# layer_tracker_flat

layer_tracker_flat/clk_routes.png
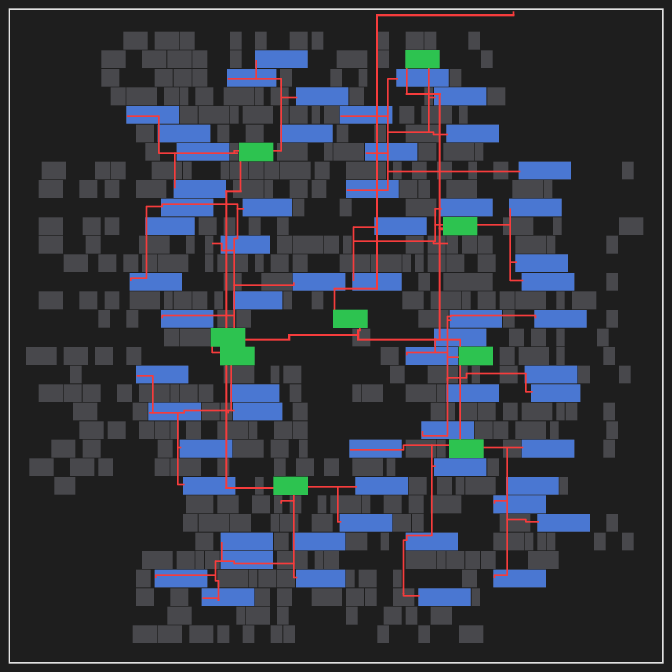

## src/rtl/layer_tracker_pkg.sv

```systemverilog
`default_nettype none
// ============================================================================
// Module   : layer_pkg
// Purpose  : Shared types and constants for the layer_tracker pipeline slots.
// Revision : 1.0 - initial release
// ============================================================================
package layer_pkg;

    typedef logic [2:0][4:0] layer_t;

    localparam int LAYER_RS  = 0;
    localparam int LAYER_RT  = 1;
    localparam int LAYER_DST = 2;

    // MIPS load-word primary opcode.
    localparam logic [5:0] OP_CODE_LW = 6'b100011;

    typedef struct packed {
        layer_t     layer;
        logic [5:0] op;
        logic       valid;
    } stage_t;

    localparam stage_t BUBBLE = '0;

endpackage : layer_pkg
`default_nettype wire

```

## src/rtl/layer_tracker_if.sv

```systemverilog
`default_nettype none
// ============================================================================
// Module   : layer_tracker_if
// Purpose  : Decoder-side inputs and per-stage register tuples of the tracker.
// Revision : 1.0 - initial release
// ============================================================================
interface layer_tracker_if;
    import layer_pkg::*;

    logic       id_valid;
    logic [5:0] id_op_code;
    layer_t     id_layer;
    logic       mem_stall;
    logic       flush;

    layer_t     layer_EX;
    layer_t     layer_MA;
    layer_t     layer_WB;
    logic [5:0] ex_op_code;
    logic [5:0] ma_op_code;
    logic       ex_valid;
    logic       ma_valid;
    logic       wb_valid;
    logic       stall_id;

    modport master (
        output id_valid, id_op_code, id_layer, mem_stall, flush,
        input  layer_EX, layer_MA, layer_WB, ex_op_code, ma_op_code,
        input  ex_valid, ma_valid, wb_valid, stall_id
    );

    modport slave (
        input  id_valid, id_op_code, id_layer, mem_stall, flush,
        output layer_EX, layer_MA, layer_WB, ex_op_code, ma_op_code,
        output ex_valid, ma_valid, wb_valid, stall_id
    );

endinterface : layer_tracker_if
`default_nettype wire

```

## src/rtl/layer_tracker_stage.sv

```systemverilog
`default_nettype none
// ============================================================================
// Module   : layer_stage
// Purpose  : One pipeline slot; holds, loads, or collapses to a bubble.
// Revision : 1.0 - initial release
// ============================================================================
module layer_stage
    import layer_pkg::*;
(
    input  wire logic   clk,
    input  wire logic   rst,
    input  wire logic   i_hold,
    input  wire logic   i_bubble,
    input  wire stage_t i_stage,
    output stage_t      o_stage
);

    stage_t stage_d;
    stage_t stage_q;

    // Hold outranks bubble so a frozen pipeline never loses an instruction.
    always_comb begin
        stage_d = stage_q;
        if (!i_hold) begin
            stage_d = i_bubble ? BUBBLE : i_stage;
        end
    end

    always_ff @(posedge clk) begin
        if (rst) begin
            stage_q <= BUBBLE;
        end else begin
            stage_q <= stage_d;
        end
    end

    assign o_stage = stage_q;

endmodule : layer_stage
`default_nettype wire

```

## src/rtl/layer_tracker.sv

```systemverilog
`default_nettype none
// ============================================================================
// Module   : layer_tracker
// Purpose  : Tracks rs/rt/dest tuples through EX/MA/WB for forwarding control
//            and raises stall_id on memory stall or load-use hazard.
//            Load-use detection is built only with LOAD_USE_STALL_EN defined.
// Revision : 1.0 - initial release
// ============================================================================
module layer_tracker
    import layer_pkg::*;
(
    input  wire logic      clk,
    input  wire logic      rst,
    layer_tracker_if.slave trk
);

    stage_t w_id_stage;
    stage_t w_ex_stage;
    stage_t w_ma_stage;
    stage_t w_wb_stage;
    logic   w_load_use;
    logic   w_ex_bubble;

    always_comb begin
        w_id_stage = BUBBLE;
        if (trk.id_valid) begin
            w_id_stage.layer = trk.id_layer;
            w_id_stage.op    = trk.id_op_code;
            w_id_stage.valid = 1'b1;
        end
    end

`ifdef LOAD_USE_STALL_EN
    // A zero destination never forwards, so a load into $0 cannot create a hazard.
    always_comb begin
        w_load_use = w_ex_stage.valid
                  && (w_ex_stage.op == OP_CODE_LW)
                  && (w_ex_stage.layer[LAYER_DST] != 5'd0)
                  && trk.id_valid
                  && ((w_ex_stage.layer[LAYER_DST] == trk.id_layer[LAYER_RS])
                   || (w_ex_stage.layer[LAYER_DST] == trk.id_layer[LAYER_RT]));
    end
`else
    assign w_load_use = 1'b0;
`endif

    assign w_ex_bubble  = trk.flush || w_load_use;
    // Flush discards the dependent instruction, so it cancels the hazard stall.
    assign trk.stall_id = !rst && (trk.mem_stall || (!trk.flush && w_load_use));

    layer_stage u_stage_ex (
        .clk      (clk),
        .rst      (rst),
        .i_hold   (trk.mem_stall),
        .i_bubble (w_ex_bubble),
        .i_stage  (w_id_stage),
        .o_stage  (w_ex_stage)
    );

    layer_stage u_stage_ma (
        .clk      (clk),
        .rst      (rst),
        .i_hold   (trk.mem_stall),
        .i_bubble (1'b0),
        .i_stage  (w_ex_stage),
        .o_stage  (w_ma_stage)
    );

    layer_stage u_stage_wb (
        .clk      (clk),
        .rst      (rst),
        .i_hold   (trk.mem_stall),
        .i_bubble (1'b0),
        .i_stage  (w_ma_stage),
        .o_stage  (w_wb_stage)
    );

    assign trk.layer_EX   = w_ex_stage.layer;
    assign trk.layer_MA   = w_ma_stage.layer;
    assign trk.layer_WB   = w_wb_stage.layer;
    assign trk.ex_op_code = w_ex_stage.op;
    assign trk.ma_op_code = w_ma_stage.op;
    assign trk.ex_valid   = w_ex_stage.valid;
    assign trk.ma_valid   = w_ma_stage.valid;
    assign trk.wb_valid   = w_wb_stage.valid;

endmodule : layer_tracker
`default_nettype wire

```

## src/flat_wrapper.sv

```systemverilog
// flat-port wrapper written by rule: the top's interface ports become plain ports
module layer_tracker_flat import layer_pkg::*;
  (clk, rst, trk_id_valid, trk_id_op_code, trk_id_layer, trk_mem_stall, trk_flush, trk_layer_EX, trk_layer_MA, trk_layer_WB, trk_ex_op_code, trk_ma_op_code, trk_ex_valid, trk_ma_valid, trk_wb_valid, trk_stall_id);
  layer_tracker_if trk_i ();
  input  wire logic clk;
  input  wire logic rst;
  input wire logic [$bits(trk_i.id_valid)-1:0] trk_id_valid;
  input wire logic [$bits(trk_i.id_op_code)-1:0] trk_id_op_code;
  input wire logic [$bits(trk_i.id_layer)-1:0] trk_id_layer;
  input wire logic [$bits(trk_i.mem_stall)-1:0] trk_mem_stall;
  input wire logic [$bits(trk_i.flush)-1:0] trk_flush;
  output wire logic [$bits(trk_i.layer_EX)-1:0] trk_layer_EX;
  output wire logic [$bits(trk_i.layer_MA)-1:0] trk_layer_MA;
  output wire logic [$bits(trk_i.layer_WB)-1:0] trk_layer_WB;
  output wire logic [$bits(trk_i.ex_op_code)-1:0] trk_ex_op_code;
  output wire logic [$bits(trk_i.ma_op_code)-1:0] trk_ma_op_code;
  output wire logic [$bits(trk_i.ex_valid)-1:0] trk_ex_valid;
  output wire logic [$bits(trk_i.ma_valid)-1:0] trk_ma_valid;
  output wire logic [$bits(trk_i.wb_valid)-1:0] trk_wb_valid;
  output wire logic [$bits(trk_i.stall_id)-1:0] trk_stall_id;
  assign trk_i.id_valid = trk_id_valid;
  assign trk_i.id_op_code = trk_id_op_code;
  assign trk_i.id_layer = trk_id_layer;
  assign trk_i.mem_stall = trk_mem_stall;
  assign trk_i.flush = trk_flush;
  assign trk_layer_EX = trk_i.layer_EX;
  assign trk_layer_MA = trk_i.layer_MA;
  assign trk_layer_WB = trk_i.layer_WB;
  assign trk_ex_op_code = trk_i.ex_op_code;
  assign trk_ma_op_code = trk_i.ma_op_code;
  assign trk_ex_valid = trk_i.ex_valid;
  assign trk_ma_valid = trk_i.ma_valid;
  assign trk_wb_valid = trk_i.wb_valid;
  assign trk_stall_id = trk_i.stall_id;
  layer_tracker u_core (.clk(clk), .rst(rst), .trk(trk_i));
endmodule
```

## config.mk

```make
export PLATFORM = sky130hd
export DESIGN_NAME = layer_tracker_flat
export DESIGN_NICKNAME = d
export VERILOG_FILES = /design/src/rtl/layer_tracker_pkg.sv /design/src/rtl/layer_tracker_if.sv /design/src/rtl/layer_tracker_stage.sv /design/src/rtl/layer_tracker.sv /design/src/flat_wrapper.sv
export SDC_FILE = /design/constraint.sdc
export NUM_CORES = 1
export LEC_CHECK = 0
export CORE_MARGIN = 2
export CORE_UTILIZATION = 35
export CTS_CLUSTER_SIZE = 10
export DETAILED_ROUTE_END_ITERATION = 10
export GPL_ROUTABILITY_DRIVEN = 0
export PLACE_DENSITY = 0.71
export SYNTH_ARGS = -nofsm -noshare
export SYNTH_HDL_FRONTEND = slang
export SYNTH_HIERARCHICAL = 1
export SYNTH_SLANG_ARGS = --single-unit
```

## constraint.sdc

```tcl
create_clock -name clk -period 1.26 [get_ports clk]
set_input_delay 0.378 -clock clk [delete_from_list [all_inputs] [get_ports clk]]
set_output_delay 0.378 -clock clk [all_outputs]
set_load 0.005 [all_outputs]
```

# pipeline_hazard_ctrl

<file path="src/rtl/pipeline_ctrl_pkg.sv">
// pipeline_ctrl_pkg: shared state encoding and sizing constants for the hazard controller
package pipeline_ctrl_pkg;
  typedef enum logic [1:0] {INIT, RUN, MUL_BUSY} state_e;
  localparam int REG_AW      = 5;
  localparam int MUL_LAT_MAX = 16;
  localparam int CNT_W       = 4;
endpackage

</file>
<file path="src/rtl/mul_stall_timer.sv">
// mul_stall_timer: loadable down-counter with freeze and zero flag for multiply occupancy
import pipeline_ctrl_pkg::*;
module mul_stall_timer (
  input  logic             clk,
  input  logic             rst_n,
  input  logic             load_i,
  input  logic [CNT_W-1:0] load_val_i,
  input  logic             freeze_i,
  output logic             zero_o
);
  logic [CNT_W-1:0] cnt_q, cnt_d;
  // load wins; otherwise count down to zero unless frozen
  always_comb cnt_d = load_i ? load_val_i : (freeze_i || cnt_q == '0) ? cnt_q : cnt_q - 1'b1;
  // counter register, cleared on reset so an aborted multiply leaves no residue
  always_ff @(posedge clk or negedge rst_n)
    if (!rst_n) cnt_q <= '0;
    else cnt_q <= cnt_d;
  assign zero_o = cnt_q == '0;
endmodule

</file>
<file path="src/rtl/pipeline_hazard_ctrl.sv">
// pipeline_hazard_ctrl: hold/clear control for the 5-stage pipeline; HAZARD_PERF_CNT_EN adds perf counters
import pipeline_ctrl_pkg::*;
module pipeline_hazard_ctrl #(
  parameter int REG_AW  = pipeline_ctrl_pkg::REG_AW,
  parameter int MUL_LAT = 4
) (
  input  logic              clk,
  input  logic              rst_n,
  input  logic [REG_AW-1:0] id_rs1,
  input  logic [REG_AW-1:0] id_rs2,
  input  logic              id_uses_rs1,
  input  logic              id_uses_rs2,
  input  logic [REG_AW-1:0] ex_rd,
  input  logic              ex_reg_write,
  input  logic              ex_mem_read,
  input  logic              ex_branch_taken,
  input  logic              ex_mul_start,
  input  logic              dmem_wait,
  output logic              pc_hold,
  output logic              if_id_hold,
  output logic              if_id_clear,
  output logic              id_ex_hold,
  output logic              id_ex_clear,
  output logic              ex_mem_hold,
  output logic              ex_mem_clear,
  output logic              mem_wb_hold,
  output logic              mem_wb_clear
`ifdef HAZARD_PERF_CNT_EN
  ,
  output logic [31:0]       stall_cycles,
  output logic [31:0]       flush_events
`endif
);
  localparam logic [CNT_W-1:0] LOAD_VAL = CNT_W'(MUL_LAT - 2);
  if (MUL_LAT < 2 || MUL_LAT > MUL_LAT_MAX) begin : g_bad_lat
    $error("MUL_LAT out of range");
  end
  state_e state_q;
  logic   cnt_zero, in_init, in_run, in_busy, load_use, mul_go;
  logic   frz, mst, br, lu;
  assign in_init  = state_q == INIT;
  assign in_run   = state_q == RUN;
  assign in_busy  = state_q == MUL_BUSY;
  assign load_use = ex_mem_read && ex_reg_write && ex_rd != '0 &&
                    ((id_uses_rs1 && id_rs1 == ex_rd) || (id_uses_rs2 && id_rs2 == ex_rd));
  assign mul_go   = in_run && !dmem_wait && ex_mul_start;
  assign frz      = (in_run || in_busy) && dmem_wait;
  assign mst      = mul_go || (in_busy && !dmem_wait && !cnt_zero);
  assign br       = in_run && !dmem_wait && !ex_mul_start && ex_branch_taken;
  assign lu       = in_run && !dmem_wait && !ex_mul_start && !ex_branch_taken && load_use;
  assign pc_hold      = in_init || frz || mst || lu;
  assign if_id_hold   = frz || mst || lu;
  assign if_id_clear  = in_init || br;
  assign id_ex_hold   = frz || mst;
  assign id_ex_clear  = in_init || br || lu;
  assign ex_mem_hold  = frz;
  assign ex_mem_clear = in_init || mst;
  assign mem_wb_hold  = 1'b0;
  assign mem_wb_clear = in_init || frz;
  mul_stall_timer u_timer (
    .clk        (clk),
    .rst_n      (rst_n),
    .load_i     (mul_go),
    .load_val_i (LOAD_VAL),
    .freeze_i   (dmem_wait || !in_busy),
    .zero_o     (cnt_zero)
  );
  // control FSM: one INIT cycle, then RUN, with MUL_BUSY covering multiply occupancy
  always_ff @(posedge clk or negedge rst_n)
    if (!rst_n) state_q <= INIT;
    else
      case (state_q)
        INIT:     state_q <= RUN;
        RUN:      if (mul_go) state_q <= MUL_BUSY;
        MUL_BUSY: if (!dmem_wait && cnt_zero) state_q <= RUN;
        default:  state_q <= INIT;
      endcase
`ifdef HAZARD_PERF_CNT_EN
  // wrapping counters of stalled cycles and taken-branch flushes
  always_ff @(posedge clk or negedge rst_n)
    if (!rst_n) begin
      stall_cycles <= '0;
      flush_events <= '0;
    end else begin
      if (pc_hold && !in_init) stall_cycles <= stall_cycles + 32'd1;
      if (br) flush_events <= flush_events + 32'd1;
    end
`endif
endmodule

</file>
<file path="config.mk">
export PLATFORM = sky130hd
export DESIGN_NAME = pipeline_hazard_ctrl
export DESIGN_NICKNAME = d
export VERILOG_FILES = /design/src/rtl/pipeline_ctrl_pkg.sv /design/src/rtl/mul_stall_timer.sv /design/src/rtl/pipeline_hazard_ctrl.sv
export SDC_FILE = /design/constraint.sdc
export NUM_CORES = 1
export LEC_CHECK = 0
export CORE_MARGIN = 1.5
export CORE_UTILIZATION = 32
export CTS_CLUSTER_SIZE = 12
export DETAILED_ROUTE_END_ITERATION = 8
export GPL_ROUTABILITY_DRIVEN = 1
export PLACE_DENSITY = 0.78
export SYNTH_ARGS = -nofsm -noshare
export SYNTH_HDL_FRONTEND = slang
export SYNTH_HIERARCHICAL = 1
export SYNTH_SLANG_ARGS = --single-unit
</file>
<file path="constraint.sdc">
create_clock -name clk -period 2.1 [get_ports clk]
set_clock_uncertainty 0.2 [all_clocks]
set_input_delay 0.525 -clock clk [delete_from_list [all_inputs] [get_ports clk]]
set_output_delay 0.525 -clock clk [all_outputs]
set_load 0.005 [all_outputs]
</file>
# pulse_seq_gen

===== src/rtl/pulse_seq_pkg.sv =====
// Purpose: shared types and constants for the pulse sequence generator.
//   state_t    : FSM encoding (IDLE, PULSE, FOLLOW, GAP, DONE)
//   MIN_PERIOD : smallest legal pulse spacing; shorter requests are clamped up
//   ARR_REQ / ARR_FOLLOW : bit positions inside the arr[1:0] output
package pulse_seq_pkg;

    typedef enum logic [2:0] {
        IDLE   = 3'd0,
        PULSE  = 3'd1,
        FOLLOW = 3'd2,
        GAP    = 3'd3,
        DONE   = 3'd4
    } state_t;

    localparam int unsigned MIN_PERIOD = 2;
    localparam int unsigned ARR_REQ    = 0;
    localparam int unsigned ARR_FOLLOW = 1;

endpackage


===== src/rtl/pulse_seq_checker.sv =====
// Purpose: watches the FF stage return path and counts cycles where O differs
//          from the I driven one cycle earlier.
// Ports:
//   CLK, RESET    : clock, synchronous active-high reset
//   I             : pulse sent to the FF stage this cycle
//   O             : FF stage output, expected to equal I of the prior cycle
//   mismatch_cnt  : saturating count of mismatches since reset
// Optional: PULSE_SEQ_ASSERT_EN compiles in an SVA check of the I -> O relation.
module pulse_seq_checker
    import pulse_seq_pkg::*;
#(
    parameter int unsigned CNT_W = 8
) (
    input  logic             CLK,
    input  logic             RESET,
    input  logic             I,
    input  logic             O,
    output logic [CNT_W-1:0] mismatch_cnt
);

    logic i_dly;
    logic armed;

    // The FF stage has no reset, so its first post-reset output is not trusted.
    always_ff @(posedge CLK) begin
        if (RESET) begin
            i_dly        <= 1'b0;
            armed        <= 1'b0;
            mismatch_cnt <= '0;
        end else begin
            i_dly <= I;
            armed <= 1'b1;
            if (armed && (O != i_dly) && (mismatch_cnt != '1)) begin
                mismatch_cnt <= mismatch_cnt + CNT_W'(1);
            end
        end
    end

`ifdef PULSE_SEQ_ASSERT_EN
    a_i_to_o: assert property (@(posedge CLK) disable iff (RESET) (armed && i_dly) |-> O);
`else
`endif

endmodule


===== src/rtl/pulse_seq_gen.sv =====
// Purpose: emits bursts of single-cycle pulses on I together with the
//          arr[1:0] request/follow pair, and counts FF stage mismatches.
// Ports:
//   CLK, RESET    : clock, synchronous active-high reset
//   start         : begin a burst (accepted only when idle)
//   period        : cycles between pulse starts, latched on start (min 2)
//   burst_len     : pulses per burst, latched on start
//   I             : pulse to FF stage
//   arr           : [0] request (with I), [1] follow (one cycle later)
//   O             : FF stage output
//   busy          : high from the cycle after an accepted start through DONE
//   done          : one-cycle pulse at end of burst
//   pulse_cnt     : pulses issued in the current burst
//   mismatch_cnt  : saturating O mismatch count since reset
// Optional: PULSE_SEQ_ASSERT_EN compiles in protocol SVA checks.
module pulse_seq_gen
    import pulse_seq_pkg::*;
#(
    parameter int unsigned PERIOD_W = 8,
    parameter int unsigned BURST_W  = 4,
    parameter int unsigned CNT_W    = 8
) (
    input  logic                CLK,
    input  logic                RESET,
    input  logic                start,
    input  logic [PERIOD_W-1:0] period,
    input  logic [BURST_W-1:0]  burst_len,
    output logic                I,
    output logic [1:0]          arr,
    input  logic                O,
    output logic                busy,
    output logic                done,
    output logic [BURST_W-1:0]  pulse_cnt,
    output logic [CNT_W-1:0]    mismatch_cnt
);

    state_t              state_q, state_d;
    logic [PERIOD_W-1:0] per_q, per_d;
    logic [BURST_W-1:0]  len_q, len_d;
    logic [PERIOD_W-1:0] gap_q, gap_d;
    logic [BURST_W-1:0]  pcnt_d;
    logic                i_nxt, busy_nxt, done_nxt;
    logic [1:0]          arr_nxt;

    // Next-state and next-output logic; outputs are registered from state_d.
    always_comb begin
        state_d  = state_q;
        per_d    = per_q;
        len_d    = len_q;
        gap_d    = gap_q;
        pcnt_d   = pulse_cnt;
        i_nxt    = 1'b0;
        arr_nxt  = 2'b00;
        busy_nxt = 1'b0;
        done_nxt = 1'b0;

        unique case (state_q)
            IDLE: begin
                if (start) begin
                    per_d   = (period < PERIOD_W'(MIN_PERIOD)) ? PERIOD_W'(MIN_PERIOD) : period;
                    len_d   = burst_len;
                    pcnt_d  = '0;
                    state_d = (burst_len == '0) ? DONE : PULSE;
                end
            end
            PULSE: begin
                state_d = FOLLOW;
            end
            FOLLOW: begin
                if (pulse_cnt == len_q) begin
                    state_d = DONE;
                end else if (per_q == PERIOD_W'(MIN_PERIOD)) begin
                    state_d = PULSE;
                end else begin
                    // GAP lasts per-2 cycles: load per-3 and exit on zero.
                    gap_d   = per_q - PERIOD_W'(MIN_PERIOD + 1);
                    state_d = GAP;
                end
            end
            GAP: begin
                if (gap_q == '0) begin
                    state_d = PULSE;
                end else begin
                    gap_d = gap_q - PERIOD_W'(1);
                end
            end
            DONE: begin
                state_d = IDLE;
            end
            default: begin
                state_d = IDLE;
            end
        endcase

        if (state_d == PULSE) begin
            pcnt_d = pcnt_d + BURST_W'(1);
        end

        i_nxt               = (state_d == PULSE);
        arr_nxt[ARR_REQ]    = (state_d == PULSE);
        arr_nxt[ARR_FOLLOW] = (state_d == FOLLOW);
        busy_nxt            = (state_d != IDLE);
        done_nxt            = (state_d == DONE);
    end

    // State, burst context and registered outputs.
    always_ff @(posedge CLK) begin
        if (RESET) begin
            state_q   <= IDLE;
            per_q     <= '0;
            len_q     <= '0;
            gap_q     <= '0;
            pulse_cnt <= '0;
            I         <= 1'b0;
            arr       <= 2'b00;
            busy      <= 1'b0;
            done      <= 1'b0;
        end else begin
            state_q   <= state_d;
            per_q     <= per_d;
            len_q     <= len_d;
            gap_q     <= gap_d;
            pulse_cnt <= pcnt_d;
            I         <= i_nxt;
            arr       <= arr_nxt;
            busy      <= busy_nxt;
            done      <= done_nxt;
        end
    end

    pulse_seq_checker #(
        .CNT_W (CNT_W)
    ) u_checker (
        .CLK          (CLK),
        .RESET        (RESET),
        .I            (I),
        .O            (O),
        .mismatch_cnt (mismatch_cnt)
    );

`ifdef PULSE_SEQ_ASSERT_EN
    a_req_follow: assert property (@(posedge CLK) disable iff (RESET) arr[ARR_REQ] |-> ##1 arr[ARR_FOLLOW]);
    a_i_req:      assert property (@(posedge CLK) disable iff (RESET) I |-> arr[ARR_REQ]);
    a_req_single: assert property (@(posedge CLK) disable iff (RESET) arr[ARR_REQ] |-> ##1 !arr[ARR_REQ]);
    a_done_idle:  assert property (@(posedge CLK) disable iff (RESET) done |-> ##1 !busy);
`else
`endif

endmodule


===== config.mk =====
export PLATFORM = sky130hd
export DESIGN_NAME = pulse_seq_gen
export DESIGN_NICKNAME = d
export VERILOG_FILES = /design/src/rtl/pulse_seq_pkg.sv /design/src/rtl/pulse_seq_checker.sv /design/src/rtl/pulse_seq_gen.sv
export SDC_FILE = /design/constraint.sdc
export NUM_CORES = 1
export LEC_CHECK = 0
export CORE_ASPECT_RATIO = 1.2
export CORE_MARGIN = 2
export CORE_UTILIZATION = 50
export CTS_BUF_LIST = sky130_fd_sc_hd__clkbuf_16
export CTS_CLUSTER_DIAMETER = 50
export DETAILED_ROUTE_END_ITERATION = 6
export DONT_BUFFER_PORTS = 1
export PLACE_DENSITY = 0.66
export SYNTH_ARGS = -nofsm -noshare
export SYNTH_HDL_FRONTEND = slang
export SYNTH_HIERARCHICAL = 1
export SYNTH_SLANG_ARGS = --single-unit

===== constraint.sdc =====
create_clock -name CLK -period 2.7 [get_ports CLK]
set_clock_uncertainty 0.2 [all_clocks]
set_input_delay 0.27 -clock CLK [delete_from_list [all_inputs] [get_ports CLK]]
set_output_delay 0.27 -clock CLK [all_outputs]
set_load 0.05 [all_outputs]


==> gallery <==
Sizing map.
shot_01.png
Bar = 20 um.
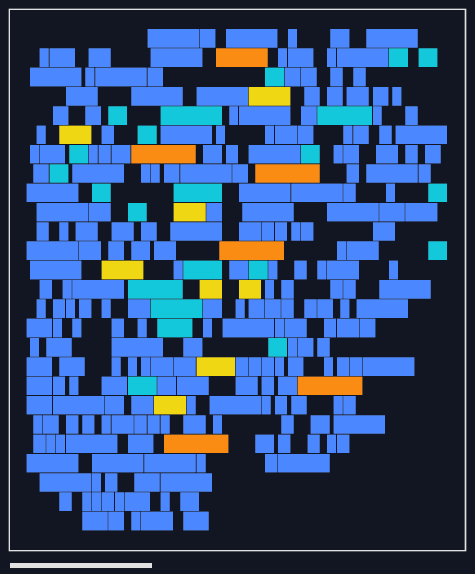
shot_02.png
Bar = 10 um.
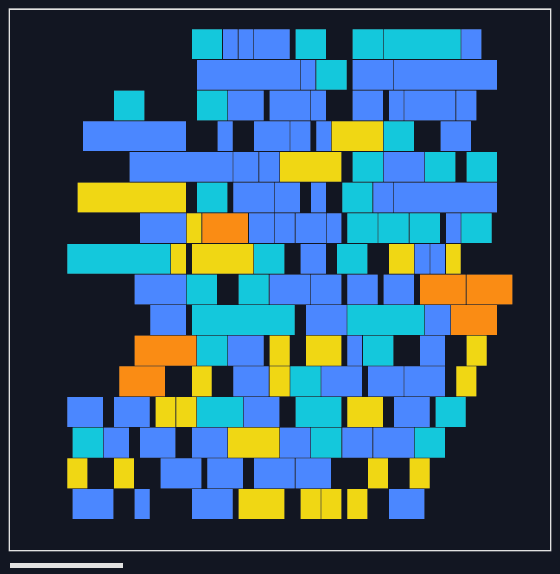
shot_03.png
Bar = 20 um.
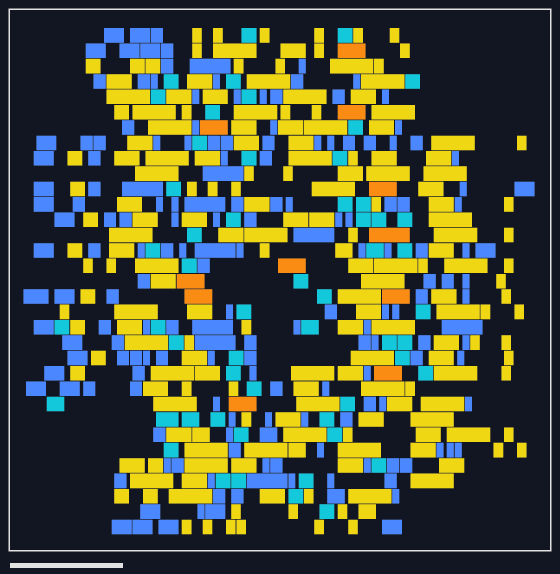
shot_02.png is pipeline_hazard_ctrl.
shot_03.png is layer_tracker_flat.
shot_01.png is pulse_seq_gen.
- largest die: shot_03.png

pulse_seq_gen/clk_routes.png
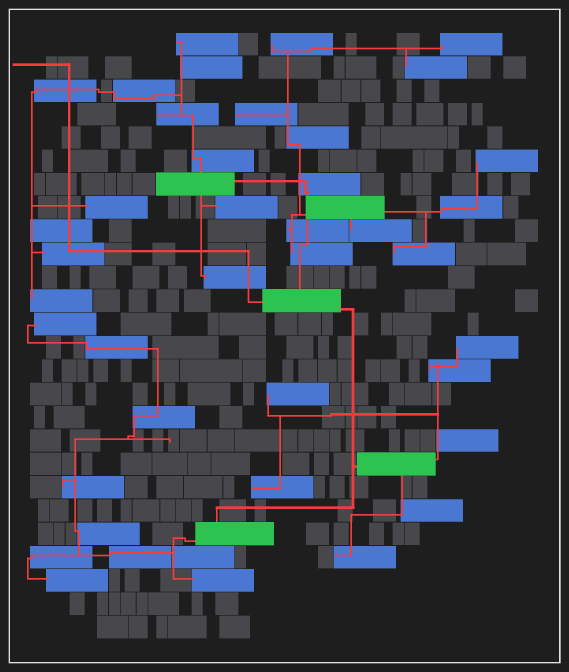
blue -> flip-flops  # count 41
green -> clock drivers  # count 5
red -> clock wires  # length 493 um
flops lie = all over the die
Latency at later pin: 280 ps
power drawn by the clock network: 556 uW
clock network fraction of design power: 0.319

==> git commit body, pulse_seq_gen <==
Log flow metrics for this revision

- Die area: just under 0.005 mm2
- Before antenna repair, the detailed router went through 4 iterations.
- Global-route wire length before repair: just over 8000 um
- The leakage power in the latest report is roughly 0.001 uW.
- The synthesis report gives the async set-or-reset register share as 0.
- Registers: 41
- The cell-mix breakdown from Yosys lists the simple-gate area share as 0.2734.
* Resized cells post-CTS: 0
* Aggregate routed wire length: about 4700 um
* Wire length per cell: 14.45 um
- Clock Sink Count: 41
- Adder share: 0.03468
- The worst setup path is captured at a register.
- Start point of the worst hold path: start
- Clock-pin slew was measured on the worst setup and hold paths at roughly 60 ps.
- Run status: finished clean
- In this run, the synthesized area fraction spent on AND-OR/OR-AND gates is recorded as 0.1960.
- Per the final report, the share of cell area in clock cells is 0.05335.
- Post-synth the commonest register cell is sky130_fd_sc_hd__dfxtp_1.
* Top Layer Used: met4
- The final timing report lists a max-slew violation count of 0.
- Ranked by instance count, the synthesized netlist is headed by sky130_fd_sc_hd__dfxtp_1, sky130_fd_sc_hd__nand2_1, sky130_fd_sc_hd__a21oi_1.
[pulse_seq_gen: cells by family after synthesis]
group,after synthesis
compound gates,60
xor+xnor,14
fa+ha+maj,6
buf+inv,19
flops,41
mux,4
simple gates,106
[pulse_seq_gen: stage by stage]
step	util	power (uW)	instance area (um2)	cells
6_report	0.6091	1745	2556	328
5_1_grt	0.6091	1844	2556	328
4_1_cts	0.6091	1754	2556	328
3_5_place_dp	0.5432	1170	2280	308
3_3_place_gp	0.5432	1169	2280	308
2_1_floorplan	-	1096	2165	250
pipeline_hazard_ctrl/clk_routes.png
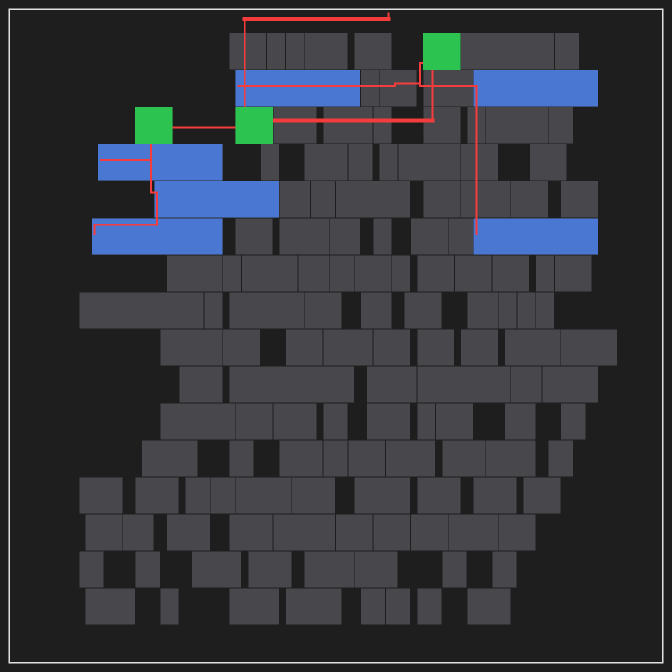
green -> clock drivers  # count 3
blue -> flip-flops  # count 6
red -> clock wires  # length 94.1 um
routed clock nets = 4
clock network fraction of design power: 0.078
Latency at later pin: 240 ps
power drawn by the clock network: 105 uW

==> git commit body, pipeline_hazard_ctrl <==
Log flow metrics for this revision

- The worst hold path belongs to the class in -> async.
- Per the synthesis report, the simple-gate share of the synthesized area is 0.2481.
* CTS clk-pin slew, worst paths: ~50 ps
- CP startpoint: id_rs2[4]
* Post-synthesis sequential area ratio: 0.2326
* Top non-seq family: simple AND/OR/NAND/NOR gates
- Ranking of synthesized cells by instance count: sky130_fd_sc_hd__inv_1, sky130_fd_sc_hd__xor2_1, sky130_fd_sc_hd__dfrtp_1
- Pre-CTS WS: -965.4 ps
- The die is 47.92 um wide.
- Post-CTS setup buffers: 8
* Total negative slack: -1788 ps
- Number of flip-flops in the largest register: 4
* Library cell with the largest summed area after synthesis: sky130_fd_sc_hd__dfrtp_1
- AND-OR/OR-AND share of the synthesized area: 0.1996
- The critical path is of the in -> out type.
* Violated checks: setup timing
* Growth of design area from synthesis to finish: 91.08%
* Required time at the endpoint of the critical path: approximately 1400 ps
- Number of buffers inserted during clock tree synthesis: 3
- In this run, the synthesized area fraction spent on xor and xnor cells is recorded as 0.1357.
- Resized cells post-CTS: around 92
- Peak per-stage delay on the critical path: slightly below 400 ps
- Drt pass-1 iters: 4
- The critical path goes through clkdlybuf4s15_2 -> xor2_1 -> nor4_1 -> a32oi_1 -> buf_4 -> o21ai_2 -> buf_2.
- Counting the fill cells in the layout gives approximately 170.
- Biggest registers after layout: u_timer/cnt_q: 4 flops, state_q: 2 flops
* Worst Reg2Reg Path Length in Cells: 8
- The initial utilization of the core area, before any placement, comes to 0.3359.
- Setup violations remaining at the end of the flow were counted as 6.
- EDFF count, synth: 0
- Per the OpenROAD floorplan log, the area of the die is between 0.002 and 0.0025 mm2.
- Endpoints failing hold in the final report were tallied at 0.
- Worst Path Buf+Inv: 3
- In the synthesized netlist the dominant register cell turns out to be sky130_fd_sc_hd__dfrtp_1.
- Final worst-path cycle share: 1.194
- Via count normalized by instance count: between 4 and 5
- Worst setup margin: -407.3 ps
- Placed Instance Area: ~0.0011 mm2
- After routing the design area is approximately 0.0012 mm2.
* Setup slack of the most critical reg-to-reg path: about 90 ps
* Number of cells after detailed placement: between 150 and 200
- Adder share: 0.09690
* Startpoint types: primary input
- Kind of cell adding the most delay to the critical path: buffers and inverters
- TritonCTS reports the number of clock sinks as 6.
- Run status: finished, violations left
- Yosys reports a chip area of approximately 650 um2.
- Seq power: 234 uW
-- pipeline_hazard_ctrl: metal layers --
metal / global-route usage / wire length (um) / up-vias
met5: 0 / 0 / -
met2: 0.3333 / 1159 / 16
met4: 0.02703 / 13 / 0
met1: 0.2361 / 863 / 372
met3: 0.07170 / 62 / 2
li1: - / - / 385
-- pipeline_hazard_ctrl: final cells by class --
class                   count  area (um2)  share of cell area
repair buffers             58       459.2              0.3722
flip-flops and latches      6       151.4              0.1227
clock buffers               3       22.52             0.01826
well taps                  27       33.78             0.02738
inverters                   8       30.03             0.02434
multi-input cells          62       536.8              0.4351
layer_tracker_flat/clocks.png
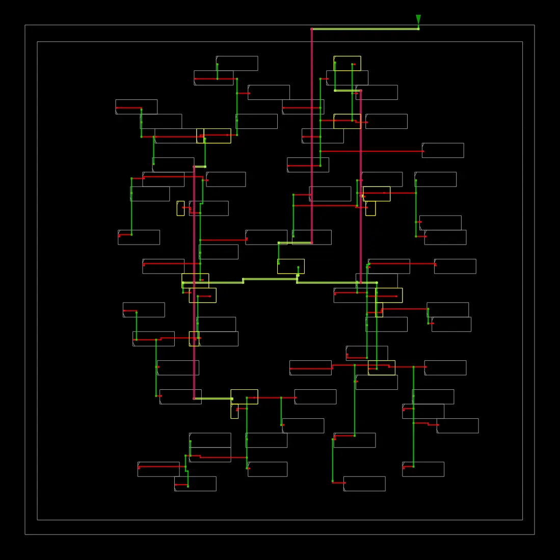
Latency at later pin: 330 ps
count of clock-net buffers in the final layout: 14
number of buffers inserted during clock tree synthesis: 9
Clock Sink Count: 60

Notes on layer_tracker_flat/clk_routes.png above:
green -> clock drivers  # count 9
red -> clock wires  # length 751 um
blue -> flip-flops  # count 60
routed clock nets = 10
worst clock skew: 7.165 ps
power drawn by the clock network: 1450 uW

==> git commit body, layer_tracker_flat <==
Log flow metrics for this revision

- The run finished with clean final reports.
- Start point of the worst hold path: u_core/u_stage_wb/o_stage[20]
- Number of remaining DRC errors: 0
* Final-report max-slew violation count: 0
- Routing usage on met2: 0.2168
- Floorplan Utilization: 0.3594
* Leading power group: registers
- Maximum vdd drop: ~440 uV
- Drt pass-1 iters: 4
- Areal power density over the cells: 949.8 mW/mm2
- Timing endpoint of the critical path: trk_stall_id
* Total negative slack: 0 ps
- Number of cells after detailed placement: 500
- Internal portion of total power: roughly 3000 uW
- In the synthesized netlist, the number of instances is 292.
[layer_tracker_flat: layout by cell type (no fill, tap or decap), drive strengths merged]
cell type      count
o22ai             57
buf               76
clkdlybuf4s15      4
dlymetal6s2s       1
dfxtp             60
clkbuf            46
and2              21
a21oi              3
nor2b              1
clkinv             2
clkdlybuf4s50     22
or3b               3
or2                3
conb               4
nand2b            57
nand2             60
[layer_tracker_flat: tightest hold or removal path: stages (launching register included)]
cell and delay (ps):
sky130_fd_sc_hd__dfxtp_2 320, sky130_fd_sc_hd__nand2_1 70, sky130_fd_sc_hd__a21oi_2 50

# cam_pattern_tx

cam_pattern_tx/clocks.png
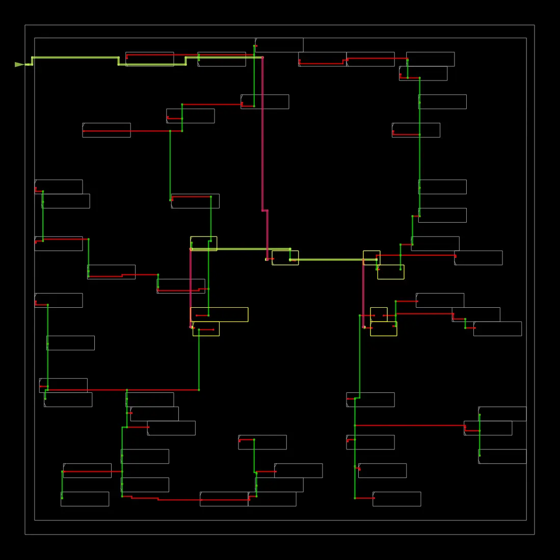

File: config.mk
export PLATFORM = sky130hd
export DESIGN_NAME = cam_pattern_tx
export DESIGN_NICKNAME = d
export VERILOG_FILES = /design/src/rtl/cam_pattern_tx.sv
export SDC_FILE = /design/constraint.sdc
export NUM_CORES = 1
export LEC_CHECK = 0
export CAP_MARGIN = 20
export CORE_MARGIN = 1.5
export CORE_UTILIZATION = 35
export DETAILED_ROUTE_END_ITERATION = 12
export GPL_ROUTABILITY_DRIVEN = 0
export PLACE_DENSITY_LB_ADDON = 0.05
export SLEW_MARGIN = 20
export SYNTH_ARGS = -nofsm -noshare
export SYNTH_HDL_FRONTEND = slang
export SYNTH_SLANG_ARGS = --single-unit
File: constraint.sdc
create_clock -name m_clock -period 2.82 [get_ports m_clock]
set_input_delay 0.282 -clock m_clock [delete_from_list [all_inputs] [get_ports m_clock]]
set_output_delay 0.282 -clock m_clock [all_outputs]
set_load 0.02 [all_outputs]
File: src/rtl/cam_pattern_tx.sv
// Camera-style RGB444 test pattern transmitter with pclk, href and c_vsync.
// Define CAM_TX_BARS_EN to compile the colour-bar generator (pattern_sel).
module cam_pattern_tx #(
    parameter int H_ACTIVE    = 128,
    parameter int V_ACTIVE    = 128,
    parameter int H_BLANK     = 16,
    parameter int VSYNC_LINES = 3,
    parameter int V_BACK      = 2,
    parameter int V_FRONT     = 2
) (
    input  logic       m_clock,
    input  logic       p_reset,
    input  logic       enable,
    input  logic       pattern_sel,
    output logic       pclk,
    output logic       href,
    output logic       c_vsync,
    output logic [7:0] out_data,
    output logic       busy,
    output logic       frame_done
);

    localparam int LINE = 2 * H_ACTIVE + H_BLANK;

    typedef enum logic [2:0] {
        IDLE, VSYNC, VBACK, ACTIVE, HBLANK, VFRONT
    } state_t;

    state_t      state, nstate;
    logic        ph;
    logic        pat, npat;
    logic        ndone;
    logic [15:0] cnt, ncnt;
    logic [15:0] line, nline;
    logic [11:0] rgb;
    logic [7:0]  ndata;

    // Counters only advance on the m_clock edge where ph falls.
    always_comb begin
        nstate = state;
        ncnt   = cnt;
        nline  = line;
        npat   = pat;
        ndone  = 1'b0;
        if (state == IDLE) begin
            if (enable) begin
                nstate = VSYNC;
                ncnt   = '0;
                nline  = '0;
                npat   = pattern_sel;
            end
        end else if (ph) begin
            ncnt = cnt + 16'd1;
            unique case (state)
                VSYNC, VBACK, VFRONT: begin
                    if (cnt == 16'(LINE - 1)) begin
                        ncnt  = '0;
                        nline = line + 16'd1;
                        if (state == VSYNC && line == 16'(VSYNC_LINES - 1)) begin
                            nstate = VBACK;
                            nline  = '0;
                        end
                        if (state == VBACK && line == 16'(V_BACK - 1)) begin
                            nstate = ACTIVE;
                            nline  = '0;
                        end
                        if (state == VFRONT && line == 16'(V_FRONT - 1)) begin
                            nline = '0;
                            ndone = 1'b1;
                            if (enable) begin
                                nstate = VSYNC;
                                npat   = pattern_sel;
                            end else begin
                                nstate = IDLE;
                            end
                        end
                    end
                end
                ACTIVE: begin
                    if (cnt == 16'(2 * H_ACTIVE - 1)) begin
                        ncnt   = '0;
                        nstate = HBLANK;
                    end
                end
                HBLANK: begin
                    if (cnt == 16'(H_BLANK - 1)) begin
                        ncnt = '0;
                        if (line == 16'(V_ACTIVE - 1)) begin
                            nstate = VFRONT;
                            nline  = '0;
                        end else begin
                            nstate = ACTIVE;
                            nline  = line + 16'd1;
                        end
                    end
                end
                default: ;
            endcase
        end
    end

    // Pixel x is ncnt >> 1; byte select is ncnt[0].
    always_comb begin
        rgb = {ncnt[7:4], nline[6:3], ncnt[4:1] ^ nline[3:0]};
`ifdef CAM_TX_BARS_EN
        if (npat) begin
            unique case (3'((int'(ncnt[15:1]) * 8) / H_ACTIVE))
                3'd0:    rgb = 12'hFFF;
                3'd1:    rgb = 12'hFF0;
                3'd2:    rgb = 12'h0FF;
                3'd3:    rgb = 12'h0F0;
                3'd4:    rgb = 12'hF0F;
                3'd5:    rgb = 12'hF00;
                3'd6:    rgb = 12'h00F;
                default: rgb = 12'h000;
            endcase
        end
`endif
        ndata = 8'h00;
        if (nstate == ACTIVE)
            ndata = ncnt[0] ? rgb[7:0] : {4'h0, rgb[11:8]};
    end

`ifndef CAM_TX_BARS_EN
    logic unused_pat;
    assign unused_pat = pat;
`endif

    always_ff @(posedge m_clock or negedge p_reset) begin
        if (!p_reset) begin
            state      <= IDLE;
            ph         <= 1'b0;
            cnt        <= '0;
            line       <= '0;
            pat        <= 1'b0;
            href       <= 1'b0;
            c_vsync    <= 1'b0;
            out_data   <= 8'h00;
            busy       <= 1'b0;
            frame_done <= 1'b0;
        end else begin
            state      <= nstate;
            ph         <= (state == IDLE) ? 1'b0 : ~ph;
            cnt        <= ncnt;
            line       <= nline;
            pat        <= npat;
            href       <= (nstate == ACTIVE);
            c_vsync    <= (nstate == VSYNC);
            out_data   <= ndata;
            busy       <= (nstate != IDLE);
            frame_done <= ndone;
        end
    end

    assign pclk = ph;

endmodule
# ram_1port_arb2

[src/rtl/ram_arb_pkg.sv]
// Shared types and the round-robin helper for the two-requester RAM arbiter.
package ram_arb_pkg;

  localparam int ReqIdBits = 1;

  typedef logic [ReqIdBits-1:0] req_id_t;

  localparam req_id_t REQ0 = 1'b0;
  localparam req_id_t REQ1 = 1'b1;

  typedef enum logic {
    ARB_FREE   = 1'b0,
    ARB_LOCKED = 1'b1
  } arb_state_t;

  // A lone valid requester wins; on a tie the one not served last wins.
  function automatic req_id_t rr_next_grant(input logic v0, input logic v1,
                                            input req_id_t last_grant);
    req_id_t g;
    if (v0 && !v1) begin
      g = REQ0;
    end else if (v1 && !v0) begin
      g = REQ1;
    end else begin
      g = (last_grant == REQ0) ? REQ1 : REQ0;
    end
    return g;
  endfunction

endpackage

[src/rtl/ram_arb_tagq.sv]
// In-order queue of requester ids, one entry per outstanding read.
module ram_arb_tagq
  import ram_arb_pkg::*;
#(
  parameter int TagDepth = 4
) (
  input  logic    clk,
  input  logic    reset,
  input  logic    push,
  input  req_id_t push_id,
  input  logic    pop,
  output req_id_t head,
  output logic    empty,
  output logic    full
);

  localparam int PtrBits = $clog2(TagDepth);

  req_id_t              slots [TagDepth];
  logic [PtrBits-1:0]   wr_ptr;
  logic [PtrBits-1:0]   rd_ptr;
  logic [PtrBits:0]     count;
  logic                 do_push;
  logic                 do_pop;

  assign empty   = (count == '0);
  assign full    = (count == (PtrBits+1)'(TagDepth));
  assign head    = slots[rd_ptr];
  assign do_push = push & ~full;
  assign do_pop  = pop & ~empty;

  // Pointers are PtrBits wide, so they wrap modulo TagDepth on their own.
  always_ff @(posedge clk) begin
    if (!reset) begin
      wr_ptr <= '0;
      rd_ptr <= '0;
      count  <= '0;
    end else begin
      if (do_push) begin
        slots[wr_ptr] <= push_id;
        wr_ptr        <= wr_ptr + 1'b1;
      end
      if (do_pop) begin
        rd_ptr <= rd_ptr + 1'b1;
      end
      case ({do_push, do_pop})
        2'b10:   count <= count + 1'b1;
        2'b01:   count <= count - 1'b1;
        default: count <= count;
      endcase
    end
  end

endmodule

[src/rtl/ram_1port_arb2.sv]
// Round-robin sharing of one single-port RAM between two requesters,
// with acks routed back to the requester that issued each read.
module ram_1port_arb2
  import ram_arb_pkg::*;
#(
  parameter int Width    = 16,
  parameter int AddrBits = 8,
  parameter int TagDepth = 4
) (
  input  logic                clk,
  input  logic                reset,
  // Handshake: a transfer happens on a cycle with valid=1 and retry=0;
  // the sender holds valid and payload stable until that cycle.
  input  logic                r0_req_valid,
  output logic                r0_req_retry,
  input  logic                r0_req_we,
  input  logic [AddrBits-1:0] r0_req_addr,
  input  logic [Width-1:0]    r0_req_data,
  input  logic                r1_req_valid,
  output logic                r1_req_retry,
  input  logic                r1_req_we,
  input  logic [AddrBits-1:0] r1_req_addr,
  input  logic [Width-1:0]    r1_req_data,
  output logic                r0_ack_valid,
  input  logic                r0_ack_retry,
  output logic [Width-1:0]    r0_ack_data,
  output logic                r1_ack_valid,
  input  logic                r1_ack_retry,
  output logic [Width-1:0]    r1_ack_data,
  output logic                mem_req_valid,
  input  logic                mem_req_retry,
  output logic                mem_req_we,
  output logic [AddrBits-1:0] mem_req_addr,
  output logic [Width-1:0]    mem_req_data,
  input  logic                mem_ack_valid,
  output logic                mem_ack_retry,
  input  logic [Width-1:0]    mem_ack_data,
  output logic                err_ack,
  output arb_state_t          dbg_state
);

  arb_state_t          state;
  req_id_t             held;
  req_id_t             last_grant;
  req_id_t             grant;
  logic                g_valid;
  logic                g_we;
  logic [AddrBits-1:0] g_addr;
  logic [Width-1:0]    g_data;
  logic                blocked;
  logic                xfer;
  logic                q_push;
  logic                q_pop;
  logic                q_empty;
  logic                q_full;
  req_id_t             q_head;
  logic                head_retry;

  always_comb begin
    grant = (state == ARB_LOCKED) ? held
                                  : rr_next_grant(r0_req_valid, r1_req_valid, last_grant);
    if (grant == REQ1) begin
      g_valid = r1_req_valid;
      g_we    = r1_req_we;
      g_addr  = r1_req_addr;
      g_data  = r1_req_data;
    end else begin
      g_valid = r0_req_valid;
      g_we    = r0_req_we;
      g_addr  = r0_req_addr;
      g_data  = r0_req_data;
    end
  end

  // Occupancy is the registered count, so a same-cycle pop cannot unblock a read.
  assign blocked       = g_valid & ~g_we & q_full;
  assign mem_req_valid = reset & g_valid & ~blocked;
  assign mem_req_we    = g_we;
  assign mem_req_addr  = g_addr;
  assign mem_req_data  = g_data;
  assign xfer          = mem_req_valid & ~mem_req_retry;

  assign r0_req_retry = ~reset | (grant != REQ0) | blocked | mem_req_retry;
  assign r1_req_retry = ~reset | (grant != REQ1) | blocked | mem_req_retry;

  assign q_push     = xfer & ~g_we;
  assign head_retry = (q_head == REQ1) ? r1_ack_retry : r0_ack_retry;
  assign q_pop      = reset & mem_ack_valid & ~q_empty & ~head_retry;

  // With the queue empty an ack has no owner: it is dropped, never stalled.
  assign mem_ack_retry = ~reset | (~q_empty & head_retry);
  assign r0_ack_valid  = reset & mem_ack_valid & ~q_empty & (q_head == REQ0);
  assign r1_ack_valid  = reset & mem_ack_valid & ~q_empty & (q_head == REQ1);
  assign r0_ack_data   = mem_ack_data;
  assign r1_ack_data   = mem_ack_data;

  assign dbg_state = state;

  always_ff @(posedge clk) begin
    if (!reset) begin
      state      <= ARB_FREE;
      held       <= REQ0;
      last_grant <= REQ1;
      err_ack    <= 1'b0;
    end else begin
      case (state)
        ARB_FREE: begin
          if (mem_req_valid && mem_req_retry) begin
            state <= ARB_LOCKED;
            held  <= grant;
          end
        end
        ARB_LOCKED: begin
          if (xfer) begin
            state <= ARB_FREE;
          end
        end
        default: state <= ARB_FREE;
      endcase
      if (xfer) begin
        last_grant <= grant;
      end
      if (mem_ack_valid && q_empty) begin
        err_ack <= 1'b1;
      end
    end
  end

  ram_arb_tagq #(
    .TagDepth(TagDepth)
  ) u_tagq (
    .clk    (clk),
    .reset  (reset),
    .push   (q_push),
    .push_id(grant),
    .pop    (q_pop),
    .head   (q_head),
    .empty  (q_empty),
    .full   (q_full)
  );

endmodule

[config.mk]
export PLATFORM = sky130hd
export DESIGN_NAME = ram_1port_arb2
export DESIGN_NICKNAME = d
export VERILOG_FILES = /design/src/rtl/ram_arb_pkg.sv /design/src/rtl/ram_arb_tagq.sv /design/src/rtl/ram_1port_arb2.sv
export SDC_FILE = /design/constraint.sdc
export NUM_CORES = 1
export LEC_CHECK = 0
export ABC_AREA = 1
export CAP_MARGIN = 20
export CORE_MARGIN = 2
export CORE_UTILIZATION = 31
export CTS_BUF_LIST = sky130_fd_sc_hd__clkbuf_16
export DETAILED_ROUTE_END_ITERATION = 10
export PLACE_DENSITY = 0.81
export SLEW_MARGIN = 20
export SYNTH_ARGS = -nofsm -noshare
export SYNTH_HDL_FRONTEND = slang
export SYNTH_SLANG_ARGS = --single-unit
export TNS_END_PERCENT = 20
[constraint.sdc]
create_clock -name clk -period 3.1 [get_ports clk]
set_input_delay 0.93 -clock clk [delete_from_list [all_inputs] [get_ports clk]]
set_output_delay 0.93 -clock clk [all_outputs]
set_load 0.01 [all_outputs]

==> layout pictures side by side <==
Clock network drawn from the DEF.
Plate I
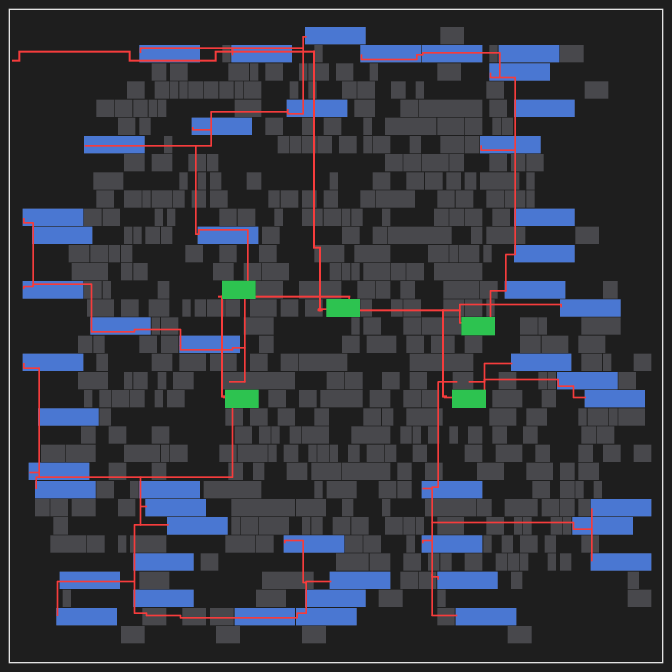
Plate II
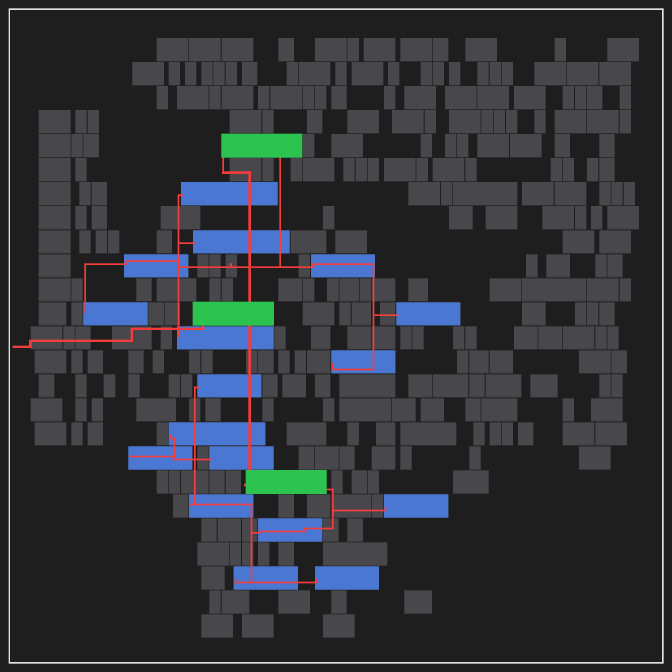
| picture | from |
|---|---|
| Plate I | cam_pattern_tx |
| Plate II | ram_1port_arb2 |
The one with the most sequential cells is Plate I.

Key to Plate I:
red -> clock wires  # length 704 um
green -> clock drivers  # count 5
blue -> flip-flops  # count 48
flops lie = all over the die

ram_1port_arb2/sizes.png
Bar = 20 um.
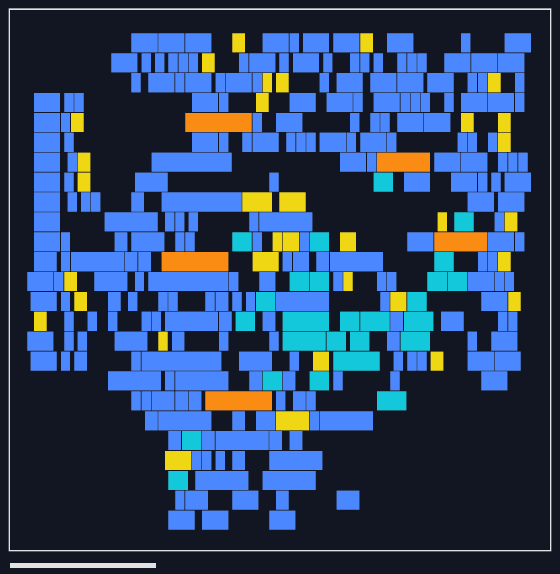
yellow -> _2 cells  # cells 33, share 11%, most used clkbuf_2
blue -> _0 and _1 cells  # cells 245, share 79%, most used nand2_1
orange -> _6 and larger  # cells 5, share 1.6%, most used clkbuf_16
cyan -> _3 and _4 cells  # cells 26, share 8.4%, most used buf_4
post-route cell area: 0.002406 mm2
worst setup margin: 41.69 ps
count of non-CTS buffers in the layout: 111
growth of design area from synthesis to finish: 59.06%

==> git commit body, ram_1port_arb2 <==
Log flow metrics for this revision

- Antenna violations before repair: 0
- Pin count of the biggest net entering global routing: 22
- TritonRoute reported its final design rule violation total as 0.
* Final tally of setup violations: 0
- Count of synthesis-stage warnings from yosys: 0
- Across all register-to-register paths, the minimum setup slack is a little under 800 ps.
- Routing resource usage on met2 recorded by global route was 0.2758.
- For this run, the slowest stage of the critical path takes approximately 260 ps.
- Timing endpoint of the critical path: mem_req_data[7]
- Sink of the worst hold path: err_ack
* Number of vias in the routed layout: between 1500 and 2000
- The power report lists the sequential group at approximately 250 uW.
- Multi-input combinational gate total: 155
- Clock Sink Count: 17
* Worst endpoint data arrival time: ~2100 ps
- Final net count: ~400
- The die covers 0.005455 mm2.
- Tracing the worst setup path back leads to its startpoint at r1_req_valid.
* Synth unique cells: 26
- Along the critical path, the tally of buffer and inverter instances is 5.
* Biggest area consumer among cell classes: buffers
- Looking at the max-slew report, the worst-margin pin has a slew of 383.4 ps.
- Library cell with the largest summed area after synthesis: sky130_fd_sc_hd__nand2_1
* Largest fanout on the critical path: 6
- Destination of the worst register-to-register timing path: u_tagq.count[2]
* Gate power share: 0.453
* Run status: finished clean
- Diode insertion count for antenna repair: 0
- CTS Hold Bufs: 0
- For the worst flop-to-flop path, the logic depth is 15.
- The initialized floorplan defines 25 standard-cell rows.
* Utilization of the core after routing: 0.5094
* Ys async rst share: 0
* Internal portion of total power: 628.0 uW
- Yosys attributes the largest share of cell area to sky130_fd_sc_hd__nand2_1, sky130_fd_sc_hd__dfxtp_1, sky130_fd_sc_hd__buf_4, sky130_fd_sc_hd__edfxtp_1, sky130_fd_sc_hd__inv_1.
- Kind of cell adding the most delay to the critical path: buffers and inverters
- Post-CTS setup buffers: 1
* Most frequently placed logic cell in the final layout: sky130_fd_sc_hd__nand2_1
- Final worst-path cycle share: 0.9866
* Count of clock-net buffers in the final layout: 3
- Combinational power: between 400 and 500 uW
- After global routing the overflow that remains totals 0.
ram_1port_arb2: cells by family (layout without fill, tap and decap cells):
family | Yosys count | count (layout) | share of synthesized area
AOI/OAI and AO/OA | 20 | 20 | 0.07528
xor gates and xnor gates | 1 | 1 | 0.005791
adders and majority gates | 6 | 6 | 0.05459
buffers and inverters | 60 | 137 | 0.2374
DFF | 17 | 17 | 0.2515
and+or+nand+nor | 128 | 128 | 0.3755
cam_pattern_tx/io_placement.png
Pins as bars across the die edge, other pins in gray.
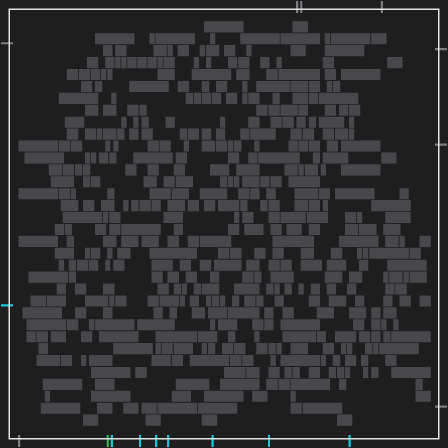
green -> `href`  # pins 1, direction output, edge bottom
cyan -> `out_data`  # pins 8, direction output, edge 7 bottom, 1 left
all pins by edge = 9 bottom, 3 top, 3 right, 2 left
Die H: 97.69 um
die outline width: 97.69 um

## Picture notes: cam_pattern_tx/clocks.png
worst clock skew: 20.63 ps
Latency at later pin: 320 ps
Clock Sink Count: 48
registers: 48
power drawn by the clock network: 531 uW

==> git commit body, cam_pattern_tx <==
Log flow metrics for this revision

* Run status: finished, violations left
* Violated checks: setup timing
- Routing usage on met2: 0.3440
- Summed over all nets, wire length on met3 after detailed routing comes to slightly above 400 um.
* Top-count cell post-synth: sky130_fd_sc_hd__dfrtp_1
* Number of nets with antenna violations after detailed routing: 0
- The OpenROAD report gives the critical path a data arrival time of roughly 3200 ps.
* Pin count of the biggest net entering global routing: 26
* Area leader share: 0.3828
- The timing report gives the biggest stage delay along the critical path as ~610 ps.
- Worst Reg2Reg Path Length in Cells: 8
- CTS clk-pin slew, worst paths: around 110 ps
- Placed Instance Area: about 0.004 mm2
- The first detailed-routing pass took 4 iterations.
* Final tally of setup violations: 11
* Metal2 WL: ~4600 um
- Share of final-layout standard cells stronger than drive strength 1: 0.3794
* Worst setup margin: -157.2 ps
* Seq power: 690 uW
* Synthesized instance count: between 300 and 400
- Busiest grt layer: met2
- The group that draws the most power in this run is registers.
* Worst-case clock buffer depth: 2
* Internal portion of total power: roughly 970 uW
- In the global route stage, met3 resource usage came out at 0.03309.
- Library cell with the largest summed area after synthesis: sky130_fd_sc_hd__dfrtp_1
- Net switching fraction of the power: 0.2314
- Post-synthesis sequential area ratio: 0.3828
- Top Layer Used: met4
- Largest fanout on the critical path: 5
- For the final routed database, the setup TNS stands at -959.8 ps.
- For this floorplan the total number of well-tap instances is ~110.
* Count of non-CTS buffers in the layout: 113
* Number of buffers inserted during clock tree synthesis: 5
* Final-report max-slew violation count: 0
- Number of global-route vias before repair: around 3000
-- cam_pattern_tx: cell families (layout without fill, tap and decap cells) --
kind of cell | count (synthesis) | after routing | share of synthesized area
and+or+nand+nor | 165 | 165 | 0.2986
AOI/OAI and AO/OA | 87 | 88 | 0.2261
DFF | 48 | 48 | 0.3828
buffers and inverters | 25 | 136 | 0.03349
xor gates and xnor gates | 13 | 13 | 0.03628
adders and majority gates | 4 | 4 | 0.01595
muxes | 2 | 2 | 0.006778

# s2mm_burst_scheduler

s2mm_burst_scheduler/sizes.png
Bar = 50 um.
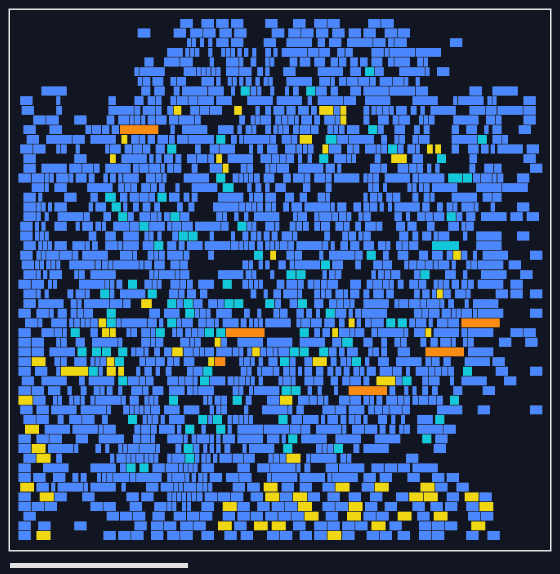

## src/rtl/s2mm_sched_pkg.sv

```systemverilog
// s2mm_sched_pkg: shared types, default burst geometry and ring-size clamp for the S2MM burst scheduler
package s2mm_sched_pkg;
  typedef enum logic {IDLE, BURST} state_t;
  localparam int DEF_BURST_LEN      = 16;
  localparam int DEF_BYTES_PER_BEAT = 4;
  localparam int BURST_BYTES        = DEF_BURST_LEN * DEF_BYTES_PER_BEAT;
  function automatic logic [4:0] clamp_size(input logic [4:0] n, input logic [4:0] lo, input logic [4:0] hi);
    return (n < lo) ? lo : (n > hi) ? hi : n;
  endfunction
endpackage

```

## src/rtl/s2mm_ring_pointer.sv

```systemverilog
// s2mm_ring_pointer: per-channel ring write pointer and wrap counter
// Ports: aclk/aresetn (sync, active-low); commit_i advances one burst; clear_i zeroes both;
//        size_log2_i is the already-clamped ring size; wptr_o byte offset, wraps_o wrap count.
module s2mm_ring_pointer
  import s2mm_sched_pkg::*;
#(
  parameter int AW = 32,
  parameter int BB = BURST_BYTES
) (
  input  logic          aclk,
  input  logic          aresetn,
  input  logic          commit_i,
  input  logic          clear_i,
  input  logic [4:0]    size_log2_i,
  output logic [AW-1:0] wptr_o,
  output logic [7:0]    wraps_o
);
  logic [AW-1:0] wptr_q, wptr_d, adv;
  logic [7:0]    wraps_q, wraps_d;
  always_comb begin
    adv     = (wptr_q + AW'(BB)) & ((AW'(1) << size_log2_i) - AW'(1));
    wptr_d  = clear_i ? '0 : commit_i ? adv : wptr_q;
    wraps_d = clear_i ? '0 : (commit_i && adv == '0) ? wraps_q + 8'd1 : wraps_q;
  end
  always_ff @(posedge aclk) begin
    if (!aresetn) begin
      wptr_q  <= '0;
      wraps_q <= '0;
    end else begin
      wptr_q  <= wptr_d;
      wraps_q <= wraps_d;
    end
  end
  assign wptr_o  = wptr_q;
  assign wraps_o = wraps_q;
endmodule

```

## src/rtl/s2mm_burst_scheduler.sv

```systemverilog
// s2mm_burst_scheduler: round-robin merge of two AXI-Stream sources at burst boundaries with per-channel ring addressing
// Ports: aclk/aresetn (sync, active-low); enable gates new grants; chN_base/chN_size_log2 ring config;
//        s0/s1 slave streams; m_axis master stream to the writer; address burst start address;
//        chN_wptr/chN_wraps ring state for software; grant one-hot active channel (0 when idle).
module s2mm_burst_scheduler
  import s2mm_sched_pkg::*;
#(
  parameter int AXI_ADDR_WIDTH   = 32,
  parameter int AXIS_TDATA_WIDTH = 32,
  parameter int BURST_LEN        = DEF_BURST_LEN,
  parameter int BYTES_PER_BEAT   = DEF_BYTES_PER_BEAT
) (
  input  logic                        aclk,
  input  logic                        aresetn,
  input  logic                        enable,
  input  logic [AXI_ADDR_WIDTH-1:0]   ch0_base,
  input  logic [AXI_ADDR_WIDTH-1:0]   ch1_base,
  input  logic [4:0]                  ch0_size_log2,
  input  logic [4:0]                  ch1_size_log2,
  input  logic [AXIS_TDATA_WIDTH-1:0] s0_axis_tdata,
  input  logic                        s0_axis_tvalid,
  output logic                        s0_axis_tready,
  input  logic [AXIS_TDATA_WIDTH-1:0] s1_axis_tdata,
  input  logic                        s1_axis_tvalid,
  output logic                        s1_axis_tready,
  output logic [AXIS_TDATA_WIDTH-1:0] m_axis_tdata,
  output logic                        m_axis_tvalid,
  input  logic                        m_axis_tready,
  output logic [AXI_ADDR_WIDTH-1:0]   address,
  output logic [AXI_ADDR_WIDTH-1:0]   ch0_wptr,
  output logic [AXI_ADDR_WIDTH-1:0]   ch1_wptr,
  output logic [7:0]                  ch0_wraps,
  output logic [7:0]                  ch1_wraps,
  output logic [1:0]                  grant
);
  localparam int         AW     = AXI_ADDR_WIDTH;
  localparam int         BB     = BURST_LEN * BYTES_PER_BEAT;
  localparam int         CW     = $clog2(BURST_LEN);
  localparam logic [4:0] SZ_MIN = 5'($clog2(BB));
  localparam logic [4:0] SZ_MAX = 5'(AW - 1);
  state_t          state_q, state_d;
  logic [1:0]      grant_q, grant_d;
  logic [AW-1:0]   addr_q, addr_d;
  logic [4:0]      size_q, size_d;
  logic [CW-1:0]   cnt_q, cnt_d;
  logic            last_q, last_d, en_q;
  logic            rise, pick1, sel, hs, done;
  always_comb begin
    rise           = enable & ~en_q;
    // ch1 wins when it is the only requester, or both request and ch0 went last
    pick1          = s1_axis_tvalid & (~s0_axis_tvalid | ~last_q);
    sel            = grant_q[1];
    m_axis_tdata   = sel ? s1_axis_tdata : s0_axis_tdata;
    m_axis_tvalid  = (state_q == BURST) & (sel ? s1_axis_tvalid : s0_axis_tvalid);
    s0_axis_tready = (state_q == BURST) & ~sel & m_axis_tready;
    s1_axis_tready = (state_q == BURST) & sel & m_axis_tready;
    hs             = m_axis_tvalid & m_axis_tready;
    done           = hs & (cnt_q == CW'(BURST_LEN - 1));
    state_d        = state_q;
    grant_d        = grant_q;
    addr_d         = addr_q;
    size_d         = size_q;
    cnt_d          = cnt_q;
    last_d         = last_q;
    if (state_q == IDLE) begin
      if (enable & (s0_axis_tvalid | s1_axis_tvalid)) begin
        state_d = BURST;
        grant_d = pick1 ? 2'b10 : 2'b01;
        // the pointer clear on an enable rise lands this same edge, so bypass it here
        addr_d  = (pick1 ? ch1_base : ch0_base) + (rise ? '0 : (pick1 ? ch1_wptr : ch0_wptr));
        size_d  = clamp_size(pick1 ? ch1_size_log2 : ch0_size_log2, SZ_MIN, SZ_MAX);
        cnt_d   = '0;
        last_d  = pick1;
      end
    end else begin
      cnt_d   = hs ? cnt_q + CW'(1) : cnt_q;
      state_d = done ? IDLE : BURST;
      grant_d = done ? 2'b00 : grant_q;
    end
  end
  always_ff @(posedge aclk) begin
    if (!aresetn) begin
      state_q <= IDLE;
      grant_q <= '0;
      addr_q  <= '0;
      size_q  <= SZ_MIN;
      cnt_q   <= '0;
      last_q  <= 1'b1;
      en_q    <= 1'b0;
    end else begin
      state_q <= state_d;
      grant_q <= grant_d;
      addr_q  <= addr_d;
      size_q  <= size_d;
      cnt_q   <= cnt_d;
      last_q  <= last_d;
      en_q    <= enable;
    end
  end
  s2mm_ring_pointer #(.AW(AW), .BB(BB)) u_ring0 (
    .aclk(aclk), .aresetn(aresetn), .commit_i(done & ~sel), .clear_i(rise),
    .size_log2_i(size_q), .wptr_o(ch0_wptr), .wraps_o(ch0_wraps)
  );
  s2mm_ring_pointer #(.AW(AW), .BB(BB)) u_ring1 (
    .aclk(aclk), .aresetn(aresetn), .commit_i(done & sel), .clear_i(rise),
    .size_log2_i(size_q), .wptr_o(ch1_wptr), .wraps_o(ch1_wraps)
  );
  assign address = addr_q;
  assign grant   = grant_q;
endmodule

```

## config.mk

```make
export PLATFORM = sky130hd
export DESIGN_NAME = s2mm_burst_scheduler
export DESIGN_NICKNAME = d
export VERILOG_FILES = /design/src/rtl/s2mm_sched_pkg.sv /design/src/rtl/s2mm_ring_pointer.sv /design/src/rtl/s2mm_burst_scheduler.sv
export SDC_FILE = /design/constraint.sdc
export NUM_CORES = 1
export LEC_CHECK = 0
export ABC_CLOCK_PERIOD_IN_PS = 4030
export CAP_MARGIN = 10
export CORE_MARGIN = 2
export CORE_UTILIZATION = 44
export CTS_BUF_LIST = sky130_fd_sc_hd__clkbuf_2
export DETAILED_ROUTE_END_ITERATION = 7
export GPL_ROUTABILITY_DRIVEN = 0
export PLACE_DENSITY = 0.79
export SLEW_MARGIN = 20
export SYNTH_ARGS = -nofsm -noshare
export SYNTH_HDL_FRONTEND = slang
export SYNTH_SLANG_ARGS = --single-unit
```

## constraint.sdc

```tcl
create_clock -name aclk -period 4.03 [get_ports aclk]
set_input_delay 0.6045 -clock aclk [delete_from_list [all_inputs] [get_ports aclk]]
set_output_delay 0.6045 -clock aclk [all_outputs]
set_load 0.005 [all_outputs]
```

# spi_reg_arbiter

$ cat config.mk
export PLATFORM = sky130hd
export DESIGN_NAME = spi_reg_arbiter
export DESIGN_NICKNAME = d
export VERILOG_FILES = /design/src/rtl/spi_reg_arb_pkg.sv /design/src/rtl/spi_reg_arbiter.sv
export SDC_FILE = /design/constraint.sdc
export NUM_CORES = 1
export LEC_CHECK = 0
export ABC_CLOCK_PERIOD_IN_PS = 2500
export CORE_ASPECT_RATIO = 1.1
export CORE_MARGIN = 10
export CORE_UTILIZATION = 39
export DETAILED_ROUTE_END_ITERATION = 16
export MAX_ROUTING_LAYER = met4
export PLACE_DENSITY = 0.83
export SETUP_SLACK_MARGIN = 0.02
export SKIP_LAST_GASP = 1
export SYNTH_ARGS = -nofsm -noshare
export SYNTH_HDL_FRONTEND = slang
export SYNTH_SLANG_ARGS = --single-unit
$ cat constraint.sdc
create_clock -name user_clk -period 2.5 [get_ports user_clk]
set_clock_uncertainty 0.2 [all_clocks]
set_input_delay 0.5 -clock user_clk [delete_from_list [all_inputs] [get_ports user_clk]]
set_output_delay 0.5 -clock user_clk [all_outputs]
set_load 0.005 [all_outputs]
$ cat src/rtl/spi_reg_arb_pkg.sv
// Shared types for the SPI/local register-bus arbiter: local FSM states,
// read-return owner tags and the address range check.
package spi_reg_arb_pkg;

  typedef enum logic [2:0] {
    L_IDLE  = 3'b001,
    L_ISSUE = 3'b010,
    L_RESP  = 3'b100
  } loc_state_e;

  typedef enum logic [1:0] {
    NONE   = 2'd0,
    SPI_RD = 2'd1,
    LOC    = 2'd2
  } owner_e;

  function automatic logic addr_is_oor(input logic [31:0] addr, input logic [31:0] max_addr);
    return addr > max_addr;
  endfunction

endpackage

$ cat src/rtl/spi_reg_arbiter.sv
// Arbitrates a fixed-latency register bus between the SPI slave event port
// (absolute priority, zero latency) and a valid/ready local host port.
module spi_reg_arbiter
  import spi_reg_arb_pkg::*;
#(
  parameter int unsigned            AWIDTH    = 16,
  parameter int unsigned            DWIDTH    = 16,
  parameter logic [AWIDTH-1:0]      ADDR_MAX  = 16'h00FF,
  parameter logic [DWIDTH-1:0]      OOR_RDATA = 16'hDEAD
) (
  input  logic              user_clk,
  input  logic              user_rst_n,
  input  logic              spi_wr_evt,
  input  logic [DWIDTH-1:0] spi_wr_data,
  input  logic [AWIDTH-1:0] spi_addr,
  input  logic              spi_rd_samp_evt,
  output logic [DWIDTH-1:0] spi_rd_data,
  input  logic              loc_req_valid,
  output logic              loc_req_ready,
  input  logic              loc_req_we,
  input  logic [AWIDTH-1:0] loc_req_addr,
  input  logic [DWIDTH-1:0] loc_req_wdata,
  output logic              loc_rsp_valid,
  output logic [DWIDTH-1:0] loc_rsp_rdata,
  output logic              loc_rsp_err,
  output logic              bus_req,
  output logic              bus_we,
  output logic [AWIDTH-1:0] bus_addr,
  output logic [DWIDTH-1:0] bus_wdata,
  input  logic [DWIDTH-1:0] bus_rdata,
  output logic [7:0]        spi_oor_cnt
);

  loc_state_e        state_q, state_d;
  owner_e            owner_q, owner_d;
  logic              rd_oor_q;
  logic [DWIDTH-1:0] hold_q;

  logic              lat_we;
  logic [AWIDTH-1:0] lat_addr;
  logic [DWIDTH-1:0] lat_wdata;

  logic spi_evt, spi_oor, lat_oor, loc_issue;

  assign spi_evt = spi_wr_evt | spi_rd_samp_evt;
  assign spi_oor = addr_is_oor(32'(spi_addr), 32'(ADDR_MAX));
  assign lat_oor = addr_is_oor(32'(lat_addr), 32'(ADDR_MAX));

  always_comb begin
    state_d       = state_q;
    loc_req_ready = 1'b0;
    loc_issue     = 1'b0;
    unique case (state_q)
      L_IDLE: begin
        loc_req_ready = 1'b1;
        if (loc_req_valid) state_d = L_ISSUE;
      end
      L_ISSUE: begin
        if (!spi_evt) begin
          loc_issue = 1'b1;
          state_d   = L_RESP;
        end
      end
      L_RESP:  state_d = L_IDLE;
      default: state_d = L_IDLE;
    endcase
  end

  // SPI owns the bus whenever it has an event; a simultaneous write+read is
  // treated as a write and the read is dropped.
  always_comb begin
    bus_req   = 1'b0;
    bus_we    = 1'b0;
    bus_addr  = '0;
    bus_wdata = '0;
    owner_d   = NONE;
    if (spi_evt) begin
      bus_req   = !spi_oor;
      bus_we    = spi_wr_evt;
      bus_addr  = spi_addr;
      bus_wdata = spi_wr_data;
      owner_d   = spi_wr_evt ? NONE : SPI_RD;
    end else if (loc_issue) begin
      bus_req   = !lat_oor;
      bus_we    = lat_we;
      bus_addr  = lat_addr;
      bus_wdata = lat_wdata;
      owner_d   = LOC;
    end
  end

  assign spi_rd_data = (owner_q == SPI_RD) ? (rd_oor_q ? OOR_RDATA : bus_rdata) : hold_q;

  always_ff @(posedge user_clk or negedge user_rst_n) begin
    if (!user_rst_n) begin
      state_q       <= L_IDLE;
      owner_q       <= NONE;
      rd_oor_q      <= 1'b0;
      hold_q        <= '0;
      lat_we        <= 1'b0;
      lat_addr      <= '0;
      lat_wdata     <= '0;
      loc_rsp_valid <= 1'b0;
      loc_rsp_rdata <= '0;
      loc_rsp_err   <= 1'b0;
      spi_oor_cnt   <= '0;
    end else begin
      state_q  <= state_d;
      owner_q  <= owner_d;
      rd_oor_q <= spi_oor;
      if (owner_q == SPI_RD) hold_q <= spi_rd_data;
      if (loc_req_valid && loc_req_ready) begin
        lat_we    <= loc_req_we;
        lat_addr  <= loc_req_addr;
        lat_wdata <= loc_req_wdata;
      end
      if (spi_evt && spi_oor && (spi_oor_cnt != 8'hFF)) spi_oor_cnt <= spi_oor_cnt + 8'd1;
      loc_rsp_valid <= (state_q == L_RESP);
      if (state_q == L_RESP) begin
        loc_rsp_rdata <= lat_we ? '0 : (lat_oor ? OOR_RDATA : bus_rdata);
        loc_rsp_err   <= lat_oor;
      end
    end
  end

endmodule

# alu_op_sequencer_flat

[config.mk]
export PLATFORM = sky130hd
export DESIGN_NAME = alu_op_sequencer_flat
export DESIGN_NICKNAME = d
export VERILOG_FILES = /design/src/rtl/alu_op_sequencer_if.sv /design/src/rtl/alu_op_sequencer.sv /design/src/flat_wrapper.sv
export SDC_FILE = /design/constraint.sdc
export NUM_CORES = 1
export LEC_CHECK = 0
export CELL_PAD_IN_SITES_DETAIL_PLACEMENT = 1
export CELL_PAD_IN_SITES_GLOBAL_PLACEMENT = 1
export CORE_ASPECT_RATIO = 1.5
export CORE_MARGIN = 3
export CORE_UTILIZATION = 32
export DETAILED_ROUTE_END_ITERATION = 10
export PLACE_DENSITY_LB_ADDON = 0.1
export SYNTH_ARGS = -nofsm -noshare
export SYNTH_HDL_FRONTEND = slang
export SYNTH_SLANG_ARGS = --single-unit
[constraint.sdc]
create_clock -name clk -period 1.91 [get_ports clk]
set_input_delay 0.382 -clock clk [delete_from_list [all_inputs] [get_ports clk]]
set_output_delay 0.382 -clock clk [all_outputs]
set_load 0.05 [all_outputs]
[src/rtl/alu_op_sequencer_if.sv]
// Request/response channel between a command master and the ALU op sequencer.
// Latency: none (wires only).
// Backpressure: valid/ready on both channels; req_ready/rsp_valid are driven by the sequencer.
interface alu_op_sequencer_if #(
    parameter int W   = 16,
    parameter int OPW = 5
);
    logic           req_valid;
    logic           req_ready;
    logic [OPW-1:0] req_op;
    logic [W-1:0]   req_x;
    logic [W-1:0]   req_y;
    logic [2:0]     req_jmp;

    logic           rsp_valid;
    logic           rsp_ready;
    logic [W-1:0]   rsp_data;
    logic           rsp_zr;
    logic           rsp_ng;
    logic           rsp_jump;
    logic           rsp_err;

    modport master (
        output req_valid, req_op, req_x, req_y, req_jmp, rsp_ready,
        input  req_ready, rsp_valid, rsp_data, rsp_zr, rsp_ng, rsp_jump, rsp_err
    );

    modport slave (
        input  req_valid, req_op, req_x, req_y, req_jmp, rsp_ready,
        output req_ready, rsp_valid, rsp_data, rsp_zr, rsp_ng, rsp_jump, rsp_err
    );
endinterface

[src/rtl/alu_op_sequencer.sv]
// Drives the Hack ALU from encoded ops, captures out/zr/ng, evaluates the jump condition.
// Latency: response valid 2 edges after the request is presented (1 for illegal ops).
// Backpressure: req_ready only in IDLE; response held until rsp_ready. Optional ALU_SEQ_CHECK_EN adds a result checker.
module alu_op_sequencer #(
    parameter int W   = 16,
    parameter int OPW = 5
) (
    input  logic         clk,
    input  logic         rst_n,
    alu_op_sequencer_if.slave bus,
    output logic [W-1:0] alu_x,
    output logic [W-1:0] alu_y,
    output logic         alu_zx,
    output logic         alu_nx,
    output logic         alu_zy,
    output logic         alu_ny,
    output logic         alu_f,
    output logic         alu_no,
    input  logic [W-1:0] alu_out,
    input  logic         alu_zr,
    input  logic         alu_ng
);

    typedef enum logic [1:0] {S_IDLE, S_EXEC, S_RESP} state_t;

    state_t         r_state;
    state_t         w_next;
    logic           w_req_ready;
    logic           w_rsp_valid;
    logic           w_legal;
    logic           w_jump;
    logic           w_chk_err;

    logic [W-1:0]   r_x;
    logic [W-1:0]   r_y;
    logic [2:0]     r_jmp;
    logic [5:0]     r_ctl;
    logic [W-1:0]   r_rsp_data;
    logic           r_rsp_zr;
    logic           r_rsp_ng;
    logic           r_rsp_jump;
    logic           r_rsp_err;

    // Op index -> {zx,nx,zy,ny,f,no}
    function automatic logic [5:0] f_decode(input logic [OPW-1:0] op);
        case (int'(op))
            0:       f_decode = 6'b101010;
            1:       f_decode = 6'b111111;
            2:       f_decode = 6'b111010;
            3:       f_decode = 6'b001100;
            4:       f_decode = 6'b110000;
            5:       f_decode = 6'b001101;
            6:       f_decode = 6'b110001;
            7:       f_decode = 6'b001111;
            8:       f_decode = 6'b110011;
            9:       f_decode = 6'b011111;
            10:      f_decode = 6'b110111;
            11:      f_decode = 6'b001110;
            12:      f_decode = 6'b110010;
            13:      f_decode = 6'b000010;
            14:      f_decode = 6'b010011;
            15:      f_decode = 6'b000111;
            16:      f_decode = 6'b000000;
            17:      f_decode = 6'b010101;
            default: f_decode = 6'b000000;
        endcase
    endfunction

    assign w_legal = (bus.req_op <= OPW'(17));

    // Flags seen during EXEC decide the jump; j1=lt, j2=eq, j3=gt
    assign w_jump = (r_jmp[2] & alu_ng) | (r_jmp[1] & alu_zr) | (r_jmp[0] & ~alu_ng & ~alu_zr);

`ifdef ALU_SEQ_CHECK_EN
    logic [OPW-1:0] r_op;
    logic [W-1:0]   w_expected;

    // Reference result computed straight from the op meaning, independent of the control-bit decode
    always_comb begin
        w_expected = '0;
        case (int'(r_op))
            0:       w_expected = '0;
            1:       w_expected = W'(1);
            2:       w_expected = '1;
            3:       w_expected = r_x;
            4:       w_expected = r_y;
            5:       w_expected = ~r_x;
            6:       w_expected = ~r_y;
            7:       w_expected = W'(0) - r_x;
            8:       w_expected = W'(0) - r_y;
            9:       w_expected = r_x + W'(1);
            10:      w_expected = r_y + W'(1);
            11:      w_expected = r_x - W'(1);
            12:      w_expected = r_y - W'(1);
            13:      w_expected = r_x + r_y;
            14:      w_expected = r_x - r_y;
            15:      w_expected = r_y - r_x;
            16:      w_expected = r_x & r_y;
            17:      w_expected = r_x | r_y;
            default: w_expected = '0;
        endcase
    end

    assign w_chk_err = (alu_out != w_expected) | (alu_zr != (w_expected == '0)) | (alu_ng != w_expected[W-1]);

    // Keep the op for the checker; only legal ops reach EXEC
    always_ff @(posedge clk or negedge rst_n) begin
        if (!rst_n)
            r_op <= '0;
        else if (r_state == S_IDLE && bus.req_valid && w_legal)
            r_op <= bus.req_op;
    end
`else
    assign w_chk_err = 1'b0;
`endif

    // State register
    always_ff @(posedge clk or negedge rst_n) begin
        if (!rst_n)
            r_state <= S_IDLE;
        else
            r_state <= w_next;
    end

    // Next state and handshake outputs
    always_comb begin
        w_next      = r_state;
        w_req_ready = 1'b0;
        w_rsp_valid = 1'b0;
        case (r_state)
            S_IDLE: begin
                w_req_ready = 1'b1;
                if (bus.req_valid)
                    w_next = w_legal ? S_EXEC : S_RESP;
            end
            S_EXEC: w_next = S_RESP;
            S_RESP: begin
                w_rsp_valid = 1'b1;
                if (bus.rsp_ready)
                    w_next = S_IDLE;
            end
            default: w_next = S_IDLE;
        endcase
    end

    // Operand/control latch on accept, result capture at the end of EXEC
    always_ff @(posedge clk or negedge rst_n) begin
        if (!rst_n) begin
            r_x        <= '0;
            r_y        <= '0;
            r_jmp      <= '0;
            r_ctl      <= '0;
            r_rsp_data <= '0;
            r_rsp_zr   <= 1'b0;
            r_rsp_ng   <= 1'b0;
            r_rsp_jump <= 1'b0;
            r_rsp_err  <= 1'b0;
        end else begin
            case (r_state)
                S_IDLE: begin
                    if (bus.req_valid) begin
                        if (w_legal) begin
                            // ALU drive only changes for ops that will execute
                            r_x   <= bus.req_x;
                            r_y   <= bus.req_y;
                            r_jmp <= bus.req_jmp;
                            r_ctl <= f_decode(bus.req_op);
                        end else begin
                            r_rsp_data <= '0;
                            r_rsp_zr   <= 1'b0;
                            r_rsp_ng   <= 1'b0;
                            r_rsp_jump <= 1'b0;
                            r_rsp_err  <= 1'b1;
                        end
                    end
                end
                S_EXEC: begin
                    r_rsp_data <= alu_out;
                    r_rsp_zr   <= alu_zr;
                    r_rsp_ng   <= alu_ng;
                    r_rsp_jump <= w_jump;
                    r_rsp_err  <= w_chk_err;
                end
                default: ;
            endcase
        end
    end

    assign alu_x  = r_x;
    assign alu_y  = r_y;
    assign alu_zx = r_ctl[5];
    assign alu_nx = r_ctl[4];
    assign alu_zy = r_ctl[3];
    assign alu_ny = r_ctl[2];
    assign alu_f  = r_ctl[1];
    assign alu_no = r_ctl[0];

    assign bus.req_ready = w_req_ready;
    assign bus.rsp_valid = w_rsp_valid;
    assign bus.rsp_data  = r_rsp_data;
    assign bus.rsp_zr    = r_rsp_zr;
    assign bus.rsp_ng    = r_rsp_ng;
    assign bus.rsp_jump  = r_rsp_jump;
    assign bus.rsp_err   = r_rsp_err;

endmodule
[src/flat_wrapper.sv]
// flat-port wrapper written by rule: the top's interface ports become plain ports
module alu_op_sequencer_flat 
#(
    parameter int W   = 16,
    parameter int OPW = 5
)
  (clk, rst_n, alu_x, alu_y, alu_zx, alu_nx, alu_zy, alu_ny, alu_f, alu_no, alu_out, alu_zr, alu_ng, bus_req_valid, bus_req_op, bus_req_x, bus_req_y, bus_req_jmp, bus_rsp_ready, bus_req_ready, bus_rsp_valid, bus_rsp_data, bus_rsp_zr, bus_rsp_ng, bus_rsp_jump, bus_rsp_err);
  alu_op_sequencer_if #(.W(W), .OPW(OPW)) bus_i ();
  input  logic clk;
  input  logic rst_n;
  output logic [W-1:0] alu_x;
  output logic [W-1:0] alu_y;
  output logic alu_zx;
  output logic alu_nx;
  output logic alu_zy;
  output logic alu_ny;
  output logic alu_f;
  output logic alu_no;
  input  logic [W-1:0] alu_out;
  input  logic alu_zr;
  input  logic alu_ng;
  input wire logic [$bits(bus_i.req_valid)-1:0] bus_req_valid;
  input wire logic [$bits(bus_i.req_op)-1:0] bus_req_op;
  input wire logic [$bits(bus_i.req_x)-1:0] bus_req_x;
  input wire logic [$bits(bus_i.req_y)-1:0] bus_req_y;
  input wire logic [$bits(bus_i.req_jmp)-1:0] bus_req_jmp;
  input wire logic [$bits(bus_i.rsp_ready)-1:0] bus_rsp_ready;
  output wire logic [$bits(bus_i.req_ready)-1:0] bus_req_ready;
  output wire logic [$bits(bus_i.rsp_valid)-1:0] bus_rsp_valid;
  output wire logic [$bits(bus_i.rsp_data)-1:0] bus_rsp_data;
  output wire logic [$bits(bus_i.rsp_zr)-1:0] bus_rsp_zr;
  output wire logic [$bits(bus_i.rsp_ng)-1:0] bus_rsp_ng;
  output wire logic [$bits(bus_i.rsp_jump)-1:0] bus_rsp_jump;
  output wire logic [$bits(bus_i.rsp_err)-1:0] bus_rsp_err;
  assign bus_i.req_valid = bus_req_valid;
  assign bus_i.req_op = bus_req_op;
  assign bus_i.req_x = bus_req_x;
  assign bus_i.req_y = bus_req_y;
  assign bus_i.req_jmp = bus_req_jmp;
  assign bus_i.rsp_ready = bus_rsp_ready;
  assign bus_req_ready = bus_i.req_ready;
  assign bus_rsp_valid = bus_i.rsp_valid;
  assign bus_rsp_data = bus_i.rsp_data;
  assign bus_rsp_zr = bus_i.rsp_zr;
  assign bus_rsp_ng = bus_i.rsp_ng;
  assign bus_rsp_jump = bus_i.rsp_jump;
  assign bus_rsp_err = bus_i.rsp_err;
  alu_op_sequencer #(.W(W), .OPW(OPW)) u_core (.clk(clk), .rst_n(rst_n), .bus(bus_i), .alu_x(alu_x), .alu_y(alu_y), .alu_zx(alu_zx), .alu_nx(alu_nx), .alu_zy(alu_zy), .alu_ny(alu_ny), .alu_f(alu_f), .alu_no(alu_no), .alu_out(alu_out), .alu_zr(alu_zr), .alu_ng(alu_ng));
endmodule
s2mm_burst_scheduler/layer_met4.png
Bar = 50 um.
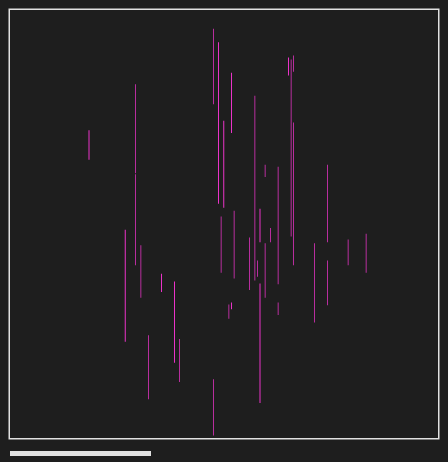
main direction = vertical
share of all routed wire = 2.3%
aggregate routed wire length: 36130 um
number of vias in the routed layout: 11720

s2mm_burst_scheduler/io_placement.png
Pins as bars across the die edge, other pins in gray.
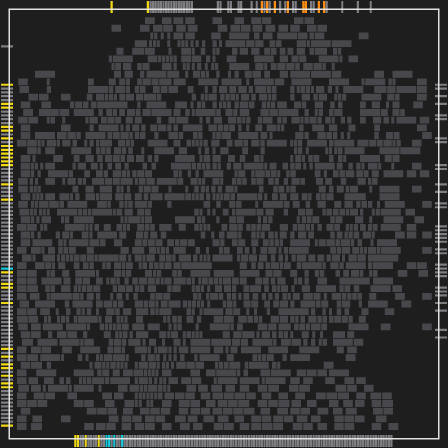
orange -> `ch1_wraps`  # pins 8, direction output, edge top
cyan -> `ch1_size_log2`  # pins 5, direction input, edge 4 bottom, 1 left
yellow -> `address`  # pins 32, direction output, edge 26 left, 4 bottom, 2 top
all pins by edge = 123 bottom, 91 left, 47 top, 32 right
Die H: 152 um
Port-buffer cells: 292
die outline width: 152 um

Notes on s2mm_burst_scheduler/sizes.png above:
orange -> _6 and larger  # cells 6, share 0.35%, most used bufinv_16
cyan -> _3 and _4 cells  # cells 92, share 5.4%, most used buf_4
blue -> _0 and _1 cells  # cells 1528, share 90%, most used clkdlybuf4s50_1
yellow -> _2 cells  # cells 67, share 4.0%, most used mux2_2
count of non-CTS buffers in the layout: 376
growth of design area from synthesis to finish: 40.13%
post-route cell area: 0.01351 mm2

==> git commit body, s2mm_burst_scheduler <==
Log flow metrics for this revision

- The flow ran to the end, but the final reports show violations.
- Violated checks: DRC
- Number of placed I/O pins: 293
- Endpoint type of the worst setup path: register
- In this run the number of cells on the critical path is 14.
* Final Hold Viols: 0
- Final-report max-slew violation count: 0
- For reference, the critical path cell chain is nor3_2 -> inv_1 -> or3_1 -> ha_1 -> buf_4 -> nor3b_1 -> a31oi_1 -> o32a_1 -> nor2_1 -> a2111o_1 -> or4_1 -> buf_4 -> o311ai_1 -> o41ai_1.
* Area leader share: 0.2617
* Startpoint types: register
* Seq power: roughly 1300 uW
- The cell family contributing the most delay on the critical path is simple AND/OR/NAND/NOR gates.
- Measured on the final layout, the clock distribution area share stands at 0.02242.
- Number of remaining DRC errors: 1
- Rows: roughly 54
- The power report attributes to the clock group a share of 0.329.
- Max_cap viols: 0
- The via count of the first global-routing pass was between 10000 and 15000.
- Class of the most critical setup path: reg -> reg
- Among all cell classes, the greatest summed area belongs to logic gates.
* Fraction of area in multi-input gates: 0.4927
- Via count normalized by instance count: 5.936
- Final critical delay including setup and external delays: 3828 ps
- EDFF count, synth: 0
- Worst clock skew: between 50 and 60 ps
- The routed design shows a wire length per standard cell of approximately 18 um.
- The pin closest to its max-slew limit shows a slew of around 870 ps.
* Combinational power: 755 uW
[s2mm_burst_scheduler: logic make-up after synthesis]
| kind of cell | synth area share |
|---|---|
| multiplexers | 0.04375 |
| buffers and inverters | 0.04972 |
| AND/OR/NAND/NOR | 0.3081 |
| AND-OR/OR-AND | 0.2348 |
| adder cells (fa/ha/maj) | 0.05011 |
| flip-flops | 0.2617 |
| XOR/XNOR | 0.05180 |
[s2mm_burst_scheduler: routing by layer]
layer,wire length (um),part of all wire,track usage
met1,14980,0.41,0.4107
met2,16340,0.45,0.4779
met3,3972,0.11,0.07102
met4,842,0.023,0.07699
met5,0,0,0
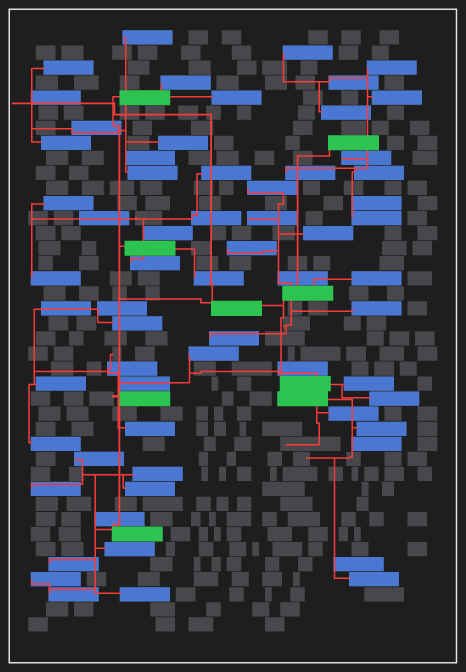
alu_op_sequencer_flat/clk_routes.png
red -> clock wires  # length 864 um
green -> clock drivers  # count 9
blue -> flip-flops  # count 63
flops lie = all over the die
routed clock nets = 10
power drawn by the clock network: 1610 uW
Latency at later pin: 320 ps
clock network fraction of design power: 0.199
worst clock skew: 8.135 ps

alu_op_sequencer_flat/sizes.png
Bar = 20 um.
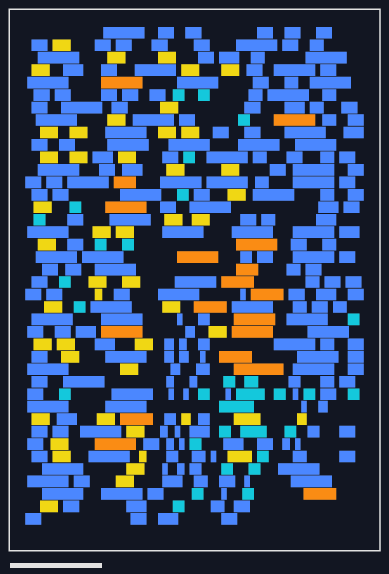
orange -> _6 and larger  # cells 18, share 5.5%, most used clkbuf_16
blue -> _0 and _1 cells  # cells 232, share 71%, most used clkdlybuf4s50_1
yellow -> _2 cells  # cells 48, share 15%, most used mux2_2
cyan -> _3 and _4 cells  # cells 31, share 9.4%, most used buf_4
post-route cell area: 0.004437 mm2
count of non-CTS buffers in the layout: 139
growth of design area from synthesis to finish: 66.24%

==> git commit body, alu_op_sequencer_flat <==
Log flow metrics for this revision

- Setup repair after global routing could not meet its margin everywhere.
* Synthesized instance count: 187
- In the placement report, post-DP HPWL is listed as 5374 um.
- Share of final-layout standard cells stronger than drive strength 1: 0.2948
- The buffer_ports step reported a buffer count of between 100 and 150.
- Of the total synthesized cell area, the portion taken by XOR and XNOR cells is 0.
- Yosys reg bits: about 63
* Synth unique cells: 30
- Startpoint types: register
- Utilization of the core after routing: 0.5506
- Final net count: approximately 400
* Total negative slack: 0 ps
* Floorplan Utilization: 0.3312
- According to the report, the first pass of detailed routing completed in 4 iterations.
* Cell leakage power: 0.002116 uW
* Run status: finished clean
* Area leader share: 0.5907
- Total global-route track usage: 0.1617
* Destination of the worst register-to-register timing path: u_core.alu_y[10]
alu_op_sequencer_flat: power by group:
group          internal (uW)  switching, uW
Sequential              1920            319
Clock                   1060            548
Combinational           1590           2660
alu_op_sequencer_flat: layout make-up:
| class | instances | area [um2] | area share |
|---|---|---|---|
| Clock buffer | 11 | 252.7 | 0.05697 |
| Clock inverter | 3 | 43.79 | 0.009870 |
| Inverter | 4 | 15.01 | 0.003384 |
| Multi-Input combinational cell | 109 | 1002 | 0.2259 |
| Sequential cell | 63 | 1577 | 0.3553 |
| Tap cell | 105 | 131.4 | 0.02961 |
| Timing Repair Buffer | 139 | 1415 | 0.3190 |
spi_reg_arbiter/clk_routes.png
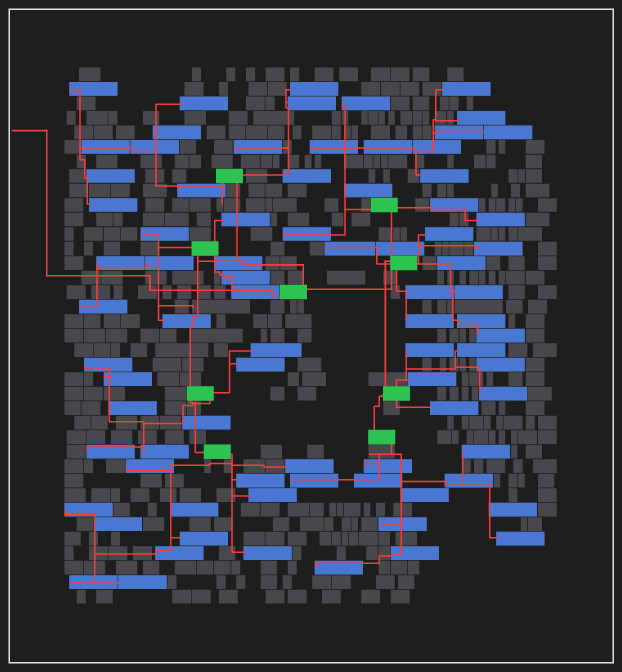
green -> clock drivers  # count 9
red -> clock wires  # length 987 um
blue -> flip-flops  # count 81
routed clock nets = 10
power drawn by the clock network: 954 uW
clock network fraction of design power: 0.195
Latency at later pin: 340 ps

spi_reg_arbiter/clocks.png
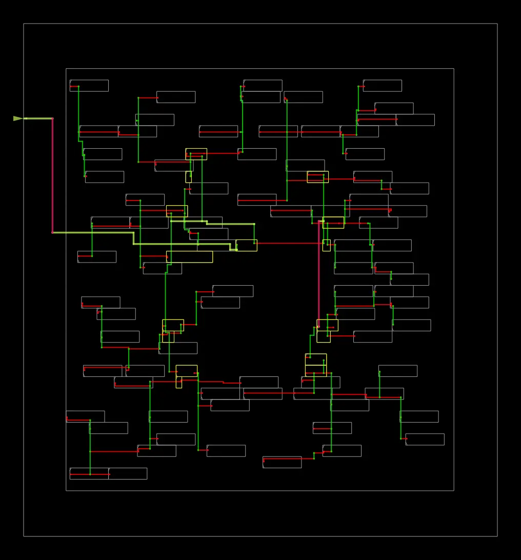
number of buffers inserted during clock tree synthesis: 9
Clock Sink Count: 81
count of clock-net buffers in the final layout: 12
registers: 81

==> git commit body, spi_reg_arbiter <==
Log flow metrics for this revision

* Timing endpoint of the critical path: bus_req
- Share of final-layout standard cells stronger than drive strength 1: 0.2399
* GP Congestion: 0.7977
- Leading power group: registers
- The floorplan report gives the top-level pin count as about 160.
- Port-buffer cells: ~160
- The run finished with clean final reports.
- Worst-case clock buffer depth: 2
- The detailed router used layers up to and including met4.
- After layout, the minimum clock period comes to approximately 2400 ps.
- Ys async rst share: 1.000
- Detailed Place HPWL: 8558 um
* Max_cap viols: 0
* Maximum level of the CTS H-tree: 3
- Number of vias in the routed layout: between 3000 and 4000
spi_reg_arbiter: final cells by class:
type,instances,area (um2),area share
clock buffers,12,145.1,0.02532
clock inverters,4,51.30,0.008950
inverters,2,7.507,0.001310
multi-input cells,230,1562,0.2724
flip-flops and latches,81,2029,0.3541
well taps,117,146.4,0.02554
repair buffers,192,1790,0.3124
spi_reg_arbiter: metal layers:
layer,up-vias,track usage
li1,1557,-
met1,1605,0.1965
met2,147,0.2846
met3,12,0.05222
met4,0,0.05159
met5,-,-

# load_unit

load_unit/sizes.png
Bar = 20 um.
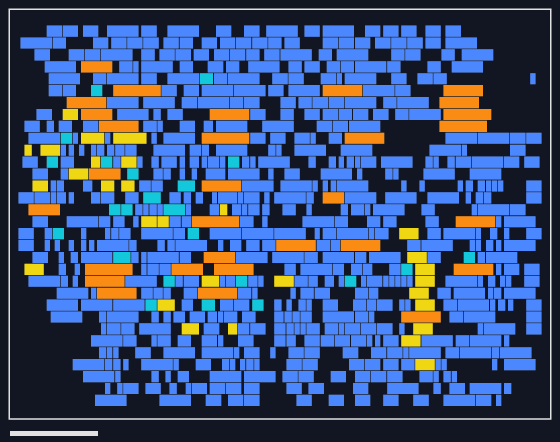

**src/rtl/load_unit_pkg.sv**
```systemverilog
// Shared constants for the load unit: load-type encodings, FSM states and
// the alignment/legality rule used when a request is accepted.
package load_unit_pkg;

    localparam logic [2:0] LT_LB  = 3'b000;
    localparam logic [2:0] LT_LH  = 3'b001;
    localparam logic [2:0] LT_LW  = 3'b011;
    localparam logic [2:0] LT_LBU = 3'b100;
    localparam logic [2:0] LT_LHU = 3'b101;

    localparam int CNT_W = 8;

    typedef enum logic [1:0] {
        ST_IDLE = 2'b00,
        ST_WAIT = 2'b01,
        ST_DONE = 2'b10
    } state_e;

    // A request is rejected for an unknown type or a misaligned half/word.
    function automatic logic load_illegal(input logic [2:0] lt, input logic [1:0] off);
        logic bad;
        case (lt)
            LT_LB, LT_LBU: bad = 1'b0;
            LT_LH, LT_LHU: bad = off[0];
            LT_LW:         bad = |off;
            default:       bad = 1'b1;
        endcase
        return bad;
    endfunction

endpackage

```
**src/rtl/load_extend.sv**
```systemverilog
// Combinational byte/halfword extraction from a little-endian read word,
// followed by sign or zero extension according to the load type.
module load_extend
    import load_unit_pkg::*;
(
    input  logic [2:0]  ltype,
    input  logic [1:0]  offset,
    input  logic [31:0] word,
    output logic [31:0] result
);

    logic [7:0]  byte_sel;
    logic [15:0] half_sel;

    always_comb begin
        byte_sel = word[{offset, 3'b000} +: 8];
        half_sel = offset[1] ? word[31:16] : word[15:0];
        result   = '0;
        case (ltype)
            LT_LB:   result = {{24{byte_sel[7]}}, byte_sel};
            LT_LBU:  result = {24'h000000, byte_sel};
            LT_LH:   result = {{16{half_sel[15]}}, half_sel};
            LT_LHU:  result = {16'h0000, half_sel};
            LT_LW:   result = word;
            default: result = '0;
        endcase
    end

endmodule

```
**src/rtl/load_unit.sv**
```systemverilog
// Load unit: accepts one load at a time, reads the aligned word from memory
// with a bounded wait, and returns the extended result with a done pulse.
module load_unit
    import load_unit_pkg::*;
#(
    parameter int MEM_TIMEOUT = 15
) (
    input  logic        clk,
    input  logic        reset,
    input  logic        req,
    output logic        ready,
    input  logic [31:0] addr,
    input  logic [2:0]  ltype,
    output logic        mem_re,
    output logic [31:0] mem_addr,
    input  logic        mem_rvalid,
    input  logic [31:0] mem_rdata,
    output logic        done,
    output logic [31:0] rdata,
    output logic        adel,
    output logic        timeout,
    output logic [1:0]  dbg_state
);

    localparam logic [CNT_W-1:0] CNT_LAST = CNT_W'(MEM_TIMEOUT - 1);

    state_e           state_q;
    logic [31:0]      addr_q;
    logic [2:0]       ltype_q;
    logic [CNT_W-1:0] cnt_q;
    logic [31:0]      res_q;
    logic             adel_flag_q;
    logic             to_flag_q;

    logic             ready_q;
    logic             mem_re_q;
    logic [31:0]      mem_addr_q;
    logic             done_q;
    logic [31:0]      rdata_q;
    logic             adel_q;
    logic             timeout_q;

    logic [31:0]      ext_d;
    logic             req_bad_d;
    logic             wait_expired_d;

    load_extend u_extend (
        .ltype  (ltype_q),
        .offset (addr_q[1:0]),
        .word   (mem_rdata),
        .result (ext_d)
    );

    assign req_bad_d      = load_illegal(ltype, addr[1:0]);
    assign wait_expired_d = (cnt_q == CNT_LAST);

    // The result and flags are staged in DONE and published together with
    // the done pulse, so rdata only ever changes on a done cycle.
    always_ff @(posedge clk) begin
        if (reset) begin
            state_q     <= ST_IDLE;
            addr_q      <= '0;
            ltype_q     <= '0;
            cnt_q       <= '0;
            res_q       <= '0;
            adel_flag_q <= 1'b0;
            to_flag_q   <= 1'b0;
            ready_q     <= 1'b1;
            mem_re_q    <= 1'b0;
            mem_addr_q  <= '0;
            done_q      <= 1'b0;
            rdata_q     <= '0;
            adel_q      <= 1'b0;
            timeout_q   <= 1'b0;
        end else begin
            done_q    <= 1'b0;
            adel_q    <= 1'b0;
            timeout_q <= 1'b0;
            case (state_q)
                ST_IDLE: begin
                    if (req) begin
                        addr_q      <= addr;
                        ltype_q     <= ltype;
                        cnt_q       <= '0;
                        to_flag_q   <= 1'b0;
                        ready_q     <= 1'b0;
                        if (req_bad_d) begin
                            // Rejected loads never touch memory and return zero.
                            adel_flag_q <= 1'b1;
                            res_q       <= '0;
                            state_q     <= ST_DONE;
                        end else begin
                            adel_flag_q <= 1'b0;
                            mem_re_q    <= 1'b1;
                            mem_addr_q  <= {addr[31:2], 2'b00};
                            state_q     <= ST_WAIT;
                        end
                    end
                end
                ST_WAIT: begin
                    if (mem_rvalid) begin
                        res_q      <= ext_d;
                        mem_re_q   <= 1'b0;
                        mem_addr_q <= '0;
                        state_q    <= ST_DONE;
                    end else if (wait_expired_d) begin
                        res_q      <= '0;
                        to_flag_q  <= 1'b1;
                        mem_re_q   <= 1'b0;
                        mem_addr_q <= '0;
                        state_q    <= ST_DONE;
                    end else begin
                        cnt_q <= cnt_q + 1'b1;
                    end
                end
                ST_DONE: begin
                    done_q    <= 1'b1;
                    rdata_q   <= res_q;
                    adel_q    <= adel_flag_q;
                    timeout_q <= to_flag_q;
                    ready_q   <= 1'b1;
                    state_q   <= ST_IDLE;
                end
                default: begin
                    ready_q    <= 1'b1;
                    mem_re_q   <= 1'b0;
                    mem_addr_q <= '0;
                    state_q    <= ST_IDLE;
                end
            endcase
        end
    end

    assign ready     = ready_q;
    assign mem_re    = mem_re_q;
    assign mem_addr  = mem_addr_q;
    assign done      = done_q;
    assign rdata     = rdata_q;
    assign adel      = adel_q;
    assign timeout   = timeout_q;
    assign dbg_state = state_q;

endmodule

```
**config.mk**
```make
export PLATFORM = sky130hd
export DESIGN_NAME = load_unit
export DESIGN_NICKNAME = d
export VERILOG_FILES = /design/src/rtl/load_unit_pkg.sv /design/src/rtl/load_extend.sv /design/src/rtl/load_unit.sv
export SDC_FILE = /design/constraint.sdc
export NUM_CORES = 1
export LEC_CHECK = 0
export CORE_ASPECT_RATIO = 0.75
export CORE_MARGIN = 1.5
export CORE_UTILIZATION = 45
export CTS_CLUSTER_SIZE = 12
export DETAILED_ROUTE_END_ITERATION = 7
export PLACE_DENSITY = 0.75
export RECOVER_POWER = 25
export SLEW_MARGIN = 20
export SYNTH_ARGS = -nofsm -noshare
export SYNTH_HDL_FRONTEND = slang
export SYNTH_HIERARCHICAL = 1
export SYNTH_SLANG_ARGS = --single-unit
```
**constraint.sdc**
```tcl
create_clock -name clk -period 2.3 [get_ports clk]
set_clock_uncertainty 0.15 [all_clocks]
set_input_delay 0.46 -clock clk [delete_from_list [all_inputs] [get_ports clk]]
set_output_delay 0.46 -clock clk [all_outputs]
set_load 0.01 [all_outputs]
```
# mult_wallace_6to3

[src/rtl/mult_wallace_6to3.sv]
// mult_wallace_6to3
//   Registered 6:3 Wallace counter. Counts the ones among six equal-weight
//   input bits and presents the count as {CO,S2,S1}, registered once so
//   that compressor tree levels can be stacked one level per clock.
//
// Ports
//   clk        in   clock, rising edge
//   rst_n      in   asynchronous active-low reset
//   in_valid   in   A1..A6 carry a valid operand this cycle
//   A1..A6     in   six bits of weight 1
//   out_valid  out  registered result is valid
//   S1         out  count bit 0 (weight 1)
//   S2         out  count bit 1 (weight 2)
//   CO         out  count bit 2 (weight 4)
module mult_wallace_6to3 (
   input  logic clk,
   input  logic rst_n,
   input  logic in_valid,
   input  logic A1,
   input  logic A2,
   input  logic A3,
   input  logic A4,
   input  logic A5,
   input  logic A6,
   output logic out_valid,
   output logic S1,
   output logic S2,
   output logic CO
);

   function automatic logic fa_sum(input logic x, input logic y, input logic z);
      return x ^ y ^ z;
   endfunction

   function automatic logic fa_carry(input logic x, input logic y, input logic z);
      return (x & y) | (x & z) | (y & z);
   endfunction

   logic sa, ca, sb, cb, cc;
   logic s1_d, s2_d, co_d;
   logic s1_q, s2_q, co_q, valid_q;

   // Level 1: two full adders reduce six weight-1 bits to two w1 + two w2.
   assign sa = fa_sum  (A1, A2, A3);
   assign ca = fa_carry(A1, A2, A3);
   assign sb = fa_sum  (A4, A5, A6);
   assign cb = fa_carry(A4, A5, A6);

   // Level 2: half adder closes weight 1, its carry joins the weight-2 column.
   assign s1_d = sa ^ sb;
   assign cc   = sa & sb;

   // Level 3: weight-2 column of three bits; at most one of ca/cb/cc pairs
   // can combine with another such that the total never exceeds 6.
   assign s2_d = fa_sum  (ca, cb, cc);
   assign co_d = fa_carry(ca, cb, cc);

   always_ff @(posedge clk or negedge rst_n) begin
      if (!rst_n) begin
         valid_q <= 1'b0;
         s1_q    <= 1'b0;
         s2_q    <= 1'b0;
         co_q    <= 1'b0;
      end else begin
         valid_q <= in_valid;
         if (in_valid) begin
            s1_q <= s1_d;
            s2_q <= s2_d;
            co_q <= co_d;
         end
      end
   end

   assign out_valid = valid_q;
   assign S1        = s1_q;
   assign S2        = s2_q;
   assign CO        = co_q;

endmodule

[config.mk]
export PLATFORM = sky130hd
export DESIGN_NAME = mult_wallace_6to3
export DESIGN_NICKNAME = d
export VERILOG_FILES = /design/src/rtl/mult_wallace_6to3.sv
export SDC_FILE = /design/constraint.sdc
export NUM_CORES = 1
export LEC_CHECK = 0
export ABC_AREA = 1
export CORE_AREA = 3 3 40 42
export CTS_CLUSTER_DIAMETER = 150
export DETAILED_ROUTE_END_ITERATION = 8
export DIE_AREA = 0 0 43 45
export GPL_ROUTABILITY_DRIVEN = 1
export PLACE_DENSITY_LB_ADDON = 0.1
export RECOVER_POWER = 25
export SLEW_MARGIN = 20
export SYNTH_ARGS = -nofsm -noshare
export SYNTH_HDL_FRONTEND = slang
export SYNTH_SLANG_ARGS = --single-unit
[constraint.sdc]
create_clock -name clk -period 1.88 [get_ports clk]
set_clock_uncertainty 0.05 [all_clocks]
set_input_delay 0.188 -clock clk [delete_from_list [all_inputs] [get_ports clk]]
set_output_delay 0.188 -clock clk [all_outputs]
set_load 0.01 [all_outputs]
mult_wallace_6to3/logic_types.png
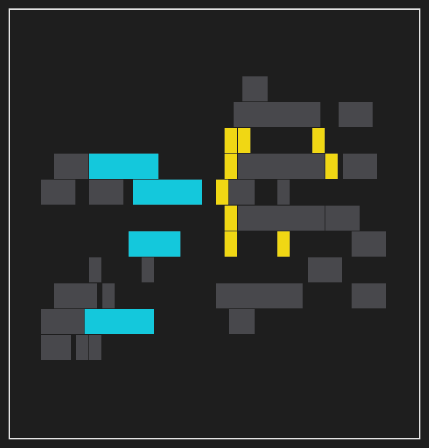
yellow -> nand cells  # cells 9
cyan -> fa/ha/maj cells  # cells 4
count of placed standard cells in the final layout, fillers left out: 53
fraction of area in multi-input gates: 0.2744
most frequently placed logic cell in the final layout: sky130_fd_sc_hd__nand2_1

==> git commit body, mult_wallace_6to3 <==
Log flow metrics for this revision

- Run status: finished clean
- Per the CTS log, the buffer count on the longest clock path is 2.
- Number of cells after detailed placement: about 50
* Class of the most critical setup path: in -> reg
- STA lists the maximum fanout along the critical path as 1.
* Top-count cell post-synth: sky130_fd_sc_hd__nand2_1
- Sequence of cells on the critical path: clkdlybuf4s50_1 -> fa_1 -> ha_2 -> fa_1 -> nand2_1 -> nand2_1
- Dividing total power by cell area gives a power density of roughly 780 mW/mm2.
* Top cells, area: sky130_fd_sc_hd__dfrtp_1, sky130_fd_sc_hd__fa_1, sky130_fd_sc_hd__nand2_1, sky130_fd_sc_hd__inv_1, sky130_fd_sc_hd__ha_1
* Final Hold Viols: 0
- Pre-CTS WS: -297.9 ps
- Critical path depth: 6
- Final worst-path cycle share: 0.9481
- As logged by OpenROAD, the buffers inserted on ports number 12.
- The cell count after synthesis came out at 23.
- The via count of the first global-routing pass is 213.
- Among cell families on the critical path, the largest total delay comes from adder cells.
- TritonRoute output was used to compute an average wire per cell of ~7.7 um.
- Utilization of the core after routing: 0.3087
- The final antenna diode tally reported by the flow is 0.
* Die area: approximately 0.0019 mm2
* Top non-seq family: adder cells
* Worst endpoint data arrival time: roughly 1900 ps
- The slowest stage of the critical path belongs to the cell sky130_fd_sc_hd__fa_1.
* Post-route cell area: 396.6 um2
- Looking at the reg2reg group, the worst path starts from S2.
- Growth of design area from synthesis to finish: 73.22%
- In this run, the synthesized area fraction spent on xor and xnor cells is recorded as 0.
- CTS tree: done
* Worst Reg2Reg Path Length in Cells: 2
- Global-route track usage on met3: 0
- Drt pass-1 iters: 1
- Share of final-layout standard cells stronger than drive strength 1: 0.1316
- Clock tree synthesis inserted a total of 3 buffers.
- Adder share: 0.3169
- For flop-to-flop paths, the worst setup slack is about 1200 ps.
## mult_wallace_6to3: layout make-up
type / instances / area, um2 / share of cell area
Inverter: 6 / 22.52 / 0.05678
Multi-Input combinational cell: 13 / 108.9 / 0.2744
Sequential cell: 4 / 100.1 / 0.2524
Tap cell: 15 / 18.77 / 0.04732
Timing Repair Buffer: 12 / 123.9 / 0.3123
Clock buffer: 3 / 22.52 / 0.05678
## mult_wallace_6to3: power breakdown
group	switching, uW	internal, uW
Clock	32.2	71.2
Combinational	39.1	56.5
Sequential	6.71	102
Total	78.0	230
load_unit/placement_by_type.png
Bar = 20 um.
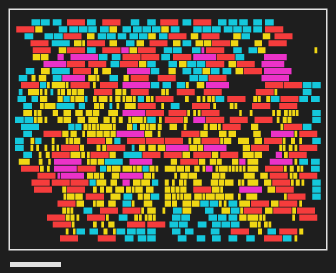
cyan -> remaining buffers and delay cells  # cells 163
red -> sequential cells  # cells 116
yellow -> combinational and other logic  # cells 364
magenta -> clock drivers and dummy loads  # cells 32
utilization of the core after routing: 0.6846
post-route cell area: 0.007127 mm2
total core area: 0.01041 mm2

About load_unit/sizes.png:
blue -> _0 and _1 cells  # cells 593, share 88%, most used clkdlybuf4s50_1
cyan -> _3 and _4 cells  # cells 23, share 3.4%, most used buf_4
yellow -> _2 cells  # cells 29, share 4.3%, most used o211ai_2
orange -> _6 and larger  # cells 30, share 4.4%, most used clkbuf_16
count of non-CTS buffers in the layout: 163
worst setup margin: 85.43 ps
growth of design area from synthesis to finish: 45.94%

==> git commit body, load_unit <==
Log flow metrics for this revision

* Run status: finished clean
* Sequential cell area in the final layout: approximately 0.0023 mm2
- Post-synthesis sequential area ratio: 0.4755
* Signal inverters: 9
- For this design the top-level I/O count stands at ~140.
- Average cell area after synthesis: 9.337 um2
- Library cell with the largest summed area after synthesis: sky130_fd_sc_hd__dfxtp_1
- Non-Clock Buffer Area Fraction: 0.2279
- CTS tree: done
- CTS clk-pin slew, worst paths: 60 ps
* Wire length per cell: around 17 um
* Number of nets with antenna violations after detailed routing: 0
* Timing endpoint of the critical path: dbg_state[1]
- Count of synthesis-stage warnings from yosys: 6
- The initial utilization of the core area, before any placement, comes to 0.4691.
- Ys async rst share: 0
- The layout has 20 clock buffers.
- Die outline width: approximately 120 um
- Looking at the critical path, the single cell with the biggest stage delay is sky130_fd_sc_hd__clkdlybuf4s50_1.
- Number of vias in the routed layout: ~4600
* Start point of the worst hold path: rdata[10]
- Final-report max-slew violation count: 0
- The most critical setup path has its startpoint at dbg_state[1].
* Count of placed standard cells in the final layout, fillers left out: slightly above 800
- Top cells, area: sky130_fd_sc_hd__dfxtp_1, sky130_fd_sc_hd__a22o_1, sky130_fd_sc_hd__nand2_1, sky130_fd_sc_hd__a21oi_1, sky130_fd_sc_hd__o211ai_2
- The chip area line in the Yosys stat output reads around 0.0049 mm2.
- The number of placed instances, taps included, is 779.
- Clock network fraction of design power: 0.515
* Total standard cell area after synthesis: 0.004883 mm2
- Max_cap viols: 0
- In this run the post-CTS setup repair buffer count came out at 0.
* Top Layer Used: met4
* Maximum level of the CTS H-tree: 4
- Final net count: approximately 740
* Met1 WL: approximately 6100 um
* Sequential Power Share: 0.362
* Destination of the worst register-to-register timing path: cnt_q[0]
* Area leader share: 0.4755
- The post-placement cell area is ~0.0065 mm2.
- Counting I/O delays and the setup requirement, the final critical path takes roughly 2200 ps.
* Worst endpoint data arrival time: roughly 1600 ps
* Routing usage on met2: 0.4083
* Antenna violations before repair: 0
* RR Startpoint: dbg_state[0]
- Diode insertion count for antenna repair: 0
- STA classifies the critical path endpoint as an output port.
==> load_unit: state kept, by name (all words and copies together) (netlist names) <==
register     cells
res_q           32
adel             1
timeout          1
rdata           32
ready            1
to_flag_q        1
addr_q           2
dbg_state        2
mem_re           1
ltype_q          3
cnt_q            8
adel_flag_q      1
done             1
mem_addr        30
==> load_unit: stage by stage <==
stage	hold slack, ps	setup slack [ps]
6_report	303.8	85.43
5_1_grt	318.7	40.16
4_1_cts	304.3	12.34
3_5_place_dp	297.0	-112.3
3_3_place_gp	291.6	-28.19
2_1_floorplan	274.2	409.4

# count_window_ctrl

count_window_ctrl/placement_by_type.png
Bar = 20 um.
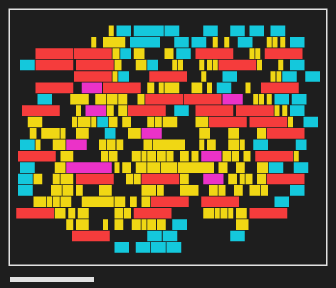
count_window_ctrl/clocks.png
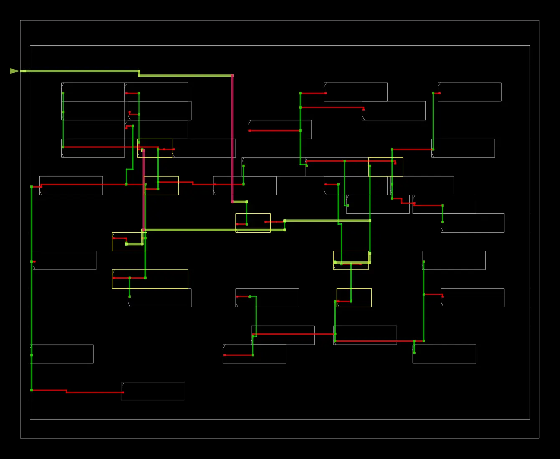
count_window_ctrl/sizes.png
Bar = 20 um.
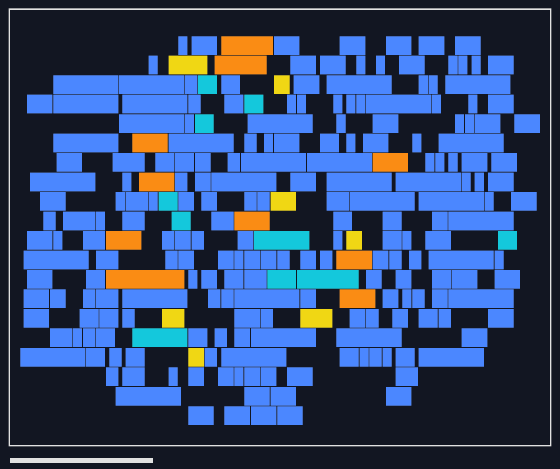
[config.mk]
export PLATFORM = sky130hd
export DESIGN_NAME = count_window_ctrl
export DESIGN_NICKNAME = d
export VERILOG_FILES = /design/src/rtl/count_window_ctrl.sv
export SDC_FILE = /design/constraint.sdc
export NUM_CORES = 1
export LEC_CHECK = 0
export CELL_PAD_IN_SITES_DETAIL_PLACEMENT = 0
export CELL_PAD_IN_SITES_GLOBAL_PLACEMENT = 1
export CORE_ASPECT_RATIO = 0.8
export CORE_UTILIZATION = 41
export CTS_BUF_LIST = sky130_fd_sc_hd__clkbuf_4 sky130_fd_sc_hd__clkbuf_8
export CTS_CLUSTER_DIAMETER = 30
export DETAILED_ROUTE_END_ITERATION = 10
export HOLD_SLACK_MARGIN = 0.08
export PLACE_DENSITY = 0.95
export SYNTH_ARGS = -nofsm -noshare
export SYNTH_HDL_FRONTEND = slang
export SYNTH_SLANG_ARGS = --single-unit
[constraint.sdc]
create_clock -name clk -period 3.1 [get_ports clk]
set_input_delay 0.93 -clock clk [delete_from_list [all_inputs] [get_ports clk]]
set_output_delay 0.93 -clock clk [all_outputs]
set_load 0.05 [all_outputs]
[src/rtl/count_window_ctrl.sv]
// Measurement-window controller for an external CNT_W-bit event counter.
// Synchronises and edge-detects an asynchronous event line. A start command clears
// the counter, then gates event edges into count_en for win_len clock cycles. At the
// end of the window the counter value and a wrap flag are captured into a result
// register and a one-cycle done pulse is raised.
module count_window_ctrl #(
  parameter int unsigned CNT_W       = 8,
  parameter int unsigned WIN_W       = 16,
  parameter int unsigned SYNC_STAGES = 2
) (
  input  logic             clk,
  input  logic             rst,
  input  logic             start,
  input  logic             abort,
  input  logic [WIN_W-1:0] win_len,
  input  logic             event_in,
  input  logic [CNT_W-1:0] count_in,
  input  logic             overflow_in,
  output logic             count_clr,
  output logic             count_en,
  output logic             busy,
  output logic             done,
  output logic [CNT_W-1:0] result,
  output logic             result_sat
);

  typedef enum logic [1:0] {
    StIdle   = 2'd0,
    StClear  = 2'd1,
    StArm    = 2'd2,
    StSettle = 2'd3
  } state_e;

  localparam logic [WIN_W-1:0] WinOne = WIN_W'(1);

  // Event synchroniser and edge detector
  logic [SYNC_STAGES-1:0] sync_q;
  logic                   prev_q;
  logic                   ev_sync;
  logic                   ev_rise;

  // Control state
  state_e           state_q, state_d;
  logic [WIN_W-1:0] timer_q, timer_d;
  logic             wrap_q, wrap_d;
  logic             done_q, done_d;
  logic [CNT_W-1:0] result_q, result_d;
  logic             sat_q, sat_d;

  assign ev_sync = sync_q[SYNC_STAGES-1];
  // One cycle per low->high transition of the synchronised line.
  assign ev_rise = ev_sync & ~prev_q;

  // Shift the raw event line through the synchroniser chain; keep the previous output.
  always_ff @(posedge clk or posedge rst) begin
    if (rst) begin
      sync_q <= '0;
      prev_q <= 1'b0;
    end else begin
      sync_q <= {sync_q[SYNC_STAGES-2:0], event_in};
      prev_q <= ev_sync;
    end
  end

  // State, window timer, wrap flag and result registers.
  always_ff @(posedge clk or posedge rst) begin
    if (rst) begin
      state_q  <= StIdle;
      timer_q  <= '0;
      wrap_q   <= 1'b0;
      done_q   <= 1'b0;
      result_q <= '0;
      sat_q    <= 1'b0;
    end else begin
      state_q  <= state_d;
      timer_q  <= timer_d;
      wrap_q   <= wrap_d;
      done_q   <= done_d;
      result_q <= result_d;
      sat_q    <= sat_d;
    end
  end

  // Next-state logic and counter control strobes; abort kills the strobes in the same cycle.
  always_comb begin
    state_d   = state_q;
    timer_d   = timer_q;
    wrap_d    = wrap_q;
    done_d    = 1'b0;
    result_d  = result_q;
    sat_d     = sat_q;
    count_clr = 1'b0;
    count_en  = 1'b0;

    unique case (state_q)
      StIdle: begin
        if (start && !abort) begin
          state_d = StClear;
          // A zero length still gives one counting cycle.
          timer_d = (win_len == '0) ? WinOne : win_len;
        end
      end

      StClear: begin
        if (abort) begin
          state_d = StIdle;
        end else begin
          count_clr = 1'b1;
          wrap_d    = 1'b0;
          state_d   = StArm;
        end
      end

      StArm: begin
        if (abort) begin
          state_d = StIdle;
        end else begin
          count_en = ev_rise;
          // Counter sits at all-ones and is about to roll over to zero.
          if (ev_rise && overflow_in) begin
            wrap_d = 1'b1;
          end
          // Timer counts down to 1 and never passes through 0, so max length cannot wrap.
          if (timer_q == WinOne) begin
            state_d = StSettle;
          end else begin
            timer_d = timer_q - WinOne;
          end
        end
      end

      StSettle: begin
        if (abort) begin
          state_d = StIdle;
        end else begin
          // count_in already reflects the final ARM-cycle increment here.
          result_d = count_in;
          sat_d    = wrap_q;
          done_d   = 1'b1;
          state_d  = StIdle;
        end
      end

      default: begin
        state_d = StIdle;
      end
    endcase
  end

  assign busy       = (state_q != StIdle);
  assign done       = done_q;
  assign result     = result_q;
  assign result_sat = sat_q;

  // Clear and enable are never requested together.
  property p_clr_en_exclusive;
    @(posedge clk) disable iff (rst) !(count_clr && count_en);
  endproperty
  assert property (p_clr_en_exclusive);

  // The done pulse only appears once back in IDLE.
  property p_done_idle;
    @(posedge clk) disable iff (rst) done |-> !busy;
  endproperty
  assert property (p_done_idle);

  // The window timer is never zero while counting.
  property p_timer_nonzero;
    @(posedge clk) disable iff (rst) (state_q == StArm) |-> (timer_q != '0);
  endproperty
  assert property (p_timer_nonzero);

endmodule

==> git commit body <==
Log flow metrics for this revision

* Synthesized instance count: roughly 190
- Along the worst path, the maximum fanout reaches 5.
- Worst Path Buf+Inv: 2
- Top Layer Used: met4
- Power spread over the standard cell area amounts to between 600 and 700 mW/mm2.
- Setup repair after global routing left no endpoint under its margin.
- Diode insertion count for antenna repair: 0
- In this run the most used layer during global routing was met2.
- The worst-case max-slew headroom was logged as 0.4226.
- Antenna violations before repair: 0
- After the first detailed-routing iteration, the DRC count stood at just under 90.
- Yosys mapped a number of flops with a built-in enable equal to 0.
* Metal2 WL: about 2000 um
- Per the detailed-route log, wirelength across all metal layers totals around 4500 um.
- Number of placed I/O pins: 43
- In the placement report, post-DP HPWL is listed as roughly 3300 um.
* Area of combinational cells with multiple inputs: a little over 900 um2
- The design draws 1487 uW.
- The DRC violation total left in the routed layout is recorded as 0.
- Run status: finished clean
- Gate power share: 0.309
- The worst VDD IR drop from the latest analysis is 334.1 uV.
- Share of final-layout standard cells stronger than drive strength 1: 0.1144
- Drt pass-1 iters: 4
Notes on count_window_ctrl/placement_by_type.png above:
cyan -> remaining buffers and delay cells  # cells 48
yellow -> combinational and other logic  # cells 148
red -> sequential cells  # cells 32
magenta -> clock drivers and dummy loads  # cells 8
utilization of the core after routing: 0.6092
Rows: 20
total core area: 0.003954 mm2

Notes on count_window_ctrl/clocks.png above:
power drawn by the clock network: 440 uW
number of buffers inserted during clock tree synthesis: 5
worst clock skew: 8.717 ps
count of clock-net buffers in the final layout: 7
Latency at later pin: 280 ps

Notes on count_window_ctrl/sizes.png above:
blue -> _0 and _1 cells  # cells 209, share 89%, most used clkdlybuf4s50_1
yellow -> _2 cells  # cells 7, share 3.0%, most used or2_2
cyan -> _3 and _4 cells  # cells 10, share 4.2%, most used buf_4
orange -> _6 and larger  # cells 10, share 4.2%, most used clkbuf_8
worst setup margin: 91.89 ps
count of non-CTS buffers in the layout: 48
post-route cell area: 0.002409 mm2

## layout make-up
class | count | share of cell area
Sequential cell | 32 | 0.3325
Clock buffer | 7 | 0.04000
Inverter | 6 | 0.009351
Multi-Input combinational cell | 142 | 0.3756
Timing Repair Buffer | 48 | 0.2016
Clock inverter | 1 | 0.01247
Tap cell | 55 | 0.02857
## final timing paths
kind	slack, ps	to	start
max in group asynchronous	1760	wrap_q	rst
min	360	sync_q[1]	sync_q[0]
max	90	count_en	abort
max reg2reg	820	timer_q[1]	timer_q[1]
min reg2reg	360	sync_q[1]	sync_q[0]
min in group asynchronous	1030	timer_q[15]	rst


## Gallery

I/O pins on the die edge.
Pins as bars across the die edge, other pins in gray.
(a)
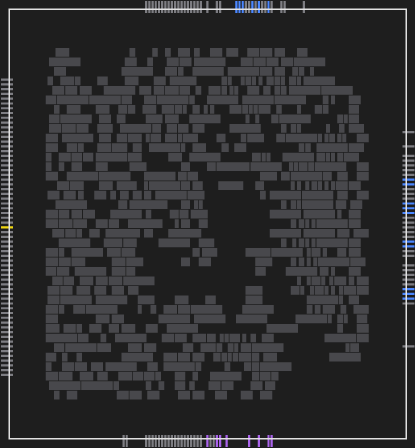
(b)
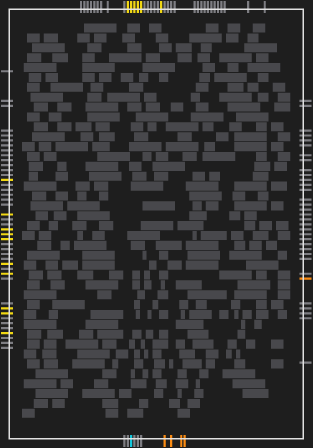
(c)
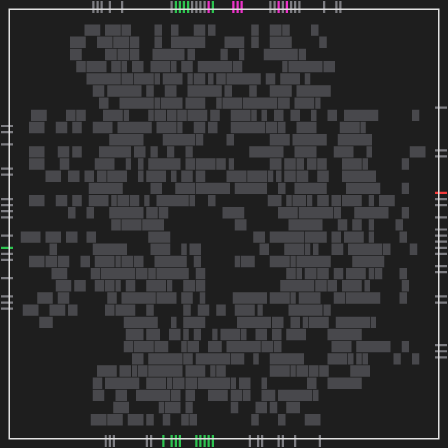
(d)
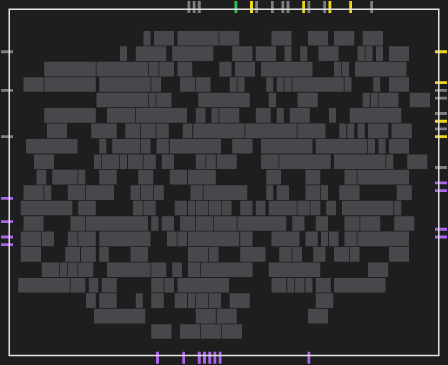
(e)
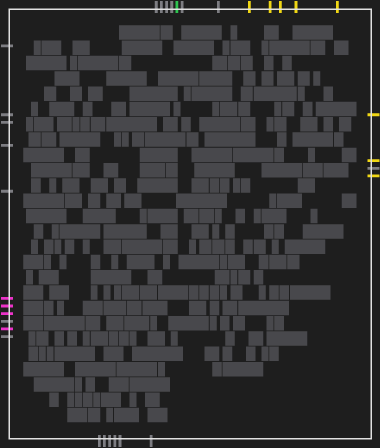
(f)
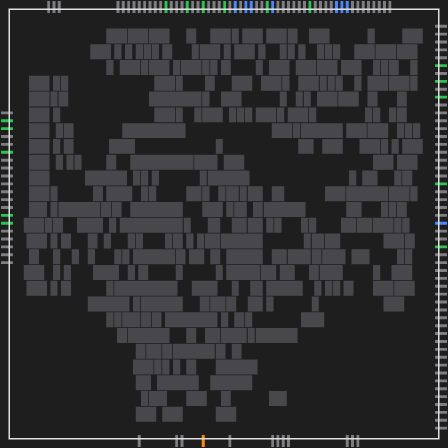
Of these, most pins: (a)
Of these, fewest pins: (e)
| from | picture |
|---|---|
| count_window_ctrl | (d) |
| spi_reg_arbiter | (a) |
| alu_op_sequencer_flat | (b) |
| layer_tracker_flat | (c) |
| pulse_seq_gen | (e) |
| ram_1port_arb2 | (f) |

Key to (d):
green -> `abort`  # pins 1, direction input, edge top
yellow -> `result`  # pins 8, direction output, edge 4 top, 4 right
purple -> `win_len`  # pins 16, direction input, edge 8 bottom, 4 right, 4 left
all pins by edge = 15 top, 13 right, 8 bottom, 7 left


## Gallery

Sizing map.
panel A
Bar = 20 um.
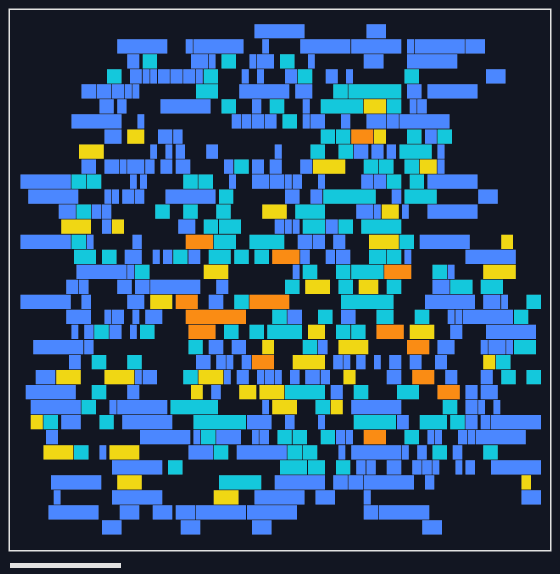
panel B
Bar = 10 um.
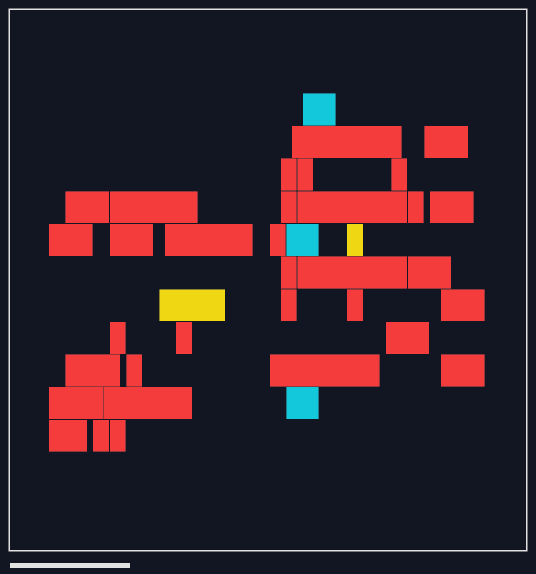
panel C
Bar = 20 um.
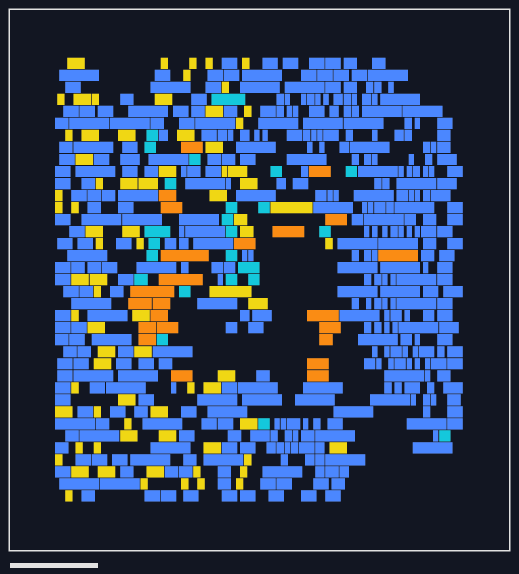
Panel A is cam_pattern_tx.
Panel C is spi_reg_arbiter.
Panel B is mult_wallace_6to3.
The one with the largest die is panel C.
The one with the smallest die is panel B.

No activity file was given, so power comes from the tool's default toggle rates.
